# ---- mul_share_arbiter ----
==> src/rtl/mul_share_arbiter.sv <==
// Round-robin arbiter that shares one fixed-latency 8x8->16 datapath between NUM_REQ requesters.
// A tag pipeline tracks each operation's owner so the result goes back to the requester that issued it.
module mul_share_arbiter #(
  parameter int NUM_REQ    = 4,
  parameter int DP_LATENCY = 2,
  parameter int IDX_W      = 2
) (
  input  logic                   clk_i,
  input  logic                   rst_i,
  input  logic                   en_i,
  input  logic [NUM_REQ-1:0]     req_valid_i,
  input  logic [8*NUM_REQ-1:0]   req_a_i,
  input  logic [8*NUM_REQ-1:0]   req_b_i,
  output logic [NUM_REQ-1:0]     req_ready_o,
  output logic                   dp_issue_o,
  output logic [7:0]             dp_a_o,
  output logic [7:0]             dp_b_o,
  input  logic [15:0]            dp_result_i,
  output logic [NUM_REQ-1:0]     rsp_valid_o,
  output logic [15:0]            rsp_result_o,
  output logic                   busy_o,
  output logic [15:0]            issue_cnt_o,
  output logic [1:0]             state_o
);

  typedef enum logic [1:0] {
    ST_IDLE  = 2'd0,
    ST_RUN   = 2'd1,
    ST_DRAIN = 2'd2
  } state_t;

  // Handshake: an operation transfers from requester k when req_valid_i[k] and
  // req_ready_o[k] are both high at a rising clk_i edge. Grants are one-hot and
  // may depend combinationally on req_valid_i; responses have no backpressure.

  state_t             state_q, state_d;
  logic [IDX_W-1:0]   ptr_q, ptr_d;
  logic [7:0]         dp_a_q, dp_b_q;
  logic               dp_issue_q;
  logic [15:0]        issue_cnt_q;
  logic [DP_LATENCY:0] tag_v_q;
  logic [IDX_W-1:0]   tag_idx_q [0:DP_LATENCY];
  logic [NUM_REQ-1:0] rsp_valid_q, rsp_valid_d;
  logic [15:0]        rsp_result_q;

  logic               grant_found;
  logic [IDX_W-1:0]   grant_idx;
  logic [NUM_REQ-1:0] grant;
  logic               busy;
  int                 cand;

  assign busy = (|tag_v_q) | (|rsp_valid_q);

  // Search upward from the pointer with wrap; first valid requester wins.
  always_comb begin
    grant_found = 1'b0;
    grant_idx   = '0;
    grant       = '0;
    cand        = 0;
    if (state_q == ST_RUN && en_i) begin
      for (int i = 0; i < NUM_REQ; i++) begin
        cand = int'(ptr_q) + i;
        if (cand >= NUM_REQ) cand = cand - NUM_REQ;
        if (!grant_found && req_valid_i[cand]) begin
          grant_found = 1'b1;
          grant_idx   = IDX_W'(cand);
        end
      end
    end
    if (grant_found) grant[grant_idx] = 1'b1;
  end

  always_comb begin
    ptr_d = ptr_q;
    if (grant_found) begin
      if (grant_idx == IDX_W'(NUM_REQ - 1)) ptr_d = '0;
      else                                  ptr_d = grant_idx + 1'b1;
    end
  end

  always_comb begin
    state_d = state_q;
    case (state_q)
      ST_IDLE:  if (en_i) state_d = ST_RUN;
      ST_RUN:   if (!en_i) state_d = busy ? ST_DRAIN : ST_IDLE;
      ST_DRAIN: begin
        if (en_i)       state_d = ST_RUN;
        else if (!busy) state_d = ST_IDLE;
      end
      default:  state_d = ST_IDLE;
    endcase
  end

  always_comb begin
    rsp_valid_d = '0;
    if (tag_v_q[DP_LATENCY]) rsp_valid_d[tag_idx_q[DP_LATENCY]] = 1'b1;
  end

  always_ff @(posedge clk_i or posedge rst_i) begin
    if (rst_i) begin
      state_q      <= ST_IDLE;
      ptr_q        <= '0;
      dp_a_q       <= '0;
      dp_b_q       <= '0;
      dp_issue_q   <= 1'b0;
      issue_cnt_q  <= '0;
      tag_v_q      <= '0;
      for (int s = 0; s <= DP_LATENCY; s++) tag_idx_q[s] <= '0;
      rsp_valid_q  <= '0;
      rsp_result_q <= '0;
    end else begin
      state_q    <= state_d;
      ptr_q      <= ptr_d;
      dp_issue_q <= grant_found;
      if (grant_found) begin
        dp_a_q      <= req_a_i[8*int'(grant_idx) +: 8];
        dp_b_q      <= req_b_i[8*int'(grant_idx) +: 8];
        issue_cnt_q <= issue_cnt_q + 16'd1;
      end
      tag_v_q[0]   <= grant_found;
      tag_idx_q[0] <= grant_idx;
      for (int s = 1; s <= DP_LATENCY; s++) begin
        tag_v_q[s]   <= tag_v_q[s-1];
        tag_idx_q[s] <= tag_idx_q[s-1];
      end
      rsp_valid_q <= rsp_valid_d;
      if (tag_v_q[DP_LATENCY]) rsp_result_q <= dp_result_i;
    end
  end

  assign req_ready_o  = grant;
  assign dp_issue_o   = dp_issue_q;
  assign dp_a_o       = dp_a_q;
  assign dp_b_o       = dp_b_q;
  assign rsp_valid_o  = rsp_valid_q;
  assign rsp_result_o = rsp_result_q;
  assign busy_o       = busy;
  assign issue_cnt_o  = issue_cnt_q;
  assign state_o      = state_q;

endmodule
==> config.mk <==
export PLATFORM = sky130hd
export DESIGN_NAME = mul_share_arbiter
export DESIGN_NICKNAME = d
export VERILOG_FILES = /design/src/rtl/mul_share_arbiter.sv
export SDC_FILE = /design/constraint.sdc
export NUM_CORES = 1
export LEC_CHECK = 0
export ABC_AREA = 1
export CAP_MARGIN = 15
export CORE_MARGIN = 4
export CORE_UTILIZATION = 25
export CTS_CLUSTER_SIZE = 12
export DETAILED_ROUTE_END_ITERATION = 8
export HOLD_SLACK_MARGIN = 0.05
export SYNTH_ARGS = -nofsm -noshare
export SYNTH_HDL_FRONTEND = slang
export SYNTH_SLANG_ARGS = --single-unit
export TNS_END_PERCENT = 10
==> constraint.sdc <==
create_clock -name clk_i -period 5.6 [get_ports clk_i]
set_input_delay 1.4 -clock clk_i [delete_from_list [all_inputs] [get_ports clk_i]]
set_output_delay 1.4 -clock clk_i [all_outputs]
set_load 0.1 [all_outputs]
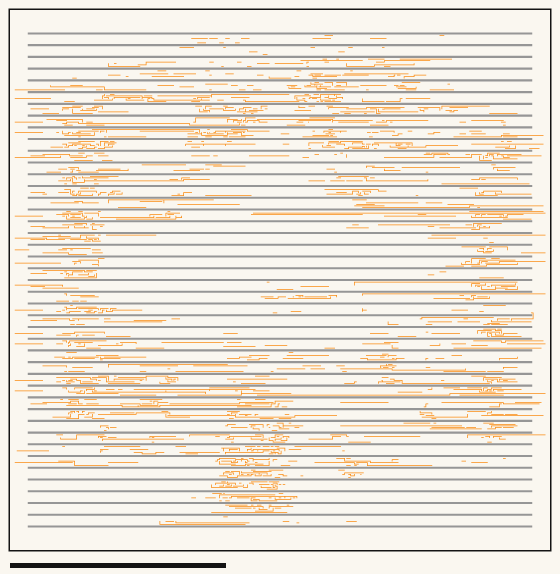
Figure 1: mul_share_arbiter, M1 wires.
The bar under the picture is 50 um long. Supply wires on this layer in grey.
The layer carries 4680 um of wire. The layer holds 47% of the routed length. 569 nets have wire on it.
via count: 3357
met1 Use GR: 0.170
drt total wl: 10000 um

==> results.tsv <==
stage	metric	value	unit
outcome	status	complete, no violations	
drt	met3WireLength	890	um
final_layout	lay_top_count	nand2_1	
placed_design	dpl_cell_area	5050	um2
placed_design	pre_cts_slack	0.544	ns
placed_design	hpwl	7460	um
logic_synthesis	yosysUniqueCellTypes	28	
grt	first_global_vias	3235	
final_layout	comb_cells	327	
final_layout	n_fill_cell	1359	
logic_synthesis	synthArstFlopShare	1.00	
pwr	cellLeakagePower	2.50	nW
final_layout	fin_nets	673	
final_timing	fin_crit_sh	0.899	
worst_setup_path	crit_type	in -> out	
logic_synthesis	ys.flops	65	
die	die_y	125	um
logic_synthesis	synth.top_cells.by_count	nand2_1, nand3_1, dfrtp_1	
pwr	peakVddDrop	0.193	mV
final_timing	fin_ws	0.568	ns
logic_synthesis	synth_top_area_share	0.474	
final_layout	buf_share	0.287	
final_timing	drv_slew	0	
clocking	cts.reportedPaths.clkPinSlew	0.06	ns
logic_synthesis	avgSynthCellArea	7.77	um2
clocking	post_cts_resized	0	
final_timing	period_minus_slack	5.03	ns
clocking	clockBufferDepth	2	
final_timing	setup_viol_count_final	0	
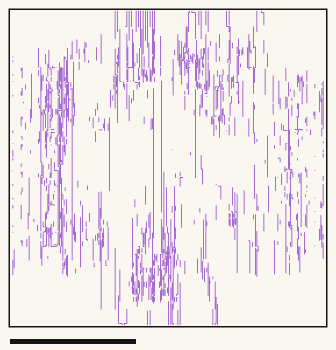
Figure 2: mul_share_arbiter, M2 wires.
The bar under the picture is 50 um long.
The wires run mostly vertical. The longest straight run is 68.3 um. The layer holds 44% of the routed length. The layer carries 4360 um of wire. 513 nets have wire on it.
met2 global-route usage: 0.191

==> worst max-delay path, delay by kind of cell <==
kind                       cells  cell delay (ns)
adders and majority gates      1             0.18
buffers and inverters          5             0.99
and+or+nand+nor                8             1.06
==> registers in the layout (all words and copies together) (netlist names) <==
register      count
issue_cnt_o      16
state_o           2
tag_v_q           3
ptr_q             2
dp_b_o            8
tag_idx_q         6
rsp_valid_o       4
dp_a_o            8
rsp_result_o     16
==> report_power, final <==
part           switching, mW  leakage [nW]  internal (mW)  total, mW
clock network          0.203         0.137          0.339      0.542
logic                   1.60          1.54          0.492       2.09
registers              0.122         0.828          0.628      0.750

# ---- i2s_audio_sink ----
File: src/rtl/i2s_audio_sink.sv
// i2s_audio_sink: one-entry sample buffer feeding a mono-to-stereo I2S serializer.
// Each accepted 16-bit sample is sent on both channels of one 32-slot frame.
// Optional feature macro: I2S_UNDERRUN_COUNT_EN builds the saturating underrun counter;
// without it underrun_count is tied to zero (underrun frames still output zeros).
module i2s_audio_sink #(
  parameter int unsigned BCLK_DIV = 16
) (
  input  logic        clk,
  input  logic        reset,
  input  logic [15:0] sample,
  input  logic        sample_valid,
  output logic        sink_ready,
  output logic        bclk,
  output logic        lrclk,
  output logic        sdata,
  output logic [15:0] underrun_count
);

  localparam int unsigned SAMPLE_W = 16;
  localparam int unsigned FRAME_W  = 2 * SAMPLE_W;
  localparam int unsigned DIV_W    = 8;
  localparam int unsigned SLOT_W   = 5;

  logic [DIV_W-1:0]    div_cnt;
  logic                div_wrap;
  logic                slot_edge;
  logic [SLOT_W-1:0]   slot;
  logic [SLOT_W-1:0]   slot_next;
  logic [SLOT_W-1:0]   bit_idx;
  logic                frame_load;
  logic [FRAME_W-1:0]  frame_word;
  logic [SAMPLE_W-1:0] sample_buf;
  logic                buf_full;
  logic                handshake;

  assign sink_ready = ~buf_full;
  assign handshake  = sample_valid & ~buf_full;
  assign div_wrap   = (div_cnt == DIV_W'(BCLK_DIV - 1));
  assign slot_edge  = div_wrap & bclk;
  assign slot_next  = slot + SLOT_W'(1);
  assign frame_load = slot_edge & (slot_next == '0);

  // Slot k shows frame_word[32-k]; for slot 0 the index wraps to 0, which picks bit 0
  // of the outgoing frame word (the one-bit I2S delay) since frame_word reloads on that edge.
  assign bit_idx = SLOT_W'(FRAME_W - 32'(slot_next));

  // Bit-clock divider: toggle bclk each time div_cnt wraps.
  always_ff @(posedge clk or posedge reset) begin
    if (reset) begin
      div_cnt <= '0;
      bclk    <= 1'b0;
    end else if (div_wrap) begin
      div_cnt <= '0;
      bclk    <= ~bclk;
    end else begin
      div_cnt <= div_cnt + DIV_W'(1);
    end
  end

  // Slot sequencer and serializer: advance and update lrclk/sdata on bclk falls.
  always_ff @(posedge clk or posedge reset) begin
    if (reset) begin
      slot       <= '1;
      lrclk      <= 1'b0;
      sdata      <= 1'b0;
      frame_word <= '0;
    end else if (slot_edge) begin
      slot  <= slot_next;
      lrclk <= slot_next[SLOT_W-1];
      sdata <= frame_word[bit_idx];
      if (frame_load) begin
        frame_word <= buf_full ? {sample_buf, sample_buf} : '0;
      end
    end
  end

  // Holding buffer: a load consumes a full buffer; a handshake only fills an empty one.
  always_ff @(posedge clk or posedge reset) begin
    if (reset) begin
      buf_full   <= 1'b0;
      sample_buf <= '0;
    end else if (frame_load && buf_full) begin
      buf_full <= 1'b0;
    end else if (handshake) begin
      buf_full   <= 1'b1;
      sample_buf <= sample;
    end
  end

`ifdef I2S_UNDERRUN_COUNT_EN
  // Underrun counter: count frame loads that found the buffer empty, saturating.
  always_ff @(posedge clk or posedge reset) begin
    if (reset) begin
      underrun_count <= '0;
    end else if (frame_load && !buf_full && (underrun_count != '1)) begin
      underrun_count <= underrun_count + 16'(1);
    end
  end
`else
  assign underrun_count = '0;
`endif

endmodule

File: config.mk
export PLATFORM = sky130hd
export DESIGN_NAME = i2s_audio_sink
export DESIGN_NICKNAME = d
export VERILOG_FILES = /design/src/rtl/i2s_audio_sink.sv
export SDC_FILE = /design/constraint.sdc
export NUM_CORES = 1
export LEC_CHECK = 0
export CORE_MARGIN = 2
export CORE_UTILIZATION = 45
export CTS_CLUSTER_SIZE = 20
export DETAILED_ROUTE_END_ITERATION = 16
export GPL_TIMING_DRIVEN = 0
export HOLD_SLACK_MARGIN = 0.1
export PLACE_DENSITY = 0.69
export REMOVE_ABC_BUFFERS = 1
export SLEW_MARGIN = 10
export SYNTH_ARGS = -nofsm -noshare
export SYNTH_HDL_FRONTEND = slang
export SYNTH_SLANG_ARGS = --single-unit
File: constraint.sdc
create_clock -name clk -period 5.3 [get_ports clk]
set_input_delay 1.06 -clock clk [delete_from_list [all_inputs] [get_ports clk]]
set_output_delay 1.06 -clock clk [all_outputs]
set_load 0.05 [all_outputs]
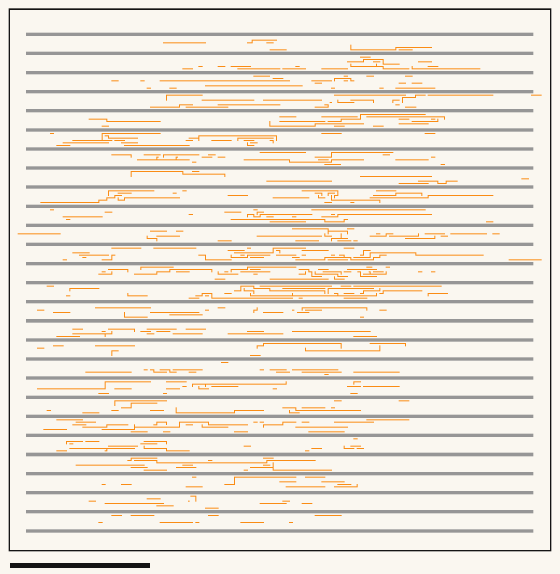
Figure 3: i2s_audio_sink, M1 wires.
The bar under the picture is 20 um long. Supply wires on this layer in grey.
206 nets have wire on it. The longest straight run is 18.4 um. The wires run mostly horizontal.
met1 Use GR: 0.169
via count: 1442
drt total wl: 3540 um

==> results.tsv <==
stage	metric	value	unit
logic_synthesis	ys_sh_simple	0.144	
grt	grt_pass1_wl	6560	um
worst_setup_path	crit_arrival	1.83	ns
final_timing	hold_violations	0	
placed_design	portBuffers	22	
final_timing	fin_ws	2.41	ns
grt	gr-total-overflow	0	
final_layout	combAreaFraction	0.375	
outcome	status	complete, no violations	
die	die_area	5920	um2
worst_setup_path	cp-end-kind	output pin	
worst_setup_path	critPathLaunchType	register	
logic_synthesis	yosys-top-cells-area	dfrtp_1, mux2_2, nand2_1	
worst_setup_path	critPathBufInv	2	
clocking	post_cts_resized	0	
grt	first_global_vias	1478	
final_layout	lay_top_cells	nand2_1, dfrtp_1, clkdlybuf4s50_1	
worst_hold_path	hp-start	frame_word[28]$_DFFE_PP0P_	
die	fp-row-count	26	
final_timing	max_slew.worst_pin.slew	0.808	ns
final_layout	antenna_cells	0	
drt	drcViolationCount	0	
drt	dr.pass1.iters	4	
final_timing	setup_viol_count_final	0	
logic_synthesis	yosys_most_used_dff	dfrtp_1	
logic_synthesis	synth_stat.cells	213	
die	n_tap_cell	70	
clocking	clkLatencyLatePin	0.29	ns
worst_setup_path	cp-endpoint	sink_ready	
logic_synthesis	avgSynthCellArea	11.2	um2
## registers in the layout, indices dropped and copies added, names as in the netlist
signal / cells
slot: 5
frame_word: 16
div_cnt: 8
bclk: 1
sample_buf: 16
buf_full: 1
sdata: 1
lrclk: 1
## metal layers
layer / GRT usage / up-vias
li1: - / 718
met4: 0.0382 / 0
met2: 0.244 / 29
met1: 0.169 / 690
met5: 0 / -
met3: 0.0353 / 5
## power breakdown
part | switching, mW | internal, mW | total (mW)
registers | 0.0266 | 0.421 | 0.448
logic | 0.0677 | 0.0594 | 0.127
clock network | 0.117 | 0.140 | 0.257

# ---- cache_mem_arbiter_flat ----
Figure 4. M2 wires (cache_mem_arbiter_flat).
The bar under the picture is 50 um long.
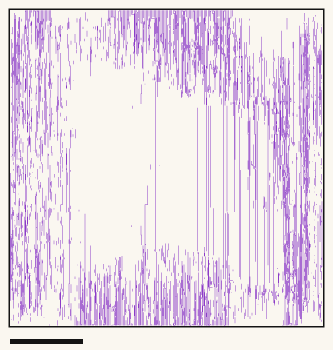
Figure 5. Signal wires on met3 (cache_mem_arbiter_flat).
Cells faint in the background.
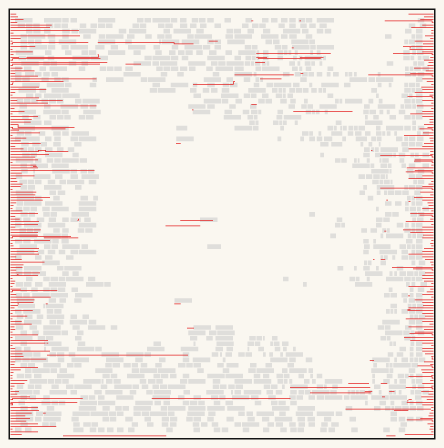
### src/rtl/cache_mem_arbiter_pkg.sv
// Shared definitions for the cache-side memory port arbiter: FSM state
// encodings, request type codes, owner encoding and a line-compare helper.
package cache_bus_pkg;

    localparam int ADDR_W = 32;
    localparam int LINE_W = 128;
    localparam int DATA_W = 32;

    typedef enum logic [1:0] {
        R_IDLE = 2'd0,
        R_REQ  = 2'd1,
        R_WAIT = 2'd2
    } rd_state_t;

    typedef enum logic {
        W_EMPTY = 1'b0,
        W_FULL  = 1'b1
    } wr_state_t;

    localparam logic [2:0] TYPE_BYTE = 3'b000;
    localparam logic [2:0] TYPE_HALF = 3'b001;
    localparam logic [2:0] TYPE_WORD = 3'b010;
    localparam logic [2:0] TYPE_LINE = 3'b100;

    typedef enum logic {
        OWNER_ICACHE = 1'b0,
        OWNER_DCACHE = 1'b1
    } owner_t;

    // True when both addresses fall in the same 16-byte cache line.
    function automatic logic same_line(input logic [ADDR_W-1:0] a,
                                       input logic [ADDR_W-1:0] b);
        return a[ADDR_W-1:4] == b[ADDR_W-1:4];
    endfunction

endpackage

### src/rtl/cache_mem_arbiter_if.sv
// Bundle of every handshake between the two caches, the arbiter and the
// AXI bridge. The arbiter uses the slave view; the surrounding system
// (caches plus bridge) uses the master view.
interface cache_mem_arbiter_if;
    import cache_bus_pkg::*;

    logic              i_rd_req;
    logic [2:0]        i_rd_type;
    logic [ADDR_W-1:0] i_rd_addr;
    logic              i_rd_rdy;
    logic              i_ret_valid;
    logic              i_ret_last;
    logic [DATA_W-1:0] i_ret_data;

    logic              d_rd_req;
    logic [2:0]        d_rd_type;
    logic [ADDR_W-1:0] d_rd_addr;
    logic              d_rd_rdy;
    logic              d_ret_valid;
    logic              d_ret_last;
    logic [DATA_W-1:0] d_ret_data;

    logic              d_wr_req;
    logic [2:0]        d_wr_type;
    logic [ADDR_W-1:0] d_wr_addr;
    logic [3:0]        d_wr_wstrb;
    logic [LINE_W-1:0] d_wr_data;
    logic              d_wr_rdy;

    logic              m_rd_req;
    logic [2:0]        m_rd_type;
    logic [ADDR_W-1:0] m_rd_addr;
    logic              m_rd_rdy;
    logic              m_ret_valid;
    logic              m_ret_last;
    logic [DATA_W-1:0] m_ret_data;

    logic              m_wr_req;
    logic [2:0]        m_wr_type;
    logic [ADDR_W-1:0] m_wr_addr;
    logic [3:0]        m_wr_wstrb;
    logic [LINE_W-1:0] m_wr_data;
    logic              m_wr_rdy;

    modport slave (
        input  i_rd_req, i_rd_type, i_rd_addr,
        output i_rd_rdy, i_ret_valid, i_ret_last, i_ret_data,
        input  d_rd_req, d_rd_type, d_rd_addr,
        output d_rd_rdy, d_ret_valid, d_ret_last, d_ret_data,
        input  d_wr_req, d_wr_type, d_wr_addr, d_wr_wstrb, d_wr_data,
        output d_wr_rdy,
        output m_rd_req, m_rd_type, m_rd_addr,
        input  m_rd_rdy, m_ret_valid, m_ret_last, m_ret_data,
        output m_wr_req, m_wr_type, m_wr_addr, m_wr_wstrb, m_wr_data,
        input  m_wr_rdy
    );

    modport master (
        output i_rd_req, i_rd_type, i_rd_addr,
        input  i_rd_rdy, i_ret_valid, i_ret_last, i_ret_data,
        output d_rd_req, d_rd_type, d_rd_addr,
        input  d_rd_rdy, d_ret_valid, d_ret_last, d_ret_data,
        output d_wr_req, d_wr_type, d_wr_addr, d_wr_wstrb, d_wr_data,
        input  d_wr_rdy,
        input  m_rd_req, m_rd_type, m_rd_addr,
        output m_rd_rdy, m_ret_valid, m_ret_last, m_ret_data,
        input  m_wr_req, m_wr_type, m_wr_addr, m_wr_wstrb, m_wr_data,
        output m_wr_rdy
    );

endinterface

### src/rtl/cache_mem_arbiter_line_wr_buffer.sv
// One-entry data-cache write-back buffer. Holds a full line write until the
// bridge takes it; exposes its occupancy and address for read hazard checks.
module line_wr_buffer
    import cache_bus_pkg::*;
(
    input  logic              clk,
    input  logic              resetn,
    input  logic              wr_req,
    input  logic [2:0]        wr_type,
    input  logic [ADDR_W-1:0] wr_addr,
    input  logic [3:0]        wr_wstrb,
    input  logic [LINE_W-1:0] wr_data,
    output logic              wr_rdy,
    output logic              m_wr_req,
    output logic [2:0]        m_wr_type,
    output logic [ADDR_W-1:0] m_wr_addr,
    output logic [3:0]        m_wr_wstrb,
    output logic [LINE_W-1:0] m_wr_data,
    input  logic              m_wr_rdy,
    output logic              full,
    output logic [ADDR_W-1:0] line_addr
);

    wr_state_t         state_reg, state_next;
    logic              rdy_reg;
    logic              capture;
    logic [2:0]        type_reg;
    logic [ADDR_W-1:0] addr_reg;
    logic [3:0]        wstrb_reg;
    logic [LINE_W-1:0] data_reg;

    // Fill when empty and ready; drain when the bridge accepts. The drain
    // cycle cannot also fill, because ready only reflects the settled state.
    always_comb begin
        state_next = state_reg;
        capture    = 1'b0;
        case (state_reg)
            W_EMPTY: if (wr_req && rdy_reg) begin
                capture    = 1'b1;
                state_next = W_FULL;
            end
            W_FULL:  if (m_wr_rdy) state_next = W_EMPTY;
            default: state_next = W_EMPTY;
        endcase
    end

    // State, registered ready flag and captured write fields.
    always_ff @(posedge clk or negedge resetn) begin
        if (!resetn) begin
            state_reg <= W_EMPTY;
            rdy_reg   <= 1'b0;
            type_reg  <= '0;
            addr_reg  <= '0;
            wstrb_reg <= '0;
            data_reg  <= '0;
        end else begin
            state_reg <= state_next;
            rdy_reg   <= (state_next == W_EMPTY);
            if (capture) begin
                type_reg  <= wr_type;
                addr_reg  <= wr_addr;
                wstrb_reg <= wr_wstrb;
                data_reg  <= wr_data;
            end
        end
    end

    assign wr_rdy     = rdy_reg;
    assign full       = (state_reg == W_FULL);
    assign m_wr_req   = full;
    assign m_wr_type  = type_reg;
    assign m_wr_addr  = addr_reg;
    assign m_wr_wstrb = wstrb_reg;
    assign m_wr_data  = data_reg;
    assign line_addr  = addr_reg;

endmodule

### src/rtl/cache_mem_arbiter.sv
// Shares the bridge read port between icache and dcache (round-robin, one
// outstanding read), steers return beats to the owner, and routes dcache
// write-backs through a one-entry line buffer with read-after-write guard.
module cache_mem_arbiter
    import cache_bus_pkg::*;
(
    input  logic clk,
    input  logic resetn,
    cache_mem_arbiter_if.slave bus
);

    rd_state_t         rd_state_reg, rd_state_next;
    owner_t            owner_reg, owner_next;
    owner_t            last_reg, last_next;
    logic [2:0]        type_reg, type_next;
    logic [ADDR_W-1:0] addr_reg, addr_next;
    logic              grant_i, grant_d;
    logic              i_elig, d_elig;
    logic              buf_full;
    logic [ADDR_W-1:0] buf_addr;
    logic              fwd_i, fwd_d;

    line_wr_buffer u_wr_buf (
        .clk        (clk),
        .resetn     (resetn),
        .wr_req     (bus.d_wr_req),
        .wr_type    (bus.d_wr_type),
        .wr_addr    (bus.d_wr_addr),
        .wr_wstrb   (bus.d_wr_wstrb),
        .wr_data    (bus.d_wr_data),
        .wr_rdy     (bus.d_wr_rdy),
        .m_wr_req   (bus.m_wr_req),
        .m_wr_type  (bus.m_wr_type),
        .m_wr_addr  (bus.m_wr_addr),
        .m_wr_wstrb (bus.m_wr_wstrb),
        .m_wr_data  (bus.m_wr_data),
        .m_wr_rdy   (bus.m_wr_rdy),
        .full       (buf_full),
        .line_addr  (buf_addr)
    );

    // A read to the line sitting in the write buffer must wait for the drain;
    // nothing is granted while reset is held so every ready stays low.
    assign i_elig = resetn && bus.i_rd_req && !(buf_full && same_line(bus.i_rd_addr, buf_addr));
    assign d_elig = resetn && bus.d_rd_req && !(buf_full && same_line(bus.d_rd_addr, buf_addr));

    // Read FSM: round-robin grant in idle, hold request until accepted,
    // then forward beats until the last one.
    always_comb begin
        rd_state_next = rd_state_reg;
        owner_next    = owner_reg;
        last_next     = last_reg;
        type_next     = type_reg;
        addr_next     = addr_reg;
        grant_i       = 1'b0;
        grant_d       = 1'b0;
        case (rd_state_reg)
            R_IDLE: begin
                if (d_elig && (!i_elig || last_reg == OWNER_ICACHE)) grant_d = 1'b1;
                else if (i_elig)                                    grant_i = 1'b1;
                if (grant_d) begin
                    owner_next    = OWNER_DCACHE;
                    last_next     = OWNER_DCACHE;
                    type_next     = bus.d_rd_type;
                    addr_next     = bus.d_rd_addr;
                    rd_state_next = R_REQ;
                end else if (grant_i) begin
                    owner_next    = OWNER_ICACHE;
                    last_next     = OWNER_ICACHE;
                    type_next     = bus.i_rd_type;
                    addr_next     = bus.i_rd_addr;
                    rd_state_next = R_REQ;
                end
            end
            R_REQ:   if (bus.m_rd_rdy) rd_state_next = R_WAIT;
            R_WAIT:  if (bus.m_ret_valid && bus.m_ret_last) rd_state_next = R_IDLE;
            default: rd_state_next = R_IDLE;
        endcase
    end

    // Read FSM state, owner, round-robin pointer and latched request fields.
    always_ff @(posedge clk or negedge resetn) begin
        if (!resetn) begin
            rd_state_reg <= R_IDLE;
            owner_reg    <= OWNER_ICACHE;
            last_reg     <= OWNER_ICACHE;
            type_reg     <= '0;
            addr_reg     <= '0;
        end else begin
            rd_state_reg <= rd_state_next;
            owner_reg    <= owner_next;
            last_reg     <= last_next;
            type_reg     <= type_next;
            addr_reg     <= addr_next;
        end
    end

    assign fwd_i = (rd_state_reg == R_WAIT) && bus.m_ret_valid && (owner_reg == OWNER_ICACHE);
    assign fwd_d = (rd_state_reg == R_WAIT) && bus.m_ret_valid && (owner_reg == OWNER_DCACHE);

    assign bus.i_rd_rdy    = grant_i;
    assign bus.d_rd_rdy    = grant_d;
    assign bus.i_ret_valid = fwd_i;
    assign bus.i_ret_last  = fwd_i && bus.m_ret_last;
    assign bus.i_ret_data  = fwd_i ? bus.m_ret_data : '0;
    assign bus.d_ret_valid = fwd_d;
    assign bus.d_ret_last  = fwd_d && bus.m_ret_last;
    assign bus.d_ret_data  = fwd_d ? bus.m_ret_data : '0;
    assign bus.m_rd_req    = (rd_state_reg == R_REQ);
    assign bus.m_rd_type   = type_reg;
    assign bus.m_rd_addr   = addr_reg;

endmodule

### src/flat_wrapper.sv
// flat-port wrapper written by rule: the top's interface ports become plain ports
module cache_mem_arbiter_flat import cache_bus_pkg::*;
  (clk, resetn, bus_i_rd_req, bus_i_rd_type, bus_i_rd_addr, bus_i_rd_rdy, bus_i_ret_valid, bus_i_ret_last, bus_i_ret_data, bus_d_rd_req, bus_d_rd_type, bus_d_rd_addr, bus_d_rd_rdy, bus_d_ret_valid, bus_d_ret_last, bus_d_ret_data, bus_d_wr_req, bus_d_wr_type, bus_d_wr_addr, bus_d_wr_wstrb, bus_d_wr_data, bus_d_wr_rdy, bus_m_rd_req, bus_m_rd_type, bus_m_rd_addr, bus_m_rd_rdy, bus_m_ret_valid, bus_m_ret_last, bus_m_ret_data, bus_m_wr_req, bus_m_wr_type, bus_m_wr_addr, bus_m_wr_wstrb, bus_m_wr_data, bus_m_wr_rdy);
  cache_mem_arbiter_if bus_i ();
  input  logic clk;
  input  logic resetn;
  input wire logic [$bits(bus_i.i_rd_req)-1:0] bus_i_rd_req;
  input wire logic [$bits(bus_i.i_rd_type)-1:0] bus_i_rd_type;
  input wire logic [$bits(bus_i.i_rd_addr)-1:0] bus_i_rd_addr;
  output wire logic [$bits(bus_i.i_rd_rdy)-1:0] bus_i_rd_rdy;
  output wire logic [$bits(bus_i.i_ret_valid)-1:0] bus_i_ret_valid;
  output wire logic [$bits(bus_i.i_ret_last)-1:0] bus_i_ret_last;
  output wire logic [$bits(bus_i.i_ret_data)-1:0] bus_i_ret_data;
  input wire logic [$bits(bus_i.d_rd_req)-1:0] bus_d_rd_req;
  input wire logic [$bits(bus_i.d_rd_type)-1:0] bus_d_rd_type;
  input wire logic [$bits(bus_i.d_rd_addr)-1:0] bus_d_rd_addr;
  output wire logic [$bits(bus_i.d_rd_rdy)-1:0] bus_d_rd_rdy;
  output wire logic [$bits(bus_i.d_ret_valid)-1:0] bus_d_ret_valid;
  output wire logic [$bits(bus_i.d_ret_last)-1:0] bus_d_ret_last;
  output wire logic [$bits(bus_i.d_ret_data)-1:0] bus_d_ret_data;
  input wire logic [$bits(bus_i.d_wr_req)-1:0] bus_d_wr_req;
  input wire logic [$bits(bus_i.d_wr_type)-1:0] bus_d_wr_type;
  input wire logic [$bits(bus_i.d_wr_addr)-1:0] bus_d_wr_addr;
  input wire logic [$bits(bus_i.d_wr_wstrb)-1:0] bus_d_wr_wstrb;
  input wire logic [$bits(bus_i.d_wr_data)-1:0] bus_d_wr_data;
  output wire logic [$bits(bus_i.d_wr_rdy)-1:0] bus_d_wr_rdy;
  output wire logic [$bits(bus_i.m_rd_req)-1:0] bus_m_rd_req;
  output wire logic [$bits(bus_i.m_rd_type)-1:0] bus_m_rd_type;
  output wire logic [$bits(bus_i.m_rd_addr)-1:0] bus_m_rd_addr;
  input wire logic [$bits(bus_i.m_rd_rdy)-1:0] bus_m_rd_rdy;
  input wire logic [$bits(bus_i.m_ret_valid)-1:0] bus_m_ret_valid;
  input wire logic [$bits(bus_i.m_ret_last)-1:0] bus_m_ret_last;
  input wire logic [$bits(bus_i.m_ret_data)-1:0] bus_m_ret_data;
  output wire logic [$bits(bus_i.m_wr_req)-1:0] bus_m_wr_req;
  output wire logic [$bits(bus_i.m_wr_type)-1:0] bus_m_wr_type;
  output wire logic [$bits(bus_i.m_wr_addr)-1:0] bus_m_wr_addr;
  output wire logic [$bits(bus_i.m_wr_wstrb)-1:0] bus_m_wr_wstrb;
  output wire logic [$bits(bus_i.m_wr_data)-1:0] bus_m_wr_data;
  input wire logic [$bits(bus_i.m_wr_rdy)-1:0] bus_m_wr_rdy;
  assign bus_i.i_rd_req = bus_i_rd_req;
  assign bus_i.i_rd_type = bus_i_rd_type;
  assign bus_i.i_rd_addr = bus_i_rd_addr;
  assign bus_i_rd_rdy = bus_i.i_rd_rdy;
  assign bus_i_ret_valid = bus_i.i_ret_valid;
  assign bus_i_ret_last = bus_i.i_ret_last;
  assign bus_i_ret_data = bus_i.i_ret_data;
  assign bus_i.d_rd_req = bus_d_rd_req;
  assign bus_i.d_rd_type = bus_d_rd_type;
  assign bus_i.d_rd_addr = bus_d_rd_addr;
  assign bus_d_rd_rdy = bus_i.d_rd_rdy;
  assign bus_d_ret_valid = bus_i.d_ret_valid;
  assign bus_d_ret_last = bus_i.d_ret_last;
  assign bus_d_ret_data = bus_i.d_ret_data;
  assign bus_i.d_wr_req = bus_d_wr_req;
  assign bus_i.d_wr_type = bus_d_wr_type;
  assign bus_i.d_wr_addr = bus_d_wr_addr;
  assign bus_i.d_wr_wstrb = bus_d_wr_wstrb;
  assign bus_i.d_wr_data = bus_d_wr_data;
  assign bus_d_wr_rdy = bus_i.d_wr_rdy;
  assign bus_m_rd_req = bus_i.m_rd_req;
  assign bus_m_rd_type = bus_i.m_rd_type;
  assign bus_m_rd_addr = bus_i.m_rd_addr;
  assign bus_i.m_rd_rdy = bus_m_rd_rdy;
  assign bus_i.m_ret_valid = bus_m_ret_valid;
  assign bus_i.m_ret_last = bus_m_ret_last;
  assign bus_i.m_ret_data = bus_m_ret_data;
  assign bus_m_wr_req = bus_i.m_wr_req;
  assign bus_m_wr_type = bus_i.m_wr_type;
  assign bus_m_wr_addr = bus_i.m_wr_addr;
  assign bus_m_wr_wstrb = bus_i.m_wr_wstrb;
  assign bus_m_wr_data = bus_i.m_wr_data;
  assign bus_i.m_wr_rdy = bus_m_wr_rdy;
  cache_mem_arbiter u_core (.clk(clk), .resetn(resetn), .bus(bus_i));
endmodule
### config.mk
export PLATFORM = sky130hd
export DESIGN_NAME = cache_mem_arbiter_flat
export DESIGN_NICKNAME = d
export VERILOG_FILES = /design/src/rtl/cache_mem_arbiter_pkg.sv /design/src/rtl/cache_mem_arbiter_if.sv /design/src/rtl/cache_mem_arbiter_line_wr_buffer.sv /design/src/rtl/cache_mem_arbiter.sv /design/src/flat_wrapper.sv
export SDC_FILE = /design/constraint.sdc
export NUM_CORES = 1
export LEC_CHECK = 0
export CORE_AREA = 2 2 212 214
export DETAILED_ROUTE_END_ITERATION = 16
export DIE_AREA = 0 0 214 216
export SLEW_MARGIN = 20
export SYNTH_ARGS = -nofsm -noshare
export SYNTH_HDL_FRONTEND = slang
export SYNTH_SLANG_ARGS = --single-unit
### constraint.sdc
create_clock -name clk -period 5.78 [get_ports clk]
set_input_delay 0.867 -clock clk [delete_from_list [all_inputs] [get_ports clk]]
set_output_delay 0.867 -clock clk [all_outputs]
set_load 0.01 [all_outputs]
==> results.tsv <==
stage	metric	value	unit
outcome	status	complete, no violations	
worst_setup_path	cp_cell_sequence	clkdlybuf4s50_1 -> xnor2_1 -> nand4_1 -> nor4_2 -> a21oi_4 -> nor4_1 -> clkdlybuf4s50_1	
final_layout	fin_util	0.371	
grt	gr-total-overflow	0	
die	die_area	46200	um2
final_layout	buffers	562	
grt	grt_pass1_wl	57300	um
logic_synthesis	post-synth-top-count-cell	dfrtp_1	
clocking	cts.sinks	207	
worst_setup_path	cp-end-kind	output pin	
logic_synthesis	yosysUniqueCellTypes	29	
placed_design	placedCellCount	1837	
logic_synthesis	yosys_most_used_dff	dfrtp_1	
pwr	power	7.99	mW
logic_synthesis	avgSynthCellArea	12.7	um2
drt	ant_nets	0	
grt	grt_use_total	0.164	
logic_synthesis	synth_stat.cells	733	
grt	grt_max_degree	132	
job	cap_viol_max_count	0	
final_timing	hold_violations	0	
final_layout	design.seq.count	207	
final_layout	lay_top_count	clkdlybuf4s50_1	
drt	wl_met2	20400	um
clocking	cts_setup_buffers	0	
drt	wire_per_inst	20.8	um
die	core	43800	um2
worst_setup_path	crit_arrival	3.86	ns
placed_design	portBuffers	552	
final_layout	n_fill_cell	4338	
final_layout	combAreaFraction	0.244	
placed_design	hpwl	31000	um
final_layout	antenna_cells	3	
final_timing	period_minus_slack	4.73	ns
final_layout	final_cells	1882	
clocking	cts.hold.buffers_added	0	
final_layout	combGateArea	3980	um2
Notes on Figure 4 above:
The longest straight run is 138 um. The wires run mostly vertical. The layer carries 20.4 mm of wire.
met2 global-route usage: 0.306
drt total wl: 39100 um
via count: 8052

Notes on Figure 5 above:
The layer carries 3430 um of wire. The wires run mostly horizontal. 336 nets have wire on it. The layer holds 8.8% of the routed length. The longest straight run is 70.8 um.
global routing usage on met3: 0.0513

worst max-delay path: cells and delay by family:
| kind | cells | cell delay, ns |
|---|---|---|
| xor+xnor | 1 | 0.47 |
| simple gates | 3 | 1.10 |
| buf+inv | 2 | 1.09 |
| compound gates | 1 | 0.31 |
kinds of logic (layout without fill, tap and decap cells):
kind of cell,Yosys count,in the layout,synth area share
AND-OR/OR-AND,79,79,0.0489
XOR/XNOR,56,56,0.0525
buffers and inverters,54,608,0.0257
flip-flops,207,207,0.554
multiplexers,167,167,0.201
other,0,3,0
AND/OR/NAND/NOR,170,170,0.117

# ---- instr_decode_buffer ----
Figure 6. M1 wires (instr_decode_buffer).
The bar under the picture is 50 um long. Supply wires on this layer in grey.
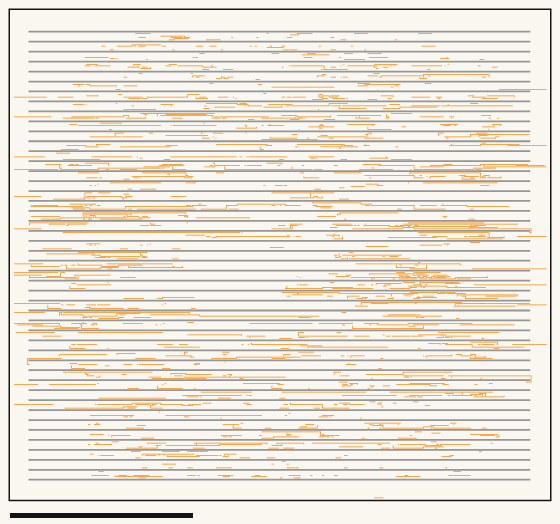
Figure 7. M2 wires (instr_decode_buffer).
The bar under the picture is 50 um long.
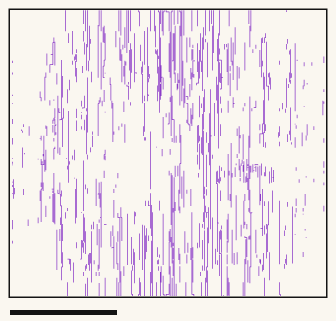
$ cat src/rtl/instr_decode_buffer_pkg.sv
// Shared definitions for the two-entry instruction decode buffer:
// instruction field positions, the register-type opcode and buffer occupancy states.
package instr_decode_buffer_pkg;

  localparam int unsigned OPC_MSB = 31;
  localparam int unsigned OPC_LSB = 26;
  localparam int unsigned RS_MSB  = 25;
  localparam int unsigned RS_LSB  = 21;
  localparam int unsigned RT_MSB  = 20;
  localparam int unsigned RT_LSB  = 16;
  localparam int unsigned IMM_MSB = 15;
  localparam int unsigned IMM_LSB = 0;

  localparam logic [5:0] OPC_RTYPE = 6'h00;

  typedef enum logic [1:0] {
    EMPTY = 2'd0,
    ONE   = 2'd1,
    FULL  = 2'd2
  } state_e;

endpackage

$ cat src/rtl/instr_decode_buffer_fields.sv
// Combinational field slicer: splits an instruction word into opcode/rs/rt/imm16
// and flags whether the instruction carries an immediate.
module instr_fields
  import instr_decode_buffer_pkg::*;
#(
  parameter logic [5:0] OPC_RTYPE = instr_decode_buffer_pkg::OPC_RTYPE
) (
  input  logic [31:0] instr,
  output logic [5:0]  opcode,
  output logic [4:0]  rs,
  output logic [4:0]  rt,
  output logic [15:0] imm16,
  output logic        uses_imm
);

  always_comb begin
    opcode   = instr[OPC_MSB:OPC_LSB];
    rs       = instr[RS_MSB:RS_LSB];
    rt       = instr[RT_MSB:RT_LSB];
    imm16    = instr[IMM_MSB:IMM_LSB];
    uses_imm = (instr[OPC_MSB:OPC_LSB] != OPC_RTYPE);
  end

endmodule

$ cat src/rtl/instr_decode_buffer.sv
// Two-entry FIFO between fetch and decode; presents the head entry's decoded
// fields, zeroed whenever the buffer is empty.
module instr_decode_buffer
  import instr_decode_buffer_pkg::*;
#(
  parameter int unsigned PC_W      = 32,
  parameter logic [5:0]  OPC_RTYPE = instr_decode_buffer_pkg::OPC_RTYPE
) (
  input  logic            clk,
  input  logic            rst_n,
  input  logic            in_valid,
  output logic            in_ready,
  input  logic [31:0]     in_instr,
  input  logic [PC_W-1:0] in_pc,
  input  logic            flush,
  output logic            out_valid,
  input  logic            out_ready,
  output logic [5:0]      opcode,
  output logic [4:0]      rs,
  output logic [4:0]      rt,
  output logic [15:0]     imm16,
  output logic            uses_imm,
  output logic [PC_W-1:0] out_pc
);

  state_e          state_q, state_d;
  logic            in_ready_q, in_ready_d;
  logic            rd_ptr_q, rd_ptr_d;
  logic            wr_ptr_q, wr_ptr_d;
  logic [31:0]     instr_mem_q [2];
  logic [31:0]     instr_mem_d [2];
  logic [PC_W-1:0] pc_mem_q [2];
  logic [PC_W-1:0] pc_mem_d [2];

  logic push, pop;

  logic [31:0] head_instr;
  logic [5:0]  f_opcode;
  logic [4:0]  f_rs;
  logic [4:0]  f_rt;
  logic [15:0] f_imm16;
  logic        f_uses_imm;

  always_comb begin
    state_d     = state_q;
    rd_ptr_d    = rd_ptr_q;
    wr_ptr_d    = wr_ptr_q;
    instr_mem_d = instr_mem_q;
    pc_mem_d    = pc_mem_q;

    // in_ready_q is already low in FULL, so push never coincides with FULL
    push = in_valid && in_ready_q && !flush;
    pop  = (state_q != EMPTY) && out_ready && !flush;

    if (push) begin
      instr_mem_d[wr_ptr_q] = in_instr;
      pc_mem_d[wr_ptr_q]    = in_pc;
      wr_ptr_d              = ~wr_ptr_q;
    end
    if (pop) begin
      rd_ptr_d = ~rd_ptr_q;
    end

    unique case (state_q)
      EMPTY: if (push) state_d = ONE;
      ONE: begin
        if (push && !pop)      state_d = FULL;
        else if (pop && !push) state_d = EMPTY;
      end
      FULL:    if (pop) state_d = ONE;
      default: state_d = EMPTY;
    endcase

    if (flush) begin
      state_d  = EMPTY;
      rd_ptr_d = 1'b0;
      wr_ptr_d = 1'b0;
    end

    in_ready_d = (state_d != FULL);
  end

  always_ff @(posedge clk) begin
    if (!rst_n) begin
      state_q    <= EMPTY;
      in_ready_q <= 1'b1;
      rd_ptr_q   <= 1'b0;
      wr_ptr_q   <= 1'b0;
    end else begin
      state_q    <= state_d;
      in_ready_q <= in_ready_d;
      rd_ptr_q   <= rd_ptr_d;
      wr_ptr_q   <= wr_ptr_d;
    end
  end

  // Storage is not reset: entries are only observable through valid state.
  always_ff @(posedge clk) begin
    instr_mem_q <= instr_mem_d;
    pc_mem_q    <= pc_mem_d;
  end

  assign head_instr = instr_mem_q[rd_ptr_q];

  instr_fields #(
    .OPC_RTYPE (OPC_RTYPE)
  ) u_fields (
    .instr    (head_instr),
    .opcode   (f_opcode),
    .rs       (f_rs),
    .rt       (f_rt),
    .imm16    (f_imm16),
    .uses_imm (f_uses_imm)
  );

  always_comb begin
    in_ready  = in_ready_q;
    out_valid = (state_q != EMPTY);
    opcode    = out_valid ? f_opcode   : '0;
    rs        = out_valid ? f_rs       : '0;
    rt        = out_valid ? f_rt       : '0;
    imm16     = out_valid ? f_imm16    : '0;
    uses_imm  = out_valid ? f_uses_imm : 1'b0;
    out_pc    = out_valid ? pc_mem_q[rd_ptr_q] : '0;
  end

endmodule

$ cat config.mk
export PLATFORM = sky130hd
export DESIGN_NAME = instr_decode_buffer
export DESIGN_NICKNAME = d
export VERILOG_FILES = /design/src/rtl/instr_decode_buffer_pkg.sv /design/src/rtl/instr_decode_buffer_fields.sv /design/src/rtl/instr_decode_buffer.sv
export SDC_FILE = /design/constraint.sdc
export NUM_CORES = 1
export LEC_CHECK = 0
export ABC_AREA = 0
export CORE_ASPECT_RATIO = 0.9
export CORE_MARGIN = 5
export CORE_UTILIZATION = 30
export CTS_CLUSTER_DIAMETER = 150
export DETAILED_ROUTE_END_ITERATION = 10
export PLACE_DENSITY_LB_ADDON = 0.1
export SYNTH_ARGS = -nofsm -noshare
export SYNTH_HDL_FRONTEND = slang
export SYNTH_SLANG_ARGS = --single-unit
$ cat constraint.sdc
create_clock -name clk -period 5 [get_ports clk]
set_clock_uncertainty 0.05 [all_clocks]
set_input_delay 0.5 -clock clk [delete_from_list [all_inputs] [get_ports clk]]
set_output_delay 0.5 -clock clk [all_outputs]
set_load 0.005 [all_outputs]
==> results.tsv <==
stage	metric	value	unit
outcome	status	complete, no violations	
worst_setup_path	crit_arrival	2.64	ns
logic_synthesis	synthesis.area	5110	um2
final_timing	timing.fmax	314	MHz
clocking	numCtsBuffers	17	
final_layout	fin_nets	516	
job	cap_viol_max_count	0	
final_timing	hold_slack	0.544	ns
drt	dr.pass1.iters	4	
pwr	p_seq	1.27	mW
grt	gr-total-overflow	0	
logic_synthesis	syn_nets	373	
final_layout	lay_top_count	clkdlybuf4s50_1	
die	core	16800	um2
drt	m1WireLength	5040	um
grt	busiest_layer	met2	
final_layout	antenna_cells	0	
final_layout	lay_top_cells	clkdlybuf4s50_1, edfxtp_1, nor2_1	
drt	wire_per_inst	16.7	um
die	fp-row-count	45	
worst_setup_path	cp_cell_sequence	buf_4 -> mux2i_1 -> nor2_1 -> clkdlybuf4s50_1	
drt	met3WireLength	676	um
pwr	peakVddDrop	0.220	mV
logic_synthesis	mux_share	0.127	
drt	ant_nets	0	
pwr	p_seq_frac	0.471	
grt	grt_use_total	0.116	
Notes on Figure 6 above:
464 nets have wire on it. The layer carries 5040 um of wire. The longest straight run is 48.3 um.
via count: 2940
drt total wl: 11200 um
met1 Use GR: 0.146

Notes on Figure 7 above:
The layer carries 5300 um of wire. The wires run mostly vertical.
met2 global-route usage: 0.181

final cells by class:
class / count / area [um2] / share of cell area
flip-flops and latches: 133 / 3950 / 0.541
repair buffers: 139 / 1380 / 0.189
multi-input cells: 154 / 1070 / 0.147
clock buffers: 19 / 433 / 0.0594
well taps: 211 / 264 / 0.0362
clock inverters: 13 / 183 / 0.0251
inverters: 2 / 7.51 / 0.00103
state kept, by name, indices dropped and copies added (netlist names):
signal and count:
in_ready 1, wr_ptr_q 1, rd_ptr_q 1, state_q 2
pc_mem_q 64, instr_mem_q 64

# ---- hub_core_flat ----
Figure 8. Clock distribution (hub_core_flat).
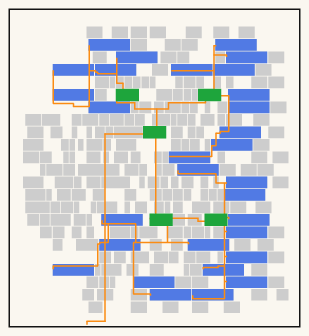
Figure 9. M2 wires (hub_core_flat).
The bar under the picture is 20 um long.
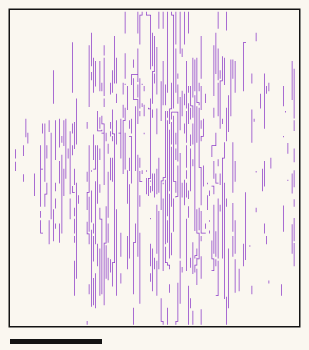
### config.mk
export PLATFORM = sky130hd
export DESIGN_NAME = hub_core_flat
export DESIGN_NICKNAME = d
export VERILOG_FILES = /design/src/rtl/hub_pkg.sv /design/src/rtl/hub_core_if.sv /design/src/rtl/hub_port_arbiter.sv /design/src/rtl/hub_core.sv /design/src/flat_wrapper.sv
export SDC_FILE = /design/constraint.sdc
export NUM_CORES = 1
export LEC_CHECK = 0
export CAP_MARGIN = 20
export CORE_ASPECT_RATIO = 1.1
export CORE_MARGIN = 2
export CORE_UTILIZATION = 45
export CTS_CLUSTER_DIAMETER = 100
export CTS_CLUSTER_SIZE = 28
export DETAILED_ROUTE_END_ITERATION = 16
export PLACE_DENSITY = 0.77
export SYNTH_ARGS = -nofsm -noshare
export SYNTH_HDL_FRONTEND = slang
export SYNTH_SLANG_ARGS = --single-unit
### constraint.sdc
create_clock -name clk -period 4 [get_ports clk]
set_input_delay 0.8 -clock clk [delete_from_list [all_inputs] [get_ports clk]]
set_output_delay 0.8 -clock clk [all_outputs]
set_load 0.02 [all_outputs]
### src/rtl/hub_pkg.sv
// hub_pkg: shared definitions for the hub repeater core.
//   state_e    - repeater state encoding (idle / repeat one source / jam all)
//   JAM_NIBBLE - nibble driven on every port while jamming
package hub_pkg;

  typedef enum logic [1:0] {
    ST_IDLE   = 2'd0,
    ST_REPEAT = 2'd1,
    ST_JAM    = 2'd2
  } state_e;

  localparam logic [3:0] JAM_NIBBLE = 4'h5;

endpackage

### src/rtl/hub_core_if.sv
// hub_core_if: MII-level bundle between the elastic buffers / internal PHYs
// and the repeater core.
//   rx_dv, rx_er, rxd  - per-port receive side (rxd packed 4 bits per port)
//   tx_en, tx_er, txd  - per-port transmit side (same packing as rxd)
//   jam, activity      - hub status for LEDs
// master: drives receive side, observes transmit side and status.
// slave : the repeater core.
interface hub_core_if #(
  parameter int PORT_COUNT = 4
);
  logic [PORT_COUNT-1:0]   rx_dv;
  logic [PORT_COUNT-1:0]   rx_er;
  logic [4*PORT_COUNT-1:0] rxd;
  logic [PORT_COUNT-1:0]   tx_en;
  logic [PORT_COUNT-1:0]   tx_er;
  logic [4*PORT_COUNT-1:0] txd;
  logic                    jam;
  logic                    activity;

  modport master (
    output rx_dv, rx_er, rxd,
    input  tx_en, tx_er, txd, jam, activity
  );

  modport slave (
    input  rx_dv, rx_er, rxd,
    output tx_en, tx_er, txd, jam, activity
  );
endinterface

### src/rtl/hub_port_arbiter.sv
// hub_port_arbiter: combinational classification of the per-port carrier.
//   i_rx_dv  - per-port receive data valid
//   i_k      - port index currently being repeated
//   o_none   - no port active
//   o_one    - exactly one port active
//   o_many   - two or more ports active
//   o_idx    - index of the active port (meaningful only when o_one)
//   o_other  - some port other than i_k is active
module hub_port_arbiter #(
  parameter int PORT_COUNT = 4,
  parameter int IDX_W      = 2
) (
  input  logic [PORT_COUNT-1:0] i_rx_dv,
  input  logic [IDX_W-1:0]      i_k,
  output logic                  o_none,
  output logic                  o_one,
  output logic                  o_many,
  output logic [IDX_W-1:0]      o_idx,
  output logic                  o_other
);

  int w_cnt;

  always_comb begin
    w_cnt   = 0;
    o_idx   = '0;
    o_other = 1'b0;
    for (int i = 0; i < PORT_COUNT; i++) begin
      if (i_rx_dv[i]) begin
        w_cnt = w_cnt + 1;
        o_idx = IDX_W'(i);
        if (i != int'(i_k)) o_other = 1'b1;
      end
    end
    o_none = (w_cnt == 0);
    o_one  = (w_cnt == 1);
    o_many = (w_cnt >= 2);
  end

endmodule

### src/rtl/hub_core.sv
// hub_core: MII repeater engine. Repeats a lone active port to all other
// ports, jams every port when two or more ports contend, and reports
// activity/jam status. All outputs are registered (1 clock latency) and are
// computed from the next state together with the current inputs.
//   clk   - 125 MHz system clock
//   rst_n - asynchronous active-low reset
//   bus   - hub_core_if slave modport (rx inputs, tx outputs, status)
module hub_core
  import hub_pkg::*;
#(
  parameter int PORT_COUNT = 4
) (
  input logic       clk,
  input logic       rst_n,
  hub_core_if.slave bus
);

  localparam int IDX_W = (PORT_COUNT > 1) ? $clog2(PORT_COUNT) : 1;

  state_e                  r_state, w_next_state;
  logic [IDX_W-1:0]        r_src, w_next_src, w_idx;
  logic                    w_none, w_one, w_many, w_other;

  logic [PORT_COUNT-1:0]   r_tx_en, r_tx_er, w_tx_en, w_tx_er;
  logic [4*PORT_COUNT-1:0] r_txd, w_txd;
  logic                    r_jam, r_activity;
  int                      w_src_i;

  hub_port_arbiter #(
    .PORT_COUNT (PORT_COUNT),
    .IDX_W      (IDX_W)
  ) u_arb (
    .i_rx_dv (bus.rx_dv),
    .i_k     (r_src),
    .o_none  (w_none),
    .o_one   (w_one),
    .o_many  (w_many),
    .o_idx   (w_idx),
    .o_other (w_other)
  );

  always_comb begin
    w_next_state = r_state;
    w_next_src   = r_src;
    case (r_state)
      ST_IDLE: begin
        if (w_many) begin
          w_next_state = ST_JAM;
        end else if (w_one) begin
          w_next_state = ST_REPEAT;
          w_next_src   = w_idx;
        end
      end
      // A new carrier on any other port is a collision, even if the
      // source has already dropped in the same cycle.
      ST_REPEAT: begin
        if (w_other)     w_next_state = ST_JAM;
        else if (w_none) w_next_state = ST_IDLE;
      end
      // Jam holds until the whole segment is quiet.
      ST_JAM: begin
        if (w_none) w_next_state = ST_IDLE;
      end
      default: w_next_state = ST_IDLE;
    endcase
  end

  always_comb begin
    w_tx_en = '0;
    w_tx_er = '0;
    w_txd   = '0;
    w_src_i = int'(w_next_src);
    case (w_next_state)
      ST_REPEAT: begin
        for (int i = 0; i < PORT_COUNT; i++) begin
          if (i != w_src_i) begin
            w_tx_en[i]       = 1'b1;
            w_tx_er[i]       = bus.rx_er[w_src_i];
            w_txd[4*i +: 4]  = bus.rxd[4*w_src_i +: 4];
          end
        end
      end
      ST_JAM: begin
        w_tx_en = '1;
        w_txd   = {PORT_COUNT{JAM_NIBBLE}};
      end
      default: ;
    endcase
  end

  always_ff @(posedge clk or negedge rst_n) begin
    if (!rst_n) begin
      r_state    <= ST_IDLE;
      r_src      <= '0;
      r_tx_en    <= '0;
      r_tx_er    <= '0;
      r_txd      <= '0;
      r_jam      <= 1'b0;
      r_activity <= 1'b0;
    end else begin
      r_state    <= w_next_state;
      r_src      <= w_next_src;
      r_tx_en    <= w_tx_en;
      r_tx_er    <= w_tx_er;
      r_txd      <= w_txd;
      r_jam      <= (w_next_state == ST_JAM);
      r_activity <= (w_next_state != ST_IDLE);
    end
  end

  assign bus.tx_en    = r_tx_en;
  assign bus.tx_er    = r_tx_er;
  assign bus.txd      = r_txd;
  assign bus.jam      = r_jam;
  assign bus.activity = r_activity;

endmodule

### src/flat_wrapper.sv
// flat-port wrapper written by rule: the top's interface ports become plain ports
module hub_core_flat import hub_pkg::*;
#(
  parameter int PORT_COUNT = 4
)
  (clk, rst_n, bus_rx_dv, bus_rx_er, bus_rxd, bus_tx_en, bus_tx_er, bus_txd, bus_jam, bus_activity);
  hub_core_if #(.PORT_COUNT(PORT_COUNT)) bus_i ();
  input logic clk;
  input logic rst_n;
  input wire logic [$bits(bus_i.rx_dv)-1:0] bus_rx_dv;
  input wire logic [$bits(bus_i.rx_er)-1:0] bus_rx_er;
  input wire logic [$bits(bus_i.rxd)-1:0] bus_rxd;
  output wire logic [$bits(bus_i.tx_en)-1:0] bus_tx_en;
  output wire logic [$bits(bus_i.tx_er)-1:0] bus_tx_er;
  output wire logic [$bits(bus_i.txd)-1:0] bus_txd;
  output wire logic [$bits(bus_i.jam)-1:0] bus_jam;
  output wire logic [$bits(bus_i.activity)-1:0] bus_activity;
  assign bus_i.rx_dv = bus_rx_dv;
  assign bus_i.rx_er = bus_rx_er;
  assign bus_i.rxd = bus_rxd;
  assign bus_tx_en = bus_i.tx_en;
  assign bus_tx_er = bus_i.tx_er;
  assign bus_txd = bus_i.txd;
  assign bus_jam = bus_i.jam;
  assign bus_activity = bus_i.activity;
  hub_core #(.PORT_COUNT(PORT_COUNT)) u_core (.clk(clk), .rst_n(rst_n), .bus(bus_i));
endmodule
==> results.tsv <==
stage	metric	value	unit
outcome	status	complete, no violations	
pwr	comb-power	0.786	mW
logic_synthesis	netlist_logic_family_top	simple AND/OR/NAND/NOR gates	
logic_synthesis	yosysWarningCount	0	
grt	busiest_layer	met2	
pwr	p_clk_frac	0.153	
die	n_tap_cell	50	
drt	wl_met2	2110	um
worst_hold_path	hp-class	reg -> reg	
final_timing	timing.fmax	269	MHz
final_layout	design.seq.count	30	
die	die_area	4330	um2
grt	first_global_vias	1441	
logic_synthesis	synthArstFlopShare	1.00	
logic_synthesis	synth_top_cell_by_area	dfrtp_1	
pwr	power.internal	0.866	mW
logic_synthesis	yosys.area_share.aoi	0.209	
Notes on Figure 8 above:
Green shows clock-net drivers, count 5. Orange shows clock wires, length 342 um. Blue shows flip-flops, count 30.
There are 6 routed clock nets.
clock latency (worst-skew pair): 0.28 ns
P_clk: 0.220 mW

Notes on Figure 9 above:
The longest straight run is 29.4 um. The layer carries 2110 um of wire. The wires run mostly vertical. 238 nets have wire on it.
via count: 1585
met2 global-route usage: 0.355
drt total wl: 4130 um

[through the flow]
step / util / instances / hold slack, ns / area [um2] / power (mW)
finish: 0.679 / 292 / 0.540 / 2480 / 1.44
floorplan: - / 172 / 0.489 / 1720 / 0.916
global route: 0.679 / 292 / 0.555 / 2480 / 1.53
global placement: 0.651 / 285 / 0.521 / 2380 / 1.20
detailed placement: 0.651 / 285 / 0.532 / 2380 / 1.21
CTS: 0.673 / 292 / 0.535 / 2460 / 1.44

# ---- cnn_inference_scheduler ----
Figure 10. M1 wires (cnn_inference_scheduler).
The bar under the picture is 20 um long. Supply wires on this layer in grey.
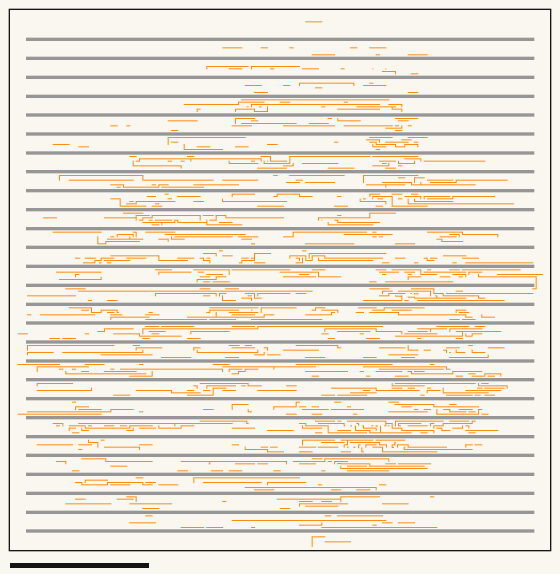
Figure 11. M2 wires (cnn_inference_scheduler).
The bar under the picture is 20 um long.
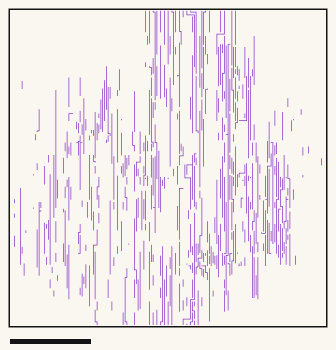
File: src/rtl/cnn_sched_pkg.sv
// Shared types and constants for the CNN inference scheduler.
package cnn_sched_pkg;

  typedef enum logic [1:0] {
    ST_IDLE  = 2'd0,
    ST_START = 2'd1,
    ST_WAIT  = 2'd2,
    ST_RESP  = 2'd3
  } state_t;

  // Master ID width is fixed regardless of how many requesters are populated.
  localparam int MID_W = 2;

  // All-ones result reported when a job is aborted by the watchdog;
  // users slice it down to their class width.
  localparam logic [31:0] CLASS_ERR = 32'hFFFF_FFFF;

endpackage

File: src/rtl/rr_arbiter.sv
// Combinational round-robin arbiter: the first asserted request found
// searching upward from i_ptr+1 (mod NUM_REQ) wins.
module rr_arbiter
  import cnn_sched_pkg::*;
#(
  parameter int NUM_REQ = 4
) (
  input  logic [NUM_REQ-1:0] i_req,
  input  logic [MID_W-1:0]   i_ptr,
  output logic [NUM_REQ-1:0] o_gnt,
  output logic [MID_W-1:0]   o_id
);

  logic             w_found;
  logic [MID_W-1:0] w_idx;

  // Walk the requesters in priority order and keep the first hit.
  always_comb begin
    o_gnt   = '0;
    o_id    = '0;
    w_found = 1'b0;
    w_idx   = '0;
    for (int i = 1; i <= NUM_REQ; i++) begin
      w_idx = MID_W'((int'(i_ptr) + i) % NUM_REQ);
      if (!w_found && i_req[w_idx]) begin
        w_found      = 1'b1;
        o_gnt[w_idx] = 1'b1;
        o_id         = w_idx;
      end
    end
  end

endmodule

File: src/rtl/cnn_inference_scheduler.sv
// Shares one CNN accelerator between NUM_REQ requesters, one job at a time,
// with round-robin grants, a watchdog on the job, and a security lock that
// blocks new grants without disturbing the job in flight.
//
// Handshake: a requester holds req_valid until it sees its req_ready bit
// (only ever high in IDLE with the lock clear); the job is accepted on the
// clock edge where both are high. Results come back as a one-cycle
// rsp_valid strobe with no back-pressure.
module cnn_inference_scheduler
  import cnn_sched_pkg::*;
#(
  parameter int NUM_REQ     = 4,
  parameter int IDX_W       = 5,
  parameter int CLASS_W     = 4,
  parameter int TIMEOUT_CYC = 4096
) (
  input  logic                     clk,
  input  logic                     resetn,
  input  logic [NUM_REQ-1:0]       req_valid,
  input  logic [NUM_REQ*IDX_W-1:0] req_image_idx,
  output logic [NUM_REQ-1:0]       req_ready,
  input  logic                     lock_in,
  output logic                     cnn_start,
  output logic [IDX_W-1:0]         cnn_image_idx,
  output logic [MID_W-1:0]         cnn_master_id,
  input  logic                     cnn_done,
  input  logic [CLASS_W-1:0]       cnn_class,
  output logic [NUM_REQ-1:0]       rsp_valid,
  output logic [CLASS_W-1:0]       rsp_class,
  output logic                     rsp_error,
  output logic                     busy,
  output logic [1:0]               dbg_state
);

  localparam int                CNT_W   = $clog2(TIMEOUT_CYC);
  localparam logic [CNT_W-1:0]  CNT_MAX = CNT_W'(TIMEOUT_CYC - 1);

  state_t               r_state, w_state_nxt;
  logic [MID_W-1:0]     r_ptr;
  logic [NUM_REQ-1:0]   r_gnt;
  logic [IDX_W-1:0]     r_idx;
  logic [MID_W-1:0]     r_mid;
  logic [CNT_W-1:0]     r_cnt;
  logic [CLASS_W-1:0]   r_class;
  logic                 r_err;

  logic [NUM_REQ-1:0]   w_gnt;
  logic [MID_W-1:0]     w_gnt_id;
  logic [IDX_W-1:0]     w_sel_idx;
  logic                 w_accept;
  logic                 w_timeout;

  rr_arbiter #(.NUM_REQ(NUM_REQ)) u_arb (
    .i_req (req_valid),
    .i_ptr (r_ptr),
    .o_gnt (w_gnt),
    .o_id  (w_gnt_id)
  );

  assign w_accept  = (r_state == ST_IDLE) && !lock_in && (|req_valid);
  assign w_timeout = (r_cnt == CNT_MAX);

  // Pick the granted requester's image index out of the packed bus.
  always_comb begin
    w_sel_idx = '0;
    for (int i = 0; i < NUM_REQ; i++) begin
      if (w_gnt_id == MID_W'(i)) w_sel_idx = req_image_idx[i*IDX_W +: IDX_W];
    end
  end

  // State register.
  always_ff @(posedge clk or negedge resetn) begin
    if (!resetn) r_state <= ST_IDLE;
    else         r_state <= w_state_nxt;
  end

  // Next-state and all state-decoded outputs.
  always_comb begin
    w_state_nxt = r_state;
    req_ready   = '0;
    cnn_start   = 1'b0;
    rsp_valid   = '0;
    rsp_class   = '0;
    rsp_error   = 1'b0;
    busy        = 1'b1;
    case (r_state)
      ST_IDLE: begin
        busy = 1'b0;
        if (!lock_in) req_ready = w_gnt;
        if (w_accept) w_state_nxt = ST_START;
      end
      ST_START: begin
        cnn_start   = 1'b1;
        w_state_nxt = ST_WAIT;
      end
      ST_WAIT: begin
        if (cnn_done || w_timeout) w_state_nxt = ST_RESP;
      end
      ST_RESP: begin
        rsp_valid   = r_gnt;
        rsp_class   = r_class;
        rsp_error   = r_err;
        w_state_nxt = ST_IDLE;
      end
      default: w_state_nxt = ST_IDLE;
    endcase
  end

  // Job context: grant capture, watchdog counter, result capture, pointer.
  always_ff @(posedge clk or negedge resetn) begin
    if (!resetn) begin
      r_ptr   <= MID_W'(NUM_REQ - 1);
      r_gnt   <= '0;
      r_idx   <= '0;
      r_mid   <= '0;
      r_cnt   <= '0;
      r_class <= '0;
      r_err   <= 1'b0;
    end else begin
      case (r_state)
        ST_IDLE: begin
          if (w_accept) begin
            r_gnt <= w_gnt;
            r_idx <= w_sel_idx;
            r_mid <= w_gnt_id;
          end
        end
        ST_START: r_cnt <= '0;
        ST_WAIT: begin
          // Done takes priority over a watchdog expiry in the same cycle.
          if (cnn_done) begin
            r_class <= cnn_class;
            r_err   <= 1'b0;
          end else if (w_timeout) begin
            r_class <= CLASS_ERR[CLASS_W-1:0];
            r_err   <= 1'b1;
          end
          if (!w_timeout) r_cnt <= r_cnt + 1'b1;
        end
        ST_RESP: r_ptr <= r_mid;
        default: ;
      endcase
    end
  end

  assign cnn_image_idx = r_idx;
  assign cnn_master_id = r_mid;
  assign dbg_state     = r_state;

endmodule
File: config.mk
export PLATFORM = sky130hd
export DESIGN_NAME = cnn_inference_scheduler
export DESIGN_NICKNAME = d
export VERILOG_FILES = /design/src/rtl/cnn_sched_pkg.sv /design/src/rtl/rr_arbiter.sv /design/src/rtl/cnn_inference_scheduler.sv
export SDC_FILE = /design/constraint.sdc
export NUM_CORES = 1
export LEC_CHECK = 0
export ABC_AREA = 0
export CAP_MARGIN = 20
export CELL_PAD_IN_SITES_DETAIL_PLACEMENT = 0
export CELL_PAD_IN_SITES_GLOBAL_PLACEMENT = 1
export CORE_MARGIN = 2
export CORE_UTILIZATION = 42
export CTS_BUF_LIST = sky130_fd_sc_hd__clkbuf_4 sky130_fd_sc_hd__clkbuf_8
export CTS_CLUSTER_DIAMETER = 120
export DETAILED_ROUTE_END_ITERATION = 10
export GPL_ROUTABILITY_DRIVEN = 0
export HOLD_SLACK_MARGIN = 0.06
export PLACE_DENSITY = 0.95
export SLEW_MARGIN = 10
export SYNTH_ARGS = -nofsm -noshare
export SYNTH_HDL_FRONTEND = slang
export SYNTH_SLANG_ARGS = --single-unit
File: constraint.sdc
create_clock -name clk -period 4.7 [get_ports clk]
set_input_delay 0.47 -clock clk [delete_from_list [all_inputs] [get_ports clk]]
set_output_delay 0.47 -clock clk [all_outputs]
set_load 0.05 [all_outputs]
==> results.tsv <==
stage	metric	value	unit
outcome	status	complete, no violations	
grt	busiest_layer	met2	
drt	vias_per_cell	5.47	
clocking	cts-root-buf	clkbuf_8	
pwr	p_clk_frac	0.142	
worst_setup_path	r2r_cells	8	
final_layout	design.seq.count	32	
placed_design	pre_cts_slack	0.969	ns
final_timing	hold_violations	0	
pwr	comb-power	1.12	mW
logic_synthesis	synth_stat.cells	242	
logic_synthesis	synthesis.area	2280	um2
final_layout	comb_cells	189	
drt	dr.pass1.iters	6	
worst_setup_path	cp.depth	7	
drt	ant_nets	0	
pwr	netSwitchingPower	0.869	mW
pwr	p_seq	0.477	mW
grt	first_global_vias	1862	
die	pin_count	56	
final_timing	fin_ws	0.697	ns
worst_hold_path	min_to	r_class[0]$_DFFE_PN0P_	
final_timing	setup_tns	0	ns
final_timing	drv_slew	0	
clocking	tritoncts	yes	
final_layout	fin_util	0.572	
die	core	5170	um2
logic_synthesis	syn_inst	242	
clocking	cts_setup_buffers	0	
logic_synthesis	synth_top_cell_by_area	dfrtp_1	
final_layout	antenna_cells	0	
die	n_tap_cell	70	
pwr	peakVddDrop	0.414	mV
job	warning_count	36	
worst_setup_path	startpoint	r_ptr[0]$_DFFE_PN1N_	
die	die_w	77.7	um
final_layout	final_cells	364	
pwr	cellLeakagePower	1.28	nW
placed_design	hpwl	3820	um
## Picture notes: Figure 10
The longest straight run is 33.6 um. The wires run mostly horizontal. The layer carries 2450 um of wire. 292 nets have wire on it. The layer holds 46% of the routed length.
via count: 1992
met1 Use GR: 0.228

## Picture notes: Figure 11
The longest straight run is 51.8 um. The layer holds 49% of the routed length.
met2 global-route usage: 0.303
drt total wl: 5310 um

[sequential cells by signal, summed over array words and instances, names as in the netlist]
signal         flops
r_cnt             12
cnn_image_idx      5
r_class            4
r_gnt              4
cnn_master_id      2
dbg_state          2
r_ptr              2
r_err              1
[worst register-to-register path, stage by stage (launching register included)]
cell,delay (ns)
dfstp_2,0.78
inv_1,0.27
ha_1,0.52
nand4bb_1,0.17
o211ai_1,0.15
a2bb2o_4,0.29
nor2_8,0.16
mux2_4,0.32
a221o_1,0.32

# ---- spi_sram_responder_flat ----
==> src/rtl/spi_sram_responder_pkg.sv <==
// Shared command codes, mode register reset value and FSM state type for the
// SPI serial-SRAM responder.
package neander_spi_pkg;

    localparam logic [7:0] CMD_READ  = 8'h03;
    localparam logic [7:0] CMD_WRITE = 8'h02;
    localparam logic [7:0] CMD_RDSR  = 8'h05;
    localparam logic [7:0] CMD_WRSR  = 8'h01;
    localparam logic [7:0] MODE_SEQ  = 8'h40;

    typedef enum logic [3:0] {
        IDLE,
        CMD,
        ADDR_HI,
        ADDR_LO,
        RD_DATA,
        WR_DATA,
        STATUS_RD,
        STATUS_WR,
        IGNORE
    } spi_resp_state_t;

endpackage

==> src/rtl/spi_sram_responder_if.sv <==
// Parallel synchronous memory port between the SPI responder (master) and the
// backing RAM (slave). Read data is valid one clk after mem_re.
interface spi_sram_responder_if #(
    parameter int ADDR_W = 16
);
    logic [ADDR_W-1:0] mem_addr;
    logic [7:0]        mem_wdata;
    logic              mem_we;
    logic              mem_re;
    logic [7:0]        mem_rdata;

    modport master (output mem_addr, mem_wdata, mem_we, mem_re, input mem_rdata);
    modport slave  (input mem_addr, mem_wdata, mem_we, mem_re, output mem_rdata);
endinterface

==> src/rtl/spi_sram_responder_pin_sync.sv <==
// Synchronizes the SPI pins into the clk domain and derives SCLK and CS edge
// pulses. CS edges are only honoured once CS has been seen high after reset.
module spi_pin_sync #(
    parameter int SYNC_STAGES = 2
) (
    input  logic clk,
    input  logic reset_n,
    input  logic cs_n,
    input  logic sclk,
    input  logic mosi,
    output logic mosi_s,
    output logic sclk_rise,
    output logic sclk_fall,
    output logic cs_fall,
    output logic cs_rise,
    output logic selected
);
    localparam int TOP = SYNC_STAGES - 1;

    logic [TOP:0] cs_sr;
    logic [TOP:0] sclk_sr;
    logic [TOP:0] mosi_sr;
    logic         cs_q;
    logic         sclk_q;
    logic         armed;

    // CS chain resets to "selected" so a CS held low through reset never
    // produces a falling edge; a real rise must arm the responder first.
    always_ff @(posedge clk or negedge reset_n) begin
        if (!reset_n) begin
            cs_sr   <= '0;
            sclk_sr <= '0;
            mosi_sr <= '0;
            cs_q    <= 1'b0;
            sclk_q  <= 1'b0;
            armed   <= 1'b0;
        end else begin
            cs_sr   <= {cs_sr[TOP-1:0], cs_n};
            sclk_sr <= {sclk_sr[TOP-1:0], sclk};
            mosi_sr <= {mosi_sr[TOP-1:0], mosi};
            cs_q    <= cs_sr[TOP];
            sclk_q  <= sclk_sr[TOP];
            if (cs_rise) armed <= 1'b1;
        end
    end

    assign mosi_s    = mosi_sr[TOP];
    assign sclk_rise = sclk_sr[TOP] & ~sclk_q;
    assign sclk_fall = ~sclk_sr[TOP] & sclk_q;
    assign cs_rise   = cs_sr[TOP] & ~cs_q;
    assign cs_fall   = armed & ~cs_sr[TOP] & cs_q;
    assign selected  = armed & ~cs_sr[TOP];

endmodule

==> src/rtl/spi_sram_responder.sv <==
// SPI mode-0 slave emulating a 23LC512-style serial SRAM on a parallel memory
// port. Define SPI_RESP_MODE_REG_EN to add the RDSR/WRSR mode register.
module spi_sram_responder
    import neander_spi_pkg::*;
#(
    parameter int ADDR_W      = 16,
    parameter int SYNC_STAGES = 2
) (
    input  logic clk,
    input  logic reset_n,
    input  logic spi_cs_n,
    input  logic spi_sclk,
    input  logic spi_mosi,
    output logic spi_miso,
    output logic spi_miso_oe,
    output logic busy,
    spi_sram_responder_if.master mem
);
    spi_resp_state_t   state, state_next;
    logic              mosi_s, sclk_rise, sclk_fall, cs_fall, cs_rise;
    logic [2:0]        bit_cnt;
    logic [7:0]        shift_in, shift_out, prefetch, mode_reg;
    logic [ADDR_W-1:0] addr, mem_addr_q;
    logic [7:0]        mem_wdata_q;
    logic              mem_we_q, mem_re_q, re_q;
    logic              is_read, first_pending, byte_done, oe, byte_mode;
    logic [7:0]        rx_byte;
    logic              byte_end;
    logic [ADDR_W-1:0] addr_shifted, addr_next;

    spi_pin_sync #(.SYNC_STAGES(SYNC_STAGES)) u_sync (
        .clk       (clk),
        .reset_n   (reset_n),
        .cs_n      (spi_cs_n),
        .sclk      (spi_sclk),
        .mosi      (spi_mosi),
        .mosi_s    (mosi_s),
        .sclk_rise (sclk_rise),
        .sclk_fall (sclk_fall),
        .cs_fall   (cs_fall),
        .cs_rise   (cs_rise),
        .selected  (busy)
    );

    assign rx_byte      = {shift_in[6:0], mosi_s};
    assign byte_end     = sclk_rise && (bit_cnt == 3'd7);
    assign addr_shifted = {addr[ADDR_W-2:0], mosi_s};
    assign addr_next    = addr + ADDR_W'(1);

`ifdef SPI_RESP_MODE_REG_EN
    always_ff @(posedge clk or negedge reset_n) begin
        if (!reset_n)                           mode_reg <= MODE_SEQ;
        else if (state == STATUS_WR && byte_end) mode_reg <= rx_byte;
    end
    assign byte_mode = (mode_reg[7:6] == 2'b00);
`else
    assign mode_reg  = MODE_SEQ;
    assign byte_mode = 1'b0;
`endif

    always_ff @(posedge clk or negedge reset_n) begin
        if (!reset_n) state <= IDLE;
        else          state <= state_next;
    end

    always_comb begin
        state_next = state;
        case (state)
            IDLE:      if (cs_fall) state_next = CMD;
            CMD: begin
                if (byte_end) begin
                    case (rx_byte)
                        CMD_READ, CMD_WRITE: state_next = ADDR_HI;
`ifdef SPI_RESP_MODE_REG_EN
                        CMD_RDSR:            state_next = STATUS_RD;
                        CMD_WRSR:            state_next = STATUS_WR;
`endif
                        default:             state_next = IGNORE;
                    endcase
                end
            end
            ADDR_HI:   if (byte_end) state_next = ADDR_LO;
            ADDR_LO:   if (byte_end) state_next = is_read ? RD_DATA : WR_DATA;
            STATUS_WR: if (byte_end) state_next = IGNORE;
            default:   state_next = state;
        endcase
        if (cs_rise) state_next = IDLE;
    end

    // The next read byte is fetched on the rise that samples bit 0, so the
    // prefetch register is already valid when the byte-boundary fall loads it.
    always_ff @(posedge clk or negedge reset_n) begin
        if (!reset_n) begin
            bit_cnt       <= '0;
            shift_in      <= '0;
            shift_out     <= '0;
            prefetch      <= '0;
            addr          <= '0;
            is_read       <= 1'b0;
            first_pending <= 1'b0;
            byte_done     <= 1'b0;
            oe            <= 1'b0;
            re_q          <= 1'b0;
            mem_addr_q    <= '0;
            mem_wdata_q   <= '0;
            mem_we_q      <= 1'b0;
            mem_re_q      <= 1'b0;
        end else begin
            mem_we_q <= 1'b0;
            mem_re_q <= 1'b0;
            re_q     <= mem_re_q;
            if (re_q) prefetch <= mem.mem_rdata;
            if (cs_fall) begin
                bit_cnt       <= '0;
                addr          <= '0;
                is_read       <= 1'b0;
                first_pending <= 1'b0;
                byte_done     <= 1'b0;
                oe            <= 1'b0;
            end
            if (cs_rise) oe <= 1'b0;
            if (sclk_rise && state != IDLE && state != IGNORE) begin
                bit_cnt  <= bit_cnt + 3'd1;
                shift_in <= rx_byte;
                case (state)
                    CMD: begin
                        if (byte_end) begin
                            is_read       <= (rx_byte == CMD_READ);
                            first_pending <= 1'b1;
                        end
                    end
                    ADDR_HI: addr <= addr_shifted;
                    ADDR_LO: begin
                        addr <= addr_shifted;
                        if (byte_end && is_read) begin
                            mem_re_q   <= 1'b1;
                            mem_addr_q <= addr_shifted;
                        end
                    end
                    WR_DATA: begin
                        if (byte_end) begin
                            byte_done <= 1'b1;
                            if (!(byte_mode && byte_done)) begin
                                mem_we_q    <= 1'b1;
                                mem_addr_q  <= addr;
                                mem_wdata_q <= rx_byte;
                                addr        <= addr_next;
                            end
                        end
                    end
                    RD_DATA: begin
                        if (byte_end && !byte_mode) begin
                            mem_re_q   <= 1'b1;
                            mem_addr_q <= addr_next;
                        end
                    end
                    default: ;
                endcase
            end
            if (sclk_fall && (state == RD_DATA || state == STATUS_RD)) begin
                if (first_pending) begin
                    shift_out     <= (state == STATUS_RD) ? mode_reg : prefetch;
                    oe            <= 1'b1;
                    first_pending <= 1'b0;
                end else if (bit_cnt == 3'd0) begin
                    if (state == STATUS_RD) begin
                        shift_out <= mode_reg;
                    end else begin
                        shift_out <= byte_mode ? 8'h00 : prefetch;
                        addr      <= addr_next;
                    end
                end else begin
                    shift_out <= {shift_out[6:0], 1'b0};
                end
            end
        end
    end

    assign spi_miso      = oe & shift_out[7];
    assign spi_miso_oe   = oe;
    assign mem.mem_addr  = mem_addr_q;
    assign mem.mem_wdata = mem_wdata_q;
    assign mem.mem_we    = mem_we_q;
    assign mem.mem_re    = mem_re_q;

endmodule

==> src/flat_wrapper.sv <==
// flat-port wrapper written by rule: the top's interface ports become plain ports
module spi_sram_responder_flat import neander_spi_pkg::*;
#(
    parameter int ADDR_W      = 16,
    parameter int SYNC_STAGES = 2
)
  (clk, reset_n, spi_cs_n, spi_sclk, spi_mosi, spi_miso, spi_miso_oe, busy, mem_mem_addr, mem_mem_wdata, mem_mem_we, mem_mem_re, mem_mem_rdata);
  spi_sram_responder_if #(.ADDR_W(ADDR_W)) mem_i ();
  input  logic clk;
  input  logic reset_n;
  input  logic spi_cs_n;
  input  logic spi_sclk;
  input  logic spi_mosi;
  output logic spi_miso;
  output logic spi_miso_oe;
  output logic busy;
  output wire logic [$bits(mem_i.mem_addr)-1:0] mem_mem_addr;
  output wire logic [$bits(mem_i.mem_wdata)-1:0] mem_mem_wdata;
  output wire logic [$bits(mem_i.mem_we)-1:0] mem_mem_we;
  output wire logic [$bits(mem_i.mem_re)-1:0] mem_mem_re;
  input wire logic [$bits(mem_i.mem_rdata)-1:0] mem_mem_rdata;
  assign mem_mem_addr = mem_i.mem_addr;
  assign mem_mem_wdata = mem_i.mem_wdata;
  assign mem_mem_we = mem_i.mem_we;
  assign mem_mem_re = mem_i.mem_re;
  assign mem_i.mem_rdata = mem_mem_rdata;
  spi_sram_responder #(.ADDR_W(ADDR_W), .SYNC_STAGES(SYNC_STAGES)) u_core (.clk(clk), .reset_n(reset_n), .spi_cs_n(spi_cs_n), .spi_sclk(spi_sclk), .spi_mosi(spi_mosi), .spi_miso(spi_miso), .spi_miso_oe(spi_miso_oe), .busy(busy), .mem(mem_i));
endmodule
==> config.mk <==
export PLATFORM = sky130hd
export DESIGN_NAME = spi_sram_responder_flat
export DESIGN_NICKNAME = d
export VERILOG_FILES = /design/src/rtl/spi_sram_responder_pkg.sv /design/src/rtl/spi_sram_responder_if.sv /design/src/rtl/spi_sram_responder_pin_sync.sv /design/src/rtl/spi_sram_responder.sv /design/src/flat_wrapper.sv
export SDC_FILE = /design/constraint.sdc
export NUM_CORES = 1
export LEC_CHECK = 0
export CORE_UTILIZATION = 30
export DETAILED_ROUTE_END_ITERATION = 8
export GPL_ROUTABILITY_DRIVEN = 0
export GPL_TIMING_DRIVEN = 1
export SYNTH_ARGS = -nofsm -noshare
export SYNTH_HDL_FRONTEND = slang
export SYNTH_SLANG_ARGS = --single-unit
==> constraint.sdc <==
create_clock -name clk -period 4.7 [get_ports clk]
set_input_delay 0.705 -clock clk [delete_from_list [all_inputs] [get_ports clk]]
set_output_delay 0.705 -clock clk [all_outputs]
set_load 0.01 [all_outputs]
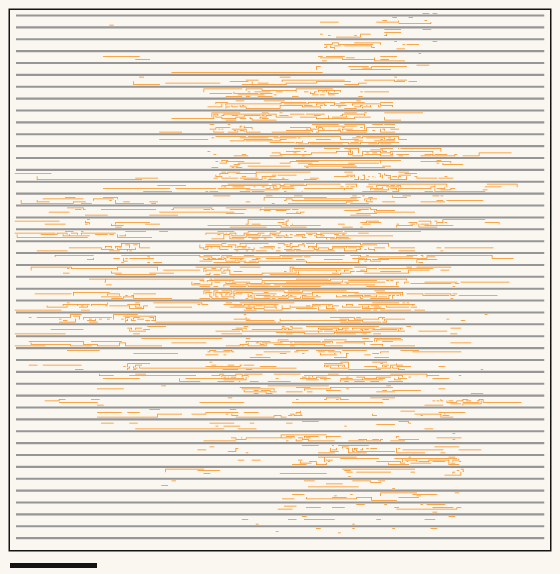
Figure 12: spi_sram_responder_flat, M1 wires.
The bar under the picture is 20 um long. Supply wires on this layer in grey.
The wires run mostly horizontal. The layer carries 5160 um of wire.
via count: 3710
drt total wl: 10700 um
met1 Use GR: 0.212

==> results.tsv <==
stage	metric	value	unit
outcome	status	complete, no violations	
logic_synthesis	mux_share	0.0296	
logic_synthesis	ys_sh_adder	0.0135	
final_timing	setup_tns	0	ns
grt	grt_pass1_wl	18000	um
pwr	netSwitchingPower	0.555	mW
worst_setup_path	cp.depth	4	
final_layout	lay_top_count	dfrtp_1	
worst_setup_path	r2r_cells	4	
final_layout	combAreaFraction	0.401	
clocking	cts-root-buf	clkbuf_16	
logic_synthesis	avgSynthCellArea	9.12	um2
job	cap_viol_max_count	0	
die	die_area	15300	um2
final_layout	n_all_inverters	13	
pwr	p_seq	0.876	mW
die	die_y	124	um
die	core	14500	um2
final_timing	setup_viol_count_final	0	
worst_setup_path	critPathLaunchType	register	
worst_setup_path	startpoint	u_core.state[0]$_DFFE_PN0P_	
clocking	h-tree-depth	3	
final_layout	clk_share	0.0586	
pwr	p_seq_frac	0.469	
worst_setup_path	crit_path_max_incr_delay	0.84	ns
clocking	cts.reportedPaths.clkPinSlew	0.07	ns
worst_hold_path	hp-class	in -> async	
die	fp-row-count	44	
logic_synthesis	ys_sh_simple	0.218	
grt	first_global_vias	3562	
final_timing	rsz0062_at_grt	false	
final_layout	sh_seq_area	0.405	
worst_setup_path	r2r_setup_slack	1.93	ns
clocking	numCtsBuffers	9	
grt	gr-total-overflow	0	
drt	vias_per_cell	5.34	
logic_synthesis	syn_nets	504	
final_timing	period_minus_slack	2.77	ns
final_timing	timing.fmax	360	MHz
die	n_tap_cell	184	
logic_synthesis	post-synth-top-count-cell	dfrtp_1	
pwr	power	1.87	mW
pwr	power-top-group	registers	
worst_setup_path	crit_arrival	3.03	ns
worst_setup_path	cp-end-kind	register	
layer usage:
metal	track usage	wire length, um
met1	0.212	5160
met2	0.225	4780
met3	0.0275	595
met4	0.0761	161
met5	0	0
stage by stage:
stage	hold WS (ns)	setup slack, ns	instance area [um2]
finish	0.304	1.93	5250
global route	0.342	1.69	5250
CTS	0.316	1.97	5250
detailed placement	0.338	1.96	4940
global placement	0.335	2.12	4940
floorplan	0.331	2.69	4440

# ---- lemming_arena ----
### config.mk
export PLATFORM = sky130hd
export DESIGN_NAME = lemming_arena
export DESIGN_NICKNAME = d
export VERILOG_FILES = /design/src/rtl/lemming_arena.sv
export SDC_FILE = /design/constraint.sdc
export NUM_CORES = 1
export LEC_CHECK = 0
export CORE_MARGIN = 1
export CORE_UTILIZATION = 47
export CTS_CLUSTER_SIZE = 28
export DETAILED_ROUTE_END_ITERATION = 12
export PLACE_DENSITY = 0.71
export SYNTH_ARGS = -nofsm -noshare
export SYNTH_HDL_FRONTEND = slang
export SYNTH_SLANG_ARGS = --single-unit
### constraint.sdc
create_clock -name clk -period 2.56 [get_ports clk]
set_clock_uncertainty 0.2 [all_clocks]
set_input_delay 0.512 -clock clk [delete_from_list [all_inputs] [get_ports clk]]
set_output_delay 0.512 -clock clk [all_outputs]
set_load 0.01 [all_outputs]
### src/rtl/lemming_arena.sv
`timescale 1ns/1ps
// Lemming walker arena: moves pos_x one cell per prescaled tick and emits registered bump pulses at walls.
// The optional obstacle cell is enabled with ARENA_OBSTACLE_EN; pos/bump/count update one cycle after the tick.
module lemming_arena #(
  parameter int XW       = 6,
  parameter int X_MIN    = 0,
  parameter int X_MAX    = 39,
  parameter int X_START  = 20,
  parameter int STEP_DIV = 4
) (
  input  logic          clk,
  input  logic          areset,
  input  logic          walk_left,
  input  logic          walk_right,
  input  logic          pause,
`ifdef ARENA_OBSTACLE_EN
  input  logic          obstacle_valid,
  input  logic [XW-1:0] obstacle_x,
`endif
  output logic [XW-1:0] pos_x,
  output logic          bump_left,
  output logic          bump_right,
  output logic          step_tick,
  output logic [7:0]    bounce_count
);

  localparam int              PW      = $clog2(STEP_DIV);
  localparam logic [PW-1:0]   L_LAST  = PW'(STEP_DIV - 1);
  localparam logic [XW-1:0]   L_MIN   = XW'(X_MIN);
  localparam logic [XW-1:0]   L_MAX   = XW'(X_MAX);
  localparam logic [XW-1:0]   L_START = XW'(X_START);

  logic [PW-1:0] r_presc;
  logic [XW-1:0] r_pos;
  logic          r_bump_left;
  logic          r_bump_right;
  logic [7:0]    r_count;

  logic          w_tick;
  logic          w_go_left;
  logic          w_go_right;
  logic [XW-1:0] w_pos_dec;
  logic [XW-1:0] w_pos_inc;
  logic          w_blk_left;
  logic          w_blk_right;
  logic          w_obs_left;
  logic          w_obs_right;
  logic [XW-1:0] w_pos_nxt;
  logic          w_bl_nxt;
  logic          w_br_nxt;

  assign w_tick     = (r_presc == L_LAST) && !pause;
  assign w_go_left  = walk_left && !walk_right;
  assign w_go_right = walk_right && !walk_left;
  assign w_pos_dec  = r_pos - XW'(1);
  assign w_pos_inc  = r_pos + XW'(1);

`ifdef ARENA_OBSTACLE_EN
  // An occupied target cell behaves exactly like a wall on the side of travel.
  assign w_obs_left  = obstacle_valid && (obstacle_x == w_pos_dec);
  assign w_obs_right = obstacle_valid && (obstacle_x == w_pos_inc);
`else
  assign w_obs_left  = 1'b0;
  assign w_obs_right = 1'b0;
`endif

  assign w_blk_left  = (r_pos == L_MIN) || w_obs_left;
  assign w_blk_right = (r_pos == L_MAX) || w_obs_right;

  always_comb begin
    w_pos_nxt = r_pos;
    w_bl_nxt  = 1'b0;
    w_br_nxt  = 1'b0;
    if (w_tick) begin
      if (w_go_left) begin
        if (w_blk_left) w_bl_nxt = 1'b1;
        else            w_pos_nxt = w_pos_dec;
      end else if (w_go_right) begin
        if (w_blk_right) w_br_nxt = 1'b1;
        else             w_pos_nxt = w_pos_inc;
      end
    end
  end

  always_ff @(posedge clk or posedge areset) begin
    if (areset) begin
      r_presc      <= '0;
      r_pos        <= L_START;
      r_bump_left  <= 1'b0;
      r_bump_right <= 1'b0;
      r_count      <= 8'd0;
    end else begin
      if (!pause) r_presc <= (r_presc == L_LAST) ? '0 : r_presc + PW'(1);
      r_pos        <= w_pos_nxt;
      r_bump_left  <= w_bl_nxt;
      r_bump_right <= w_br_nxt;
      if ((w_bl_nxt || w_br_nxt) && (r_count != 8'hFF)) r_count <= r_count + 8'd1;
    end
  end

  assign pos_x        = r_pos;
  assign bump_left    = r_bump_left;
  assign bump_right   = r_bump_right;
  assign step_tick    = w_tick;
  assign bounce_count = r_count;

endmodule

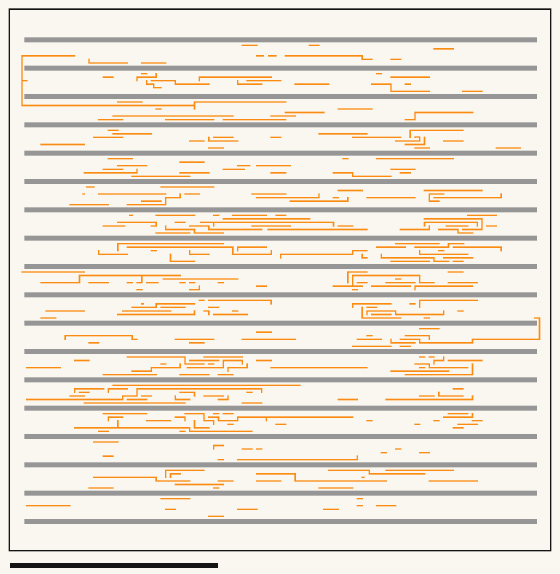
Figure 13: lemming_arena, M1 wires.
The bar under the picture is 20 um long. Supply wires on this layer in grey.
The wires run mostly horizontal. The layer carries 989 um of wire. 133 nets have wire on it. The layer holds 43% of the routed length. The longest straight run is 17.9 um.
via count: 937
drt total wl: 2280 um
met1 Use GR: 0.217

==> results.tsv <==
stage	metric	value	unit
outcome	status	complete, no violations	
grt	grt_pass1_wl	3880	um
logic_synthesis	syn_nets	121	
final_layout	nClkBuffers	4	
final_layout	sh_seq_area	0.299	
grt	first_global_vias	924	
clocking	cts-root-buf	clkbuf_4	
clocking	numCtsBuffers	3	
logic_synthesis	synthArstFlopShare	1.00	
grt	antenna_found_initial	0	
worst_setup_path	slowest_stage	clkdlybuf4s50_1	
worst_setup_path	r2r_cells	6	
logic_synthesis	avgSynthCellArea	10.6	um2
placed_design	placedCellCount	169	
clocking	clkLatencyLatePin	0.29	ns
clocking	cts_setup_buffers	0	
logic_synthesis	synth_top_cell_by_area	dfrtp_1	
final_layout	lay_top_count	clkdlybuf4s50_1	
final_layout	fin_util	0.666	
grt	grt_max_degree	19	
clocking	cts.reportedPaths.clkPinSlew	0.11	ns
final_layout	seqCellArea	453	um2
final_layout	final_cells	173	
worst_setup_path	worstPathRequired	1.85	ns
worst_setup_path	r2r_start	r_presc[0]$_DFFE_PP0N_	
logic_synthesis	synth_top_area_share	0.343	
clocking	cts.hold.buffers_added	0	
final_timing	period_minus_slack	2.51	ns
pwr	power	1.12	mW
worst_setup_path	cp.depth	4	
logic_synthesis	postSynthSeqShare	0.388	
final_layout	comb_cells	80	
final_layout	antenna_cells	0	
final_layout	drive_above_1_share	0.255	
drt	vias_per_cell	5.42	
placed_design	dpl_cell_area	1490	um2
drt	drt_iter0_markers	12	
drt	drcViolationCount	0	
logic_synthesis	ys_sh_adder	0.0643	
-- state kept, by name, indices dropped and copies added, names as in the netlist --
register	flops
bump_left	1
bump_right	1
r_presc	2
pos_x	6
bounce_count	8
-- layer usage --
metal	track usage	vias up	routed length (um)
met3	0.0263	2	63
li1	-	451	-
met1	0.217	464	989
met4	0.0946	0	31
met5	0	-	0
met2	0.368	20	1200
-- report_power, final --
part	total [mW]	internal, mW	switching, mW
Sequential	0.524	0.366	0.158
Combinational	0.450	0.263	0.186
Clock	0.148	0.0605	0.0875

# ---- render_frame_sequencer ----
### config.mk
export PLATFORM = sky130hd
export DESIGN_NAME = render_frame_sequencer
export DESIGN_NICKNAME = d
export VERILOG_FILES = /design/src/rtl/render_pkg.sv /design/src/rtl/frame_tick_gen.sv /design/src/rtl/render_frame_sequencer.sv
export SDC_FILE = /design/constraint.sdc
export NUM_CORES = 1
export LEC_CHECK = 0
export CORE_MARGIN = 2
export CORE_UTILIZATION = 46
export CTS_BUF_LIST = sky130_fd_sc_hd__clkbuf_4 sky130_fd_sc_hd__clkbuf_8
export DETAILED_ROUTE_END_ITERATION = 12
export PLACE_DENSITY_LB_ADDON = 0.05
export SLEW_MARGIN = 25
export SYNTH_ARGS = -nofsm -noshare
export SYNTH_HDL_FRONTEND = slang
export SYNTH_SLANG_ARGS = --single-unit
### constraint.sdc
create_clock -name clk -period 2.8 [get_ports clk]
set_clock_uncertainty 0.1 [all_clocks]
set_input_delay 0.56 -clock clk [delete_from_list [all_inputs] [get_ports clk]]
set_output_delay 0.56 -clock clk [all_outputs]
set_load 0.1 [all_outputs]
### src/rtl/render_pkg.sv
// Shared definitions for the frame sequencer and the pixel renderer.
package render_pkg;

  localparam logic [2:0] VIEW_FRONT = 3'b001;
  localparam logic [2:0] VIEW_RIGHT = 3'b110;
  localparam logic [2:0] VIEW_LEFT  = 3'b011;

  localparam int unsigned FRAME_LINE_DEF = 515;

  typedef enum logic [2:0] {
    GUN_IDLE    = 3'd0,
    GUN_SHOOT1  = 3'd1,
    GUN_SHOOT2  = 3'd2,
    GUN_RELOAD1 = 3'd3,
    GUN_RELOAD2 = 3'd4,
    GUN_RELOAD3 = 3'd5,
    GUN_RELOAD4 = 3'd6
  } gun_frame_t;

  // Only the three camera codes are meaningful; anything else is a glitch to ignore.
  function automatic logic view_legal(input logic [2:0] v);
    return (v == VIEW_FRONT) || (v == VIEW_RIGHT) || (v == VIEW_LEFT);
  endfunction

endpackage

### src/rtl/frame_tick_gen.sv
// One-clk frame boundary pulse. The scan counters hold each value for
// several clk, so the boundary compare is edge-detected against its own
// registered copy.
module frame_tick_gen
  import render_pkg::*;
#(
  parameter int unsigned FRAME_LINE = FRAME_LINE_DEF
) (
  input  logic       clk,
  input  logic       reset_n,
  input  logic [9:0] hCount,
  input  logic [9:0] vCount,
  output logic       frame_tick
);

  logic tick_cond;
  logic tick_cond_d;

  assign tick_cond  = (vCount == 10'(FRAME_LINE)) && (hCount == 10'd0);
  assign frame_tick = tick_cond & ~tick_cond_d;

  // Remember last clk's boundary compare for the rising-edge detect.
  always_ff @(posedge clk or negedge reset_n) begin
    if (!reset_n) tick_cond_d <= 1'b0;
    else          tick_cond_d <= tick_cond;
  end

endmodule

### src/rtl/render_frame_sequencer.sv
// Frame-synchronous game controller: latches view/enemy state, run state and
// the weapon sprite animation only on the vertical-blank frame boundary.
//
// gun state   | meaning
// ------------+---------------------------------------------
// GUN_IDLE    | weapon at rest; a pending fire starts SHOOT1
// GUN_SHOOT1  | first muzzle frame, held SHOOT_FRAMES frames
// GUN_SHOOT2  | second muzzle frame, held SHOOT_FRAMES frames
// GUN_RELOAD1 | reload frames 1..4, each held RELOAD_FRAMES
// ..RELOAD4   | frames, then back to GUN_IDLE
module render_frame_sequencer
  import render_pkg::*;
#(
  parameter int unsigned FRAME_LINE    = FRAME_LINE_DEF,
  parameter int unsigned SHOOT_FRAMES  = 4,
  parameter int unsigned RELOAD_FRAMES = 6
) (
  input  logic       clk,
  input  logic       reset_n,
  input  logic [9:0] hCount,
  input  logic [9:0] vCount,
  input  logic       start_pulse,
  input  logic       game_over,
  input  logic       fire_req,
  input  logic [2:0] camera_view,
  input  logic       forward_enemy_flag,
  input  logic       right_enemy_flag,
  input  logic       left_enemy_flag,
  output logic       frame_tick,
  output logic       running,
  output logic       title_en,
  output logic [2:0] view_q,
  output logic       enemy_vis_q,
  output logic [2:0] gun_frame,
  output logic       gun_busy,
  output logic       shot_fired,
  output logic       fire_reject
);

  localparam logic [5:0] SHOOT_LOAD  = 6'(SHOOT_FRAMES - 1);
  localparam logic [5:0] RELOAD_LOAD = 6'(RELOAD_FRAMES - 1);

  gun_frame_t gun_state;
  gun_frame_t gun_next;
  logic [5:0] step_cnt;
  logic [5:0] step_load;
  logic       pending;
  logic       start_pend;
  logic       go_pend;
  logic       go_now;
  logic [2:0] view_nxt;
  logic       enemy_nxt;

  frame_tick_gen #(.FRAME_LINE(FRAME_LINE)) u_tick (
    .clk        (clk),
    .reset_n    (reset_n),
    .hCount     (hCount),
    .vCount     (vCount),
    .frame_tick (frame_tick)
  );

  assign gun_frame = gun_state;
  assign title_en  = ~running;
  assign gun_busy  = (gun_state != GUN_IDLE) | pending;
  // A game_over landing on the tick clk itself is honoured at that tick.
  assign go_now    = go_pend | game_over;

  // View to latch at the boundary and the enemy flag belonging to it.
  always_comb begin
    view_nxt  = view_legal(camera_view) ? camera_view : view_q;
    enemy_nxt = 1'b0;
    case (view_nxt)
      VIEW_FRONT: enemy_nxt = forward_enemy_flag;
      VIEW_RIGHT: enemy_nxt = right_enemy_flag;
      VIEW_LEFT:  enemy_nxt = left_enemy_flag;
      default:    enemy_nxt = 1'b0;
    endcase
  end

  // Animation step order and the hold count for the step being entered.
  always_comb begin
    gun_next  = GUN_IDLE;
    step_load = 6'd0;
    case (gun_state)
      GUN_SHOOT1:  begin gun_next = GUN_SHOOT2;  step_load = SHOOT_LOAD;  end
      GUN_SHOOT2:  begin gun_next = GUN_RELOAD1; step_load = RELOAD_LOAD; end
      GUN_RELOAD1: begin gun_next = GUN_RELOAD2; step_load = RELOAD_LOAD; end
      GUN_RELOAD2: begin gun_next = GUN_RELOAD3; step_load = RELOAD_LOAD; end
      GUN_RELOAD3: begin gun_next = GUN_RELOAD4; step_load = RELOAD_LOAD; end
      default:     begin gun_next = GUN_IDLE;    step_load = 6'd0;        end
    endcase
  end

  // Run control, fire capture and gun animation; state moves only on frame_tick.
  always_ff @(posedge clk or negedge reset_n) begin
    if (!reset_n) begin
      running     <= 1'b0;
      start_pend  <= 1'b0;
      go_pend     <= 1'b0;
      pending     <= 1'b0;
      gun_state   <= GUN_IDLE;
      step_cnt    <= 6'd0;
      view_q      <= VIEW_FRONT;
      enemy_vis_q <= 1'b0;
      shot_fired  <= 1'b0;
      fire_reject <= 1'b0;
    end else begin
      shot_fired  <= 1'b0;
      fire_reject <= 1'b0;
      if (game_over) go_pend <= 1'b1;
      if (start_pulse && !running) start_pend <= 1'b1;
      if (fire_req && running) begin
        if (gun_state == GUN_IDLE && !pending) pending <= 1'b1;
        else                                   fire_reject <= 1'b1;
      end
      if (frame_tick) begin
        view_q      <= view_nxt;
        enemy_vis_q <= enemy_nxt;
        if (go_now) begin
          running    <= 1'b0;
          gun_state  <= GUN_IDLE;
          step_cnt   <= 6'd0;
          pending    <= 1'b0;
          start_pend <= 1'b0;
          go_pend    <= 1'b0;
        end else begin
          if (start_pend) begin
            running    <= 1'b1;
            start_pend <= 1'b0;
          end
          if (gun_state == GUN_IDLE) begin
            if (pending) begin
              gun_state  <= GUN_SHOOT1;
              pending    <= 1'b0;
              step_cnt   <= SHOOT_LOAD;
              shot_fired <= 1'b1;
            end
          end else if (step_cnt != 6'd0) begin
            step_cnt <= step_cnt - 6'd1;
          end else begin
            gun_state <= gun_next;
            step_cnt  <= step_load;
          end
        end
      end
    end
  end

endmodule

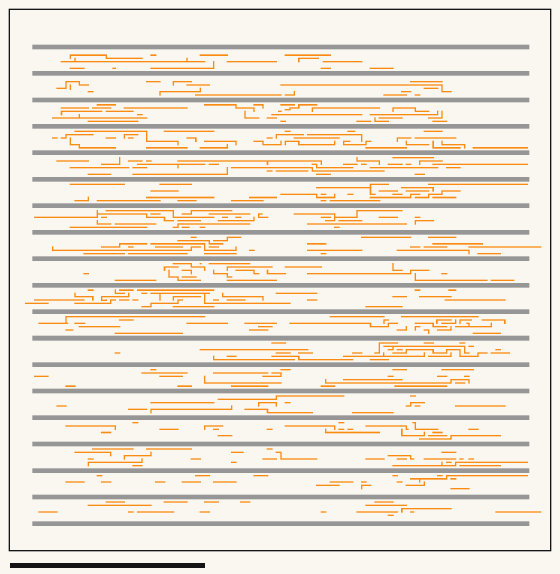
Figure 14: render_frame_sequencer, M1 wires.
The bar under the picture is 20 um long. Supply wires on this layer in grey.
The layer carries 1320 um of wire. 200 nets have wire on it. The layer holds 42% of the routed length. The wires run mostly horizontal. The longest straight run is 16.6 um.
met1 Use GR: 0.259
via count: 1262

==> results.tsv <==
stage	metric	value	unit
final_layout	combAreaFraction	0.396	
logic_synthesis	yosys-top-cells-area	dfrtp_1, a21oi_1, o21ai_0	
drt	wirelength	3170	um
final_layout	drive_above_1_share	0.197	
clocking	clockBufferDepth	2	
logic_synthesis	yosysUniqueCellTypes	41	
worst_setup_path	path_max_fanout	4	
worst_setup_path	path_delay_family	buffers and inverters	
pwr	comb-power	0.0667	mW
pwr	p_clk_frac	0.322	
final_layout	comb_cells	112	
drt	drt_iter0_markers	43	
worst_hold_path	hold_depth	2	
logic_synthesis	edf_count	0	
outcome	status	complete, no violations	
worst_setup_path	slowest_stage	or4_4	
logic_synthesis	syn_nets	179	
die	pin_count	44	
==> routing by layer <==
metal | routed length [um] | up-vias | track usage
met2 | 1660 | 35 | 0.398
met3 | 152 | 4 | 0.0609
met5 | 0 | - | 0
met1 | 1320 | 596 | 0.259
met4 | 25 | 0 | 0.0348
li1 | - | 627 | -
==> sequential cells by signal, indices dropped and copies added (netlist names) <==
register and count:
enemy_vis_q 1, fire_reject 1, go_pend 1, gun_frame 3, pending 1, running 1
shot_fired 1, start_pend 1, step_cnt 6, u_tick.tick_cond_d 1, view_q 3

# ---- uart_rx_flat ----
Figure 15. M1 wires (uart_rx_flat).
The bar under the picture is 20 um long. Supply wires on this layer in grey.
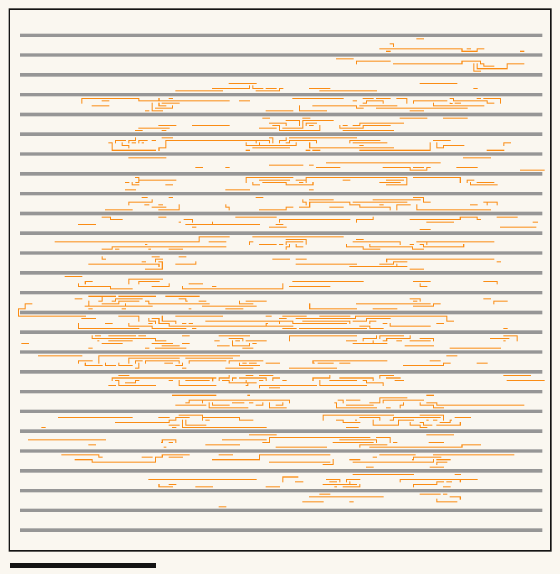
Figure 16. M2 wires (uart_rx_flat).
The bar under the picture is 20 um long.
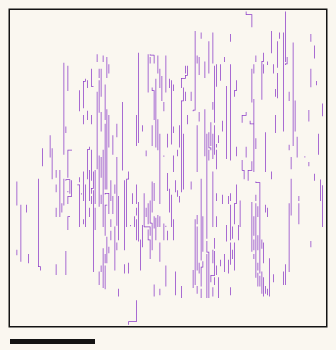
### src/rtl/uart_rx_if.sv
`default_nettype none
// ============================================================================
//  Module   : uart_rx_if
//  Purpose  : Consumer-side bundle of the UART receiver: received byte with
//             valid/ready handshake, error pulses and the busy indicator.
//  Signals  : rx_data   [7:0] received byte, stable while rx_valid=1
//             rx_valid        byte available, held until accepted
//             rx_ready        consumer accepts on rx_valid & rx_ready
//             frame_err       one-cycle pulse, stop bit sampled low
//             overrun         one-cycle pulse, good byte lost (holding full)
//             busy            receiver not idle
//  Modports : master - the receiver (drives data/status, reads ready)
//             slave  - the consumer (reads data/status, drives ready)
//  Revision : 1.0  initial release
// ============================================================================
interface uart_rx_if;
  logic [7:0] rx_data;
  logic       rx_valid;
  logic       rx_ready;
  logic       frame_err;
  logic       overrun;
  logic       busy;

  modport master (
    output rx_data,
    output rx_valid,
    output frame_err,
    output overrun,
    output busy,
    input  rx_ready
  );

  modport slave (
    input  rx_data,
    input  rx_valid,
    input  frame_err,
    input  overrun,
    input  busy,
    output rx_ready
  );
endinterface
`default_nettype wire

### src/rtl/uart_rx.sv
`default_nettype none
// ============================================================================
//  Module   : uart_rx
//  Purpose  : 8N1 UART receiver (LSB first) with OVERSAMPLE x baud internal
//             tick, two-flop input synchroniser, start-bit validation,
//             valid/ready holding register, framing and overrun flags.
//  Ports    : clk  - system clock, rising edge
//             rst  - asynchronous active-high reset
//             rx   - asynchronous serial input, idles high
//             bus  - uart_rx_if.master (rx_data, rx_valid, rx_ready,
//                    frame_err, overrun, busy)
//  Params   : CLK_FREQ (Hz), BAUD (bit/s), OVERSAMPLE (even, >= 8)
//  Revision : 1.0  initial release
// ============================================================================
module uart_rx #(
  parameter int CLK_FREQ   = 50_000_000,
  parameter int BAUD       = 9600,
  parameter int OVERSAMPLE = 16
) (
  input  logic      clk,
  input  logic      rst,
  input  logic      rx,
  uart_rx_if.master bus
);

  localparam int OS_DIV = CLK_FREQ / (BAUD * OVERSAMPLE);
  localparam int DIV_W  = (OS_DIV > 1) ? $clog2(OS_DIV) : 1;
  localparam int TICK_W = $clog2(OVERSAMPLE);

  localparam logic [DIV_W-1:0]  DIV_LAST  = DIV_W'(OS_DIV - 1);
  localparam logic [TICK_W-1:0] TICK_LAST = TICK_W'(OVERSAMPLE - 1);
  localparam logic [TICK_W-1:0] TICK_HALF = TICK_W'(OVERSAMPLE / 2 - 1);
  localparam logic [TICK_W-1:0] TICK_ONE  = TICK_W'(1);

  typedef enum logic [2:0] {
    S_IDLE      = 3'd0,
    S_START     = 3'd1,
    S_DATA      = 3'd2,
    S_STOP      = 3'd3,
    S_WAIT_HIGH = 3'd4
  } state_t;

  state_t              state_q,     state_d;
  logic                rx_meta_q,   rx_meta_d;
  logic                rxs_q,       rxs_d;
  logic [DIV_W-1:0]    div_cnt_q,   div_cnt_d;
  logic [TICK_W-1:0]   tick_cnt_q,  tick_cnt_d;
  logic [2:0]          bit_cnt_q,   bit_cnt_d;
  logic [7:0]          shreg_q,     shreg_d;
  logic [7:0]          rx_data_q,   rx_data_d;
  logic                rx_valid_q,  rx_valid_d;
  logic                frame_err_q, frame_err_d;
  logic                overrun_q,   overrun_d;
  logic                busy_q,      busy_d;
  logic                os_tick;

  // Free-running oversample divider; with OS_DIV==1 the tick is every clk.
  assign os_tick = (div_cnt_q == DIV_LAST);

  always_comb begin
    rx_meta_d   = rx;
    rxs_d       = rx_meta_q;
    div_cnt_d   = os_tick ? '0 : div_cnt_q + DIV_W'(1);
    state_d     = state_q;
    tick_cnt_d  = tick_cnt_q;
    bit_cnt_d   = bit_cnt_q;
    shreg_d     = shreg_q;
    rx_data_d   = rx_data_q;
    rx_valid_d  = rx_valid_q;
    frame_err_d = 1'b0;
    overrun_d   = 1'b0;

    // Accept; a delivery in the same cycle below overrides this.
    if (rx_valid_q && bus.rx_ready) begin
      rx_valid_d = 1'b0;
    end

    if (os_tick) begin
      case (state_q)
        S_IDLE: begin
          if (!rxs_q) begin
            state_d    = S_START;
            tick_cnt_d = '0;
          end
        end

        S_START: begin
          // Re-check the line half a bit after the falling edge; a high
          // level there means a glitch and the frame is silently dropped.
          if (tick_cnt_q == TICK_HALF) begin
            tick_cnt_d = '0;
            if (!rxs_q) begin
              state_d   = S_DATA;
              bit_cnt_d = 3'd0;
            end else begin
              state_d = S_IDLE;
            end
          end else begin
            tick_cnt_d = tick_cnt_q + TICK_ONE;
          end
        end

        S_DATA: begin
          if (tick_cnt_q == TICK_LAST) begin
            // Line is LSB first, so shifting in at the MSB leaves bit 0
            // in shreg[0] after eight samples.
            shreg_d    = {rxs_q, shreg_q[7:1]};
            tick_cnt_d = '0;
            if (bit_cnt_q == 3'd7) begin
              state_d = S_STOP;
            end else begin
              bit_cnt_d = bit_cnt_q + 3'd1;
            end
          end else begin
            tick_cnt_d = tick_cnt_q + TICK_ONE;
          end
        end

        S_STOP: begin
          if (tick_cnt_q == TICK_LAST) begin
            tick_cnt_d = '0;
            if (rxs_q) begin
              // Returning to IDLE at the stop-bit centre lets a start bit
              // that follows immediately be caught.
              state_d = S_IDLE;
              if (!rx_valid_q || bus.rx_ready) begin
                rx_data_d  = shreg_q;
                rx_valid_d = 1'b1;
              end else begin
                overrun_d = 1'b1;
              end
            end else begin
              frame_err_d = 1'b1;
              state_d     = S_WAIT_HIGH;
            end
          end else begin
            tick_cnt_d = tick_cnt_q + TICK_ONE;
          end
        end

        S_WAIT_HIGH: begin
          // A break or stuck-low line must end before a new start bit counts.
          if (rxs_q) begin
            state_d = S_IDLE;
          end
        end

        default: begin
          state_d = S_IDLE;
        end
      endcase
    end

    busy_d = (state_d != S_IDLE);
  end

  always_ff @(posedge clk or posedge rst) begin
    if (rst) begin
      state_q     <= S_IDLE;
      rx_meta_q   <= 1'b1;
      rxs_q       <= 1'b1;
      div_cnt_q   <= '0;
      tick_cnt_q  <= '0;
      bit_cnt_q   <= 3'd0;
      shreg_q     <= 8'h00;
      rx_data_q   <= 8'h00;
      rx_valid_q  <= 1'b0;
      frame_err_q <= 1'b0;
      overrun_q   <= 1'b0;
      busy_q      <= 1'b0;
    end else begin
      state_q     <= state_d;
      rx_meta_q   <= rx_meta_d;
      rxs_q       <= rxs_d;
      div_cnt_q   <= div_cnt_d;
      tick_cnt_q  <= tick_cnt_d;
      bit_cnt_q   <= bit_cnt_d;
      shreg_q     <= shreg_d;
      rx_data_q   <= rx_data_d;
      rx_valid_q  <= rx_valid_d;
      frame_err_q <= frame_err_d;
      overrun_q   <= overrun_d;
      busy_q      <= busy_d;
    end
  end

  assign bus.rx_data   = rx_data_q;
  assign bus.rx_valid  = rx_valid_q;
  assign bus.frame_err = frame_err_q;
  assign bus.overrun   = overrun_q;
  assign bus.busy      = busy_q;

endmodule
`default_nettype wire

### src/flat_wrapper.sv
// flat-port wrapper written by rule: the top's interface ports become plain ports
module uart_rx_flat 
#(
  parameter int CLK_FREQ   = 50_000_000,
  parameter int BAUD       = 9600,
  parameter int OVERSAMPLE = 16
)
  (clk, rst, rx, bus_rx_data, bus_rx_valid, bus_frame_err, bus_overrun, bus_busy, bus_rx_ready);
  uart_rx_if bus_i ();
  input  logic clk;
  input  logic rst;
  input  logic rx;
  output wire logic [$bits(bus_i.rx_data)-1:0] bus_rx_data;
  output wire logic [$bits(bus_i.rx_valid)-1:0] bus_rx_valid;
  output wire logic [$bits(bus_i.frame_err)-1:0] bus_frame_err;
  output wire logic [$bits(bus_i.overrun)-1:0] bus_overrun;
  output wire logic [$bits(bus_i.busy)-1:0] bus_busy;
  input wire logic [$bits(bus_i.rx_ready)-1:0] bus_rx_ready;
  assign bus_rx_data = bus_i.rx_data;
  assign bus_rx_valid = bus_i.rx_valid;
  assign bus_frame_err = bus_i.frame_err;
  assign bus_overrun = bus_i.overrun;
  assign bus_busy = bus_i.busy;
  assign bus_i.rx_ready = bus_rx_ready;
  uart_rx #(.CLK_FREQ(CLK_FREQ), .BAUD(BAUD), .OVERSAMPLE(OVERSAMPLE)) u_core (.clk(clk), .rst(rst), .rx(rx), .bus(bus_i));
endmodule
### config.mk
export PLATFORM = sky130hd
export DESIGN_NAME = uart_rx_flat
export DESIGN_NICKNAME = d
export VERILOG_FILES = /design/src/rtl/uart_rx_if.sv /design/src/rtl/uart_rx.sv /design/src/flat_wrapper.sv
export SDC_FILE = /design/constraint.sdc
export NUM_CORES = 1
export LEC_CHECK = 0
export ABC_AREA = 1
export CORE_UTILIZATION = 40
export DETAILED_ROUTE_END_ITERATION = 8
export PLACE_DENSITY = 0.61
export SYNTH_ARGS = -nofsm -noshare
export SYNTH_HDL_FRONTEND = slang
export SYNTH_SLANG_ARGS = --single-unit
### constraint.sdc
create_clock -name clk -period 1.8 [get_ports clk]
set_input_delay 0.45 -clock clk [delete_from_list [all_inputs] [get_ports clk]]
set_output_delay 0.45 -clock clk [all_outputs]
set_load 0.01 [all_outputs]
==> results.tsv <==
stage	metric	value	unit
outcome	status	complete, no violations	
drt	drt_iter0_markers	70	
final_timing	rsz0062_at_grt	false	
drt	dr.pass1.iters	4	
placed_design	pre_cts_slack	0.255	ns
job	warning_count	27	
die	pin_count	16	
final_layout	combGateArea	921	um2
final_timing	max_slew.worst_pin.slew	0.418	ns
logic_synthesis	ys_sh_adder	0.0300	
pwr	p_per_area	703	nW/um2
placed_design	portBuffers	15	
clocking	h-tree-depth	2	
logic_synthesis	synth_top_area_share	0.468	
clocking	cts.hold.buffers_added	0	
die	n_tap_cell	67	
die	fp-row-count	25	
final_timing	fin_crit_sh	0.903	
logic_synthesis	yosys-top-cells-area	dfrtp_1, nand2_1, nor2_1	
final_layout	n_fill_cell	474	
final_layout	lay_top_cells	nand2_1, dfrtp_1, nor2_1	
drt	ant_nets	0	
drt	drcViolationCount	0	
final_timing	fin_ws	0.175	ns
worst_setup_path	cp-end-kind	output pin	
worst_hold_path	min_to	u_core.rxs_q$_DFF_PP1_	
worst_hold_path	hp-start	u_core.rx_meta_q$_DFF_PP1_	
final_layout	clk_share	0.0487	
final_timing	hold_slack	0.358	ns
final_layout	largest_class	flip-flops and latches	
worst_setup_path	slowest_stage	clkdlybuf4s50_1	
placed_design	placedCellCount	325	
logic_synthesis	netlist_logic_family_top	simple AND/OR/NAND/NOR gates	
final_timing	setup_tns	0	ns
Notes on Figure 15 above:
The longest straight run is 19.8 um. The wires run mostly horizontal. The layer carries 1900 um of wire. 253 nets have wire on it. The layer holds 51% of the routed length.
drt total wl: 3700 um
met1 Use GR: 0.204
via count: 1566

Notes on Figure 16 above:
191 nets have wire on it. The layer holds 46% of the routed length. The layer carries 1680 um of wire. The wires run mostly vertical.
met2 global-route usage: 0.255

[flip-flops by register name (all words and copies together) (netlist names)]
signal	cells
u_core.bus.rx_valid	1
u_core.rxs_q	1
u_core.bit_cnt_q	3
u_core.bus.overrun	1
u_core.div_cnt_q	9
u_core.shreg_q	8
u_core.bus.frame_err	1
u_core.bus.busy	1
u_core.rx_meta_q	1
u_core.tick_cnt_q	4
u_core.state_q	3
u_core.bus.rx_data	8

# ---- bus_xfer_ctrl ----
Figure 17. M1 wires (bus_xfer_ctrl).
The bar under the picture is 20 um long. Supply wires on this layer in grey.
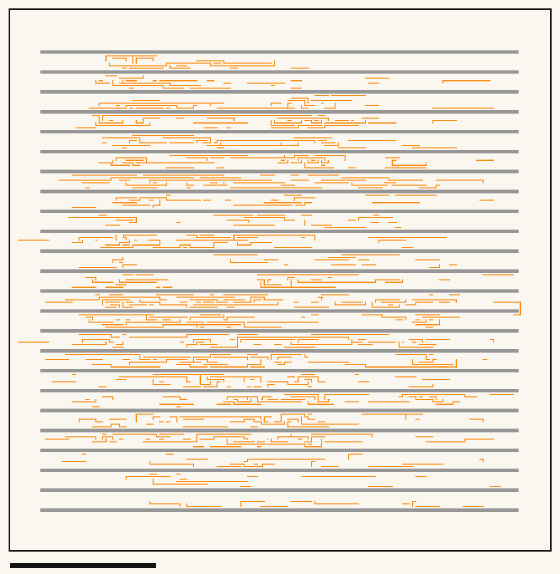
Figure 18. M2 wires (bus_xfer_ctrl).
The bar under the picture is 20 um long.
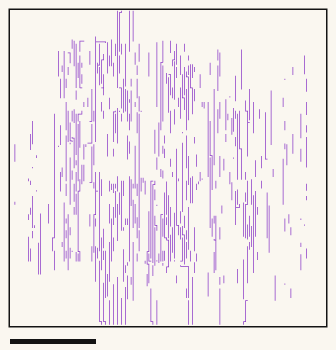
==> config.mk <==
export PLATFORM = sky130hd
export DESIGN_NAME = bus_xfer_ctrl
export DESIGN_NICKNAME = d
export VERILOG_FILES = /design/src/rtl/bus_xfer_pkg.sv /design/src/rtl/rr_arbiter.sv /design/src/rtl/bus_xfer_ctrl.sv
export SDC_FILE = /design/constraint.sdc
export NUM_CORES = 1
export LEC_CHECK = 0
export ABC_CLOCK_PERIOD_IN_PS = 8600
export CAP_MARGIN = 20
export CORE_MARGIN = 4
export CORE_UTILIZATION = 50
export CTS_CLUSTER_SIZE = 40
export DETAILED_ROUTE_END_ITERATION = 6
export GPL_ROUTABILITY_DRIVEN = 0
export GPL_TIMING_DRIVEN = 1
export HOLD_SLACK_MARGIN = 0.02
export PLACE_DENSITY = 0.81
export RECOVER_POWER = 25
export SYNTH_ARGS = -nofsm -noshare
export SYNTH_HDL_FRONTEND = slang
export SYNTH_SLANG_ARGS = --single-unit
export TNS_END_PERCENT = 100
==> constraint.sdc <==
create_clock -name clk -period 8.6 [get_ports clk]
set_input_delay 0.86 -clock clk [delete_from_list [all_inputs] [get_ports clk]]
set_output_delay 0.86 -clock clk [all_outputs]
set_load 0.1 [all_outputs]
==> src/rtl/bus_xfer_pkg.sv <==
// Shared types and constants for the bus transfer sequencer.
// Holds the FSM state enum, index-width helper and legal parameter ranges.
package bus_xfer_pkg;

  typedef enum logic [1:0] {
    IDLE,
    DRIVE,
    LOAD,
    TURN
  } state_t;

  localparam int NREG_MIN = 2;
  localparam int NREG_MAX = 16;
  localparam int NREQ_MIN = 2;
  localparam int NREQ_MAX = 8;

  function automatic int idx_w(input int n);
    return (n <= 2) ? 1 : $clog2(n);
  endfunction

endpackage

==> src/rtl/rr_arbiter.sv <==
// Round-robin arbiter: search starts one past the last winner.
// Ports: clk, rst_n, req, take (advance on grant) -> win_oh, win_idx.
module rr_arbiter
  import bus_xfer_pkg::*;
#(
  parameter int NREQ = 4,
  parameter int AW   = idx_w(NREQ)
) (
  input  logic            clk,
  input  logic            rst_n,
  input  logic [NREQ-1:0] req,
  input  logic            take,
  output logic [NREQ-1:0] win_oh,
  output logic [AW-1:0]   win_idx
);

  logic [AW-1:0] ptr;
  logic [AW-1:0] k;
  logic          found;
  int            j;

  always_comb begin
    win_oh  = '0;
    win_idx = '0;
    found   = 1'b0;
    j       = 0;
    k       = '0;
    for (int i = 0; i < NREQ; i++) begin
      j = int'(ptr) + i;
      if (j >= NREQ) j = j - NREQ;
      k = j[AW-1:0];
      if (!found && req[k]) begin
        found      = 1'b1;
        win_oh[k]  = 1'b1;
        win_idx    = k;
      end
    end
  end

  always_ff @(posedge clk or negedge rst_n) begin
    if (!rst_n) begin
      ptr <= '0;
    end else if (take && found) begin
      ptr <= (win_idx == AW'(NREQ - 1)) ? '0
                                        : win_idx + AW'(1);
    end
  end

endmodule

==> src/rtl/bus_xfer_ctrl.sv <==
// Bus transfer sequencer: grants one reg-to-reg move at a time, DRIVE/LOAD/TURN.
// Ports: req/src/dst per requester in; gnt, reg_oe, reg_ld, busy, done, err out.
module bus_xfer_ctrl
  import bus_xfer_pkg::*;
#(
  parameter int NREG = 8,
  parameter int NREQ = 4
) (
  input  logic                        clk,
  input  logic                        rst_n,
  input  logic [NREQ-1:0]             req,
  input  logic [NREQ*idx_w(NREG)-1:0] src,
  input  logic [NREQ*idx_w(NREG)-1:0] dst,
  output logic [NREQ-1:0]             gnt,
  output logic [NREG-1:0]             reg_oe,
  output logic [NREG-1:0]             reg_ld,
  output logic                        busy,
  output logic                        done,
  output logic                        err
);

  localparam int IDX_W = idx_w(NREG);
  localparam int AW    = idx_w(NREQ);

  if (NREG < NREG_MIN || NREG > NREG_MAX ||
      (NREG & (NREG - 1)) != 0) begin : g_bad_nreg
    $error("bus_xfer_ctrl: illegal NREG");
  end

  if (NREQ < NREQ_MIN || NREQ > NREQ_MAX) begin : g_bad_nreq
    $error("bus_xfer_ctrl: illegal NREQ");
  end

  state_t           state;
  logic [IDX_W-1:0] src_q;
  logic [IDX_W-1:0] dst_q;
  logic             same_q;
  logic [NREQ-1:0]  win_oh;
  logic [AW-1:0]    win_idx;
  logic [IDX_W-1:0] sel_src;
  logic [IDX_W-1:0] sel_dst;
  logic             any_req;
  logic             take;

  assign any_req = |req;
  assign take    = any_req &&
                   (state == IDLE || state == TURN);

  rr_arbiter #(
    .NREQ (NREQ),
    .AW   (AW)
  ) u_arb (
    .clk     (clk),
    .rst_n   (rst_n),
    .req     (req),
    .take    (take),
    .win_oh  (win_oh),
    .win_idx (win_idx)
  );

  always_comb begin
    sel_src = '0;
    sel_dst = '0;
    for (int i = 0; i < NREQ; i++) begin
      if (win_idx == i[AW-1:0]) begin
        sel_src = src[i*IDX_W +: IDX_W];
        sel_dst = dst[i*IDX_W +: IDX_W];
      end
    end
  end

  function automatic logic [NREG-1:0] dec(
    input logic [IDX_W-1:0] idx
  );
    logic [NREG-1:0] r;
    r      = '0;
    r[idx] = 1'b1;
    return r;
  endfunction

  // Outputs for the next cycle are set at the edge
  // that enters it, so every output is a flop.
  always_ff @(posedge clk or negedge rst_n) begin
    if (!rst_n) begin
      state  <= IDLE;
      src_q  <= '0;
      dst_q  <= '0;
      same_q <= 1'b0;
      gnt    <= '0;
      reg_oe <= '0;
      reg_ld <= '0;
      busy   <= 1'b0;
      done   <= 1'b0;
      err    <= 1'b0;
    end else begin
      gnt    <= '0;
      reg_ld <= '0;
      done   <= 1'b0;
      err    <= 1'b0;
      unique case (state)
        IDLE, TURN: begin
          if (any_req) begin
            state  <= DRIVE;
            gnt    <= win_oh;
            src_q  <= sel_src;
            dst_q  <= sel_dst;
            same_q <= (sel_src == sel_dst);
            err    <= (sel_src == sel_dst);
            busy   <= 1'b1;
            reg_oe <= (sel_src == sel_dst) ? '0
                                           : dec(sel_src);
          end else begin
            state  <= IDLE;
            busy   <= 1'b0;
            reg_oe <= '0;
          end
        end
        DRIVE: begin
          if (same_q) begin
            // Self-move: nothing to load, skip LOAD.
            state  <= TURN;
            reg_oe <= '0;
          end else begin
            state  <= LOAD;
            reg_oe <= dec(src_q);
            reg_ld <= dec(dst_q);
          end
        end
        LOAD: begin
          state  <= TURN;
          reg_oe <= '0;
          done   <= 1'b1;
        end
      endcase
    end
  end

endmodule

==> results.tsv <==
stage	metric	value	unit
final_timing	setup_viol_count_final	0	
job	cap_viol_max_count	1	
final_timing	drv_slew	35	
logic_synthesis	yosys.area_share.xor_xnor	0.00405	
outcome	status	complete, but fails checks	
grt	grt_use_met3	0.0342	
final_layout	combAreaFraction	0.438	
outcome	violations	max-capacitance violations, max-slew violations	
final_layout	sh_seq_area	0.304	
drt	vias_per_cell	5.74	
worst_setup_path	worst_r2r_endpoint	reg_oe[2]$_DFF_PN0_	
drt	met3WireLength	319	um
worst_setup_path	crit_path_max_incr_delay	0.81	ns
worst_setup_path	r2r_cells	13	
drt	wire_per_inst	13.8	um
logic_synthesis	yosys_area	2160	um2
final_layout	clk_share	0.0326	
worst_setup_path	crit_type	reg -> reg	
clocking	cts.sinks	34	
logic_synthesis	synthesis.area	2160	um2
logic_synthesis	ys.flops	34	
## Picture notes: Figure 17
268 nets have wire on it. The longest straight run is 28.5 um. The layer carries 2090 um of wire. The layer holds 46% of the routed length.
met1 Use GR: 0.254
via count: 1876
drt total wl: 4520 um

## Picture notes: Figure 18
The layer carries 2040 um of wire. The longest straight run is 28.9 um.
met2 global-route usage: 0.276

[kinds of logic (layout without fill, tap and decap cells)]
| group | Yosys count | count (layout) |
|---|---|---|
| buffers and inverters | 18 | 72 |
| multiplexers | 7 | 7 |
| adder cells (fa/ha/maj) | 14 | 14 |
| XOR/XNOR | 1 | 1 |
| AND-OR/OR-AND | 63 | 63 |
| AND/OR/NAND/NOR | 86 | 86 |
| flip-flops | 34 | 34 |
[registers in the layout, indices dropped and copies added (netlist names)]
signal	count
reg_ld	8
done	1
reg_oe	8
dst_q	3
gnt	4
err	1
src_q	3
state	2
same_q	1
busy	1
u_arb.ptr	2


## Gallery

Congestion heat map.
Plate I
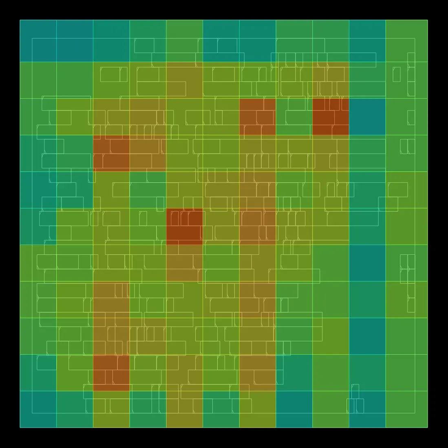
Plate II
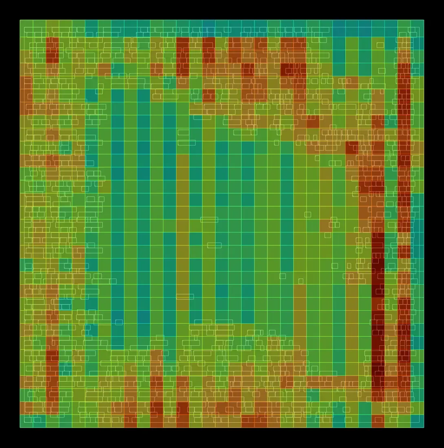
Plate III
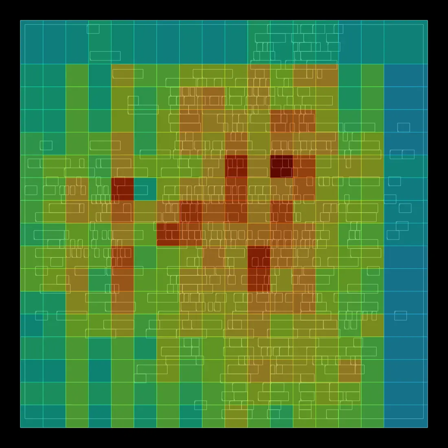
Plate IV
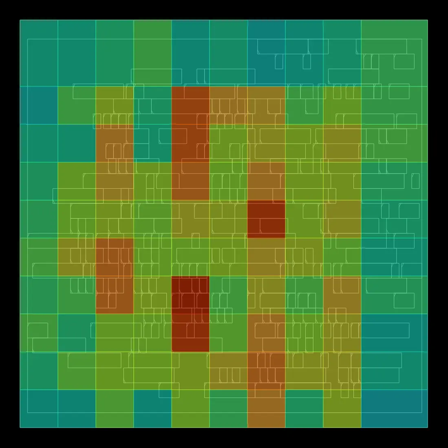
Plate V
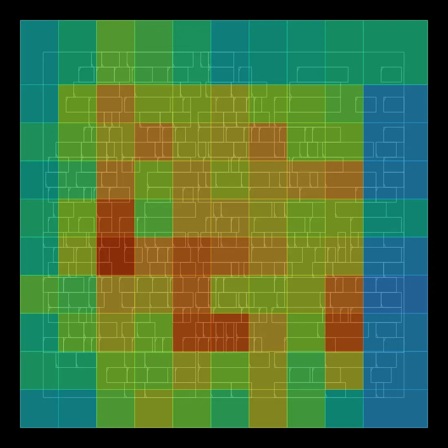
Plate VI
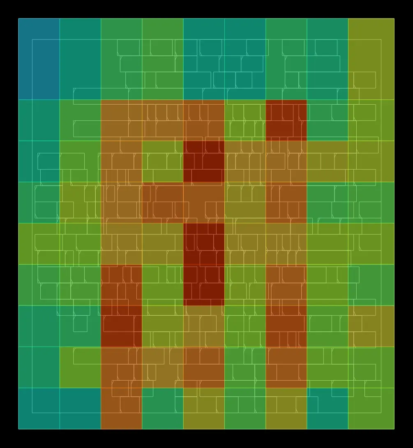
- cache_mem_arbiter_flat = Plate II
- i2s_audio_sink = Plate I
- spi_sram_responder_flat = Plate III
- hub_core_flat = Plate VI
- uart_rx_flat = Plate IV
- bus_xfer_ctrl = Plate V
Of these, most wire per cell: Plate II


==> gallery <==
M2 wires.
The bar under the picture is 20 um long.
image #1
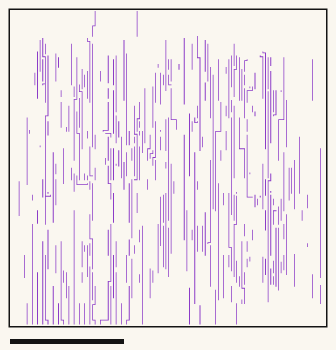
image #2
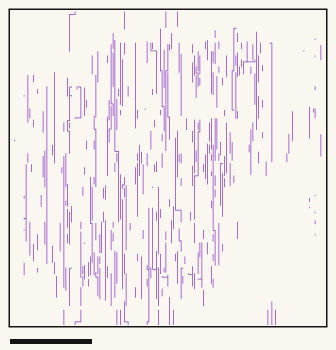
image #3
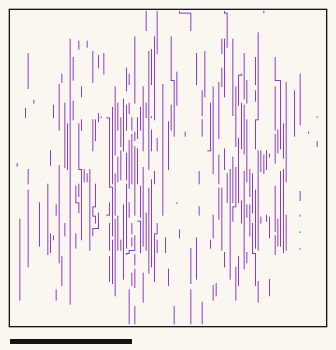
image #4
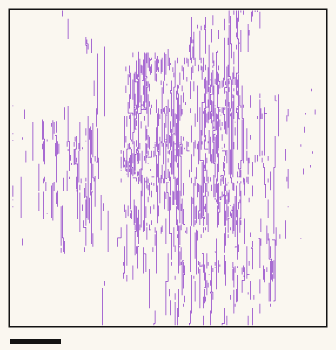
image #4 -> spi_sram_responder_flat
image #1 -> render_frame_sequencer
image #2 -> i2s_audio_sink
image #3 -> lemming_arena
The one with the largest die is image #4.

Key to image #2:
The layer carries 1780 um of wire. 215 nets have wire on it. The layer holds 50% of the routed length. The wires run mostly vertical. The longest straight run is 43.2 um.

No activity file was given, so power comes from the tool's default toggle rates.
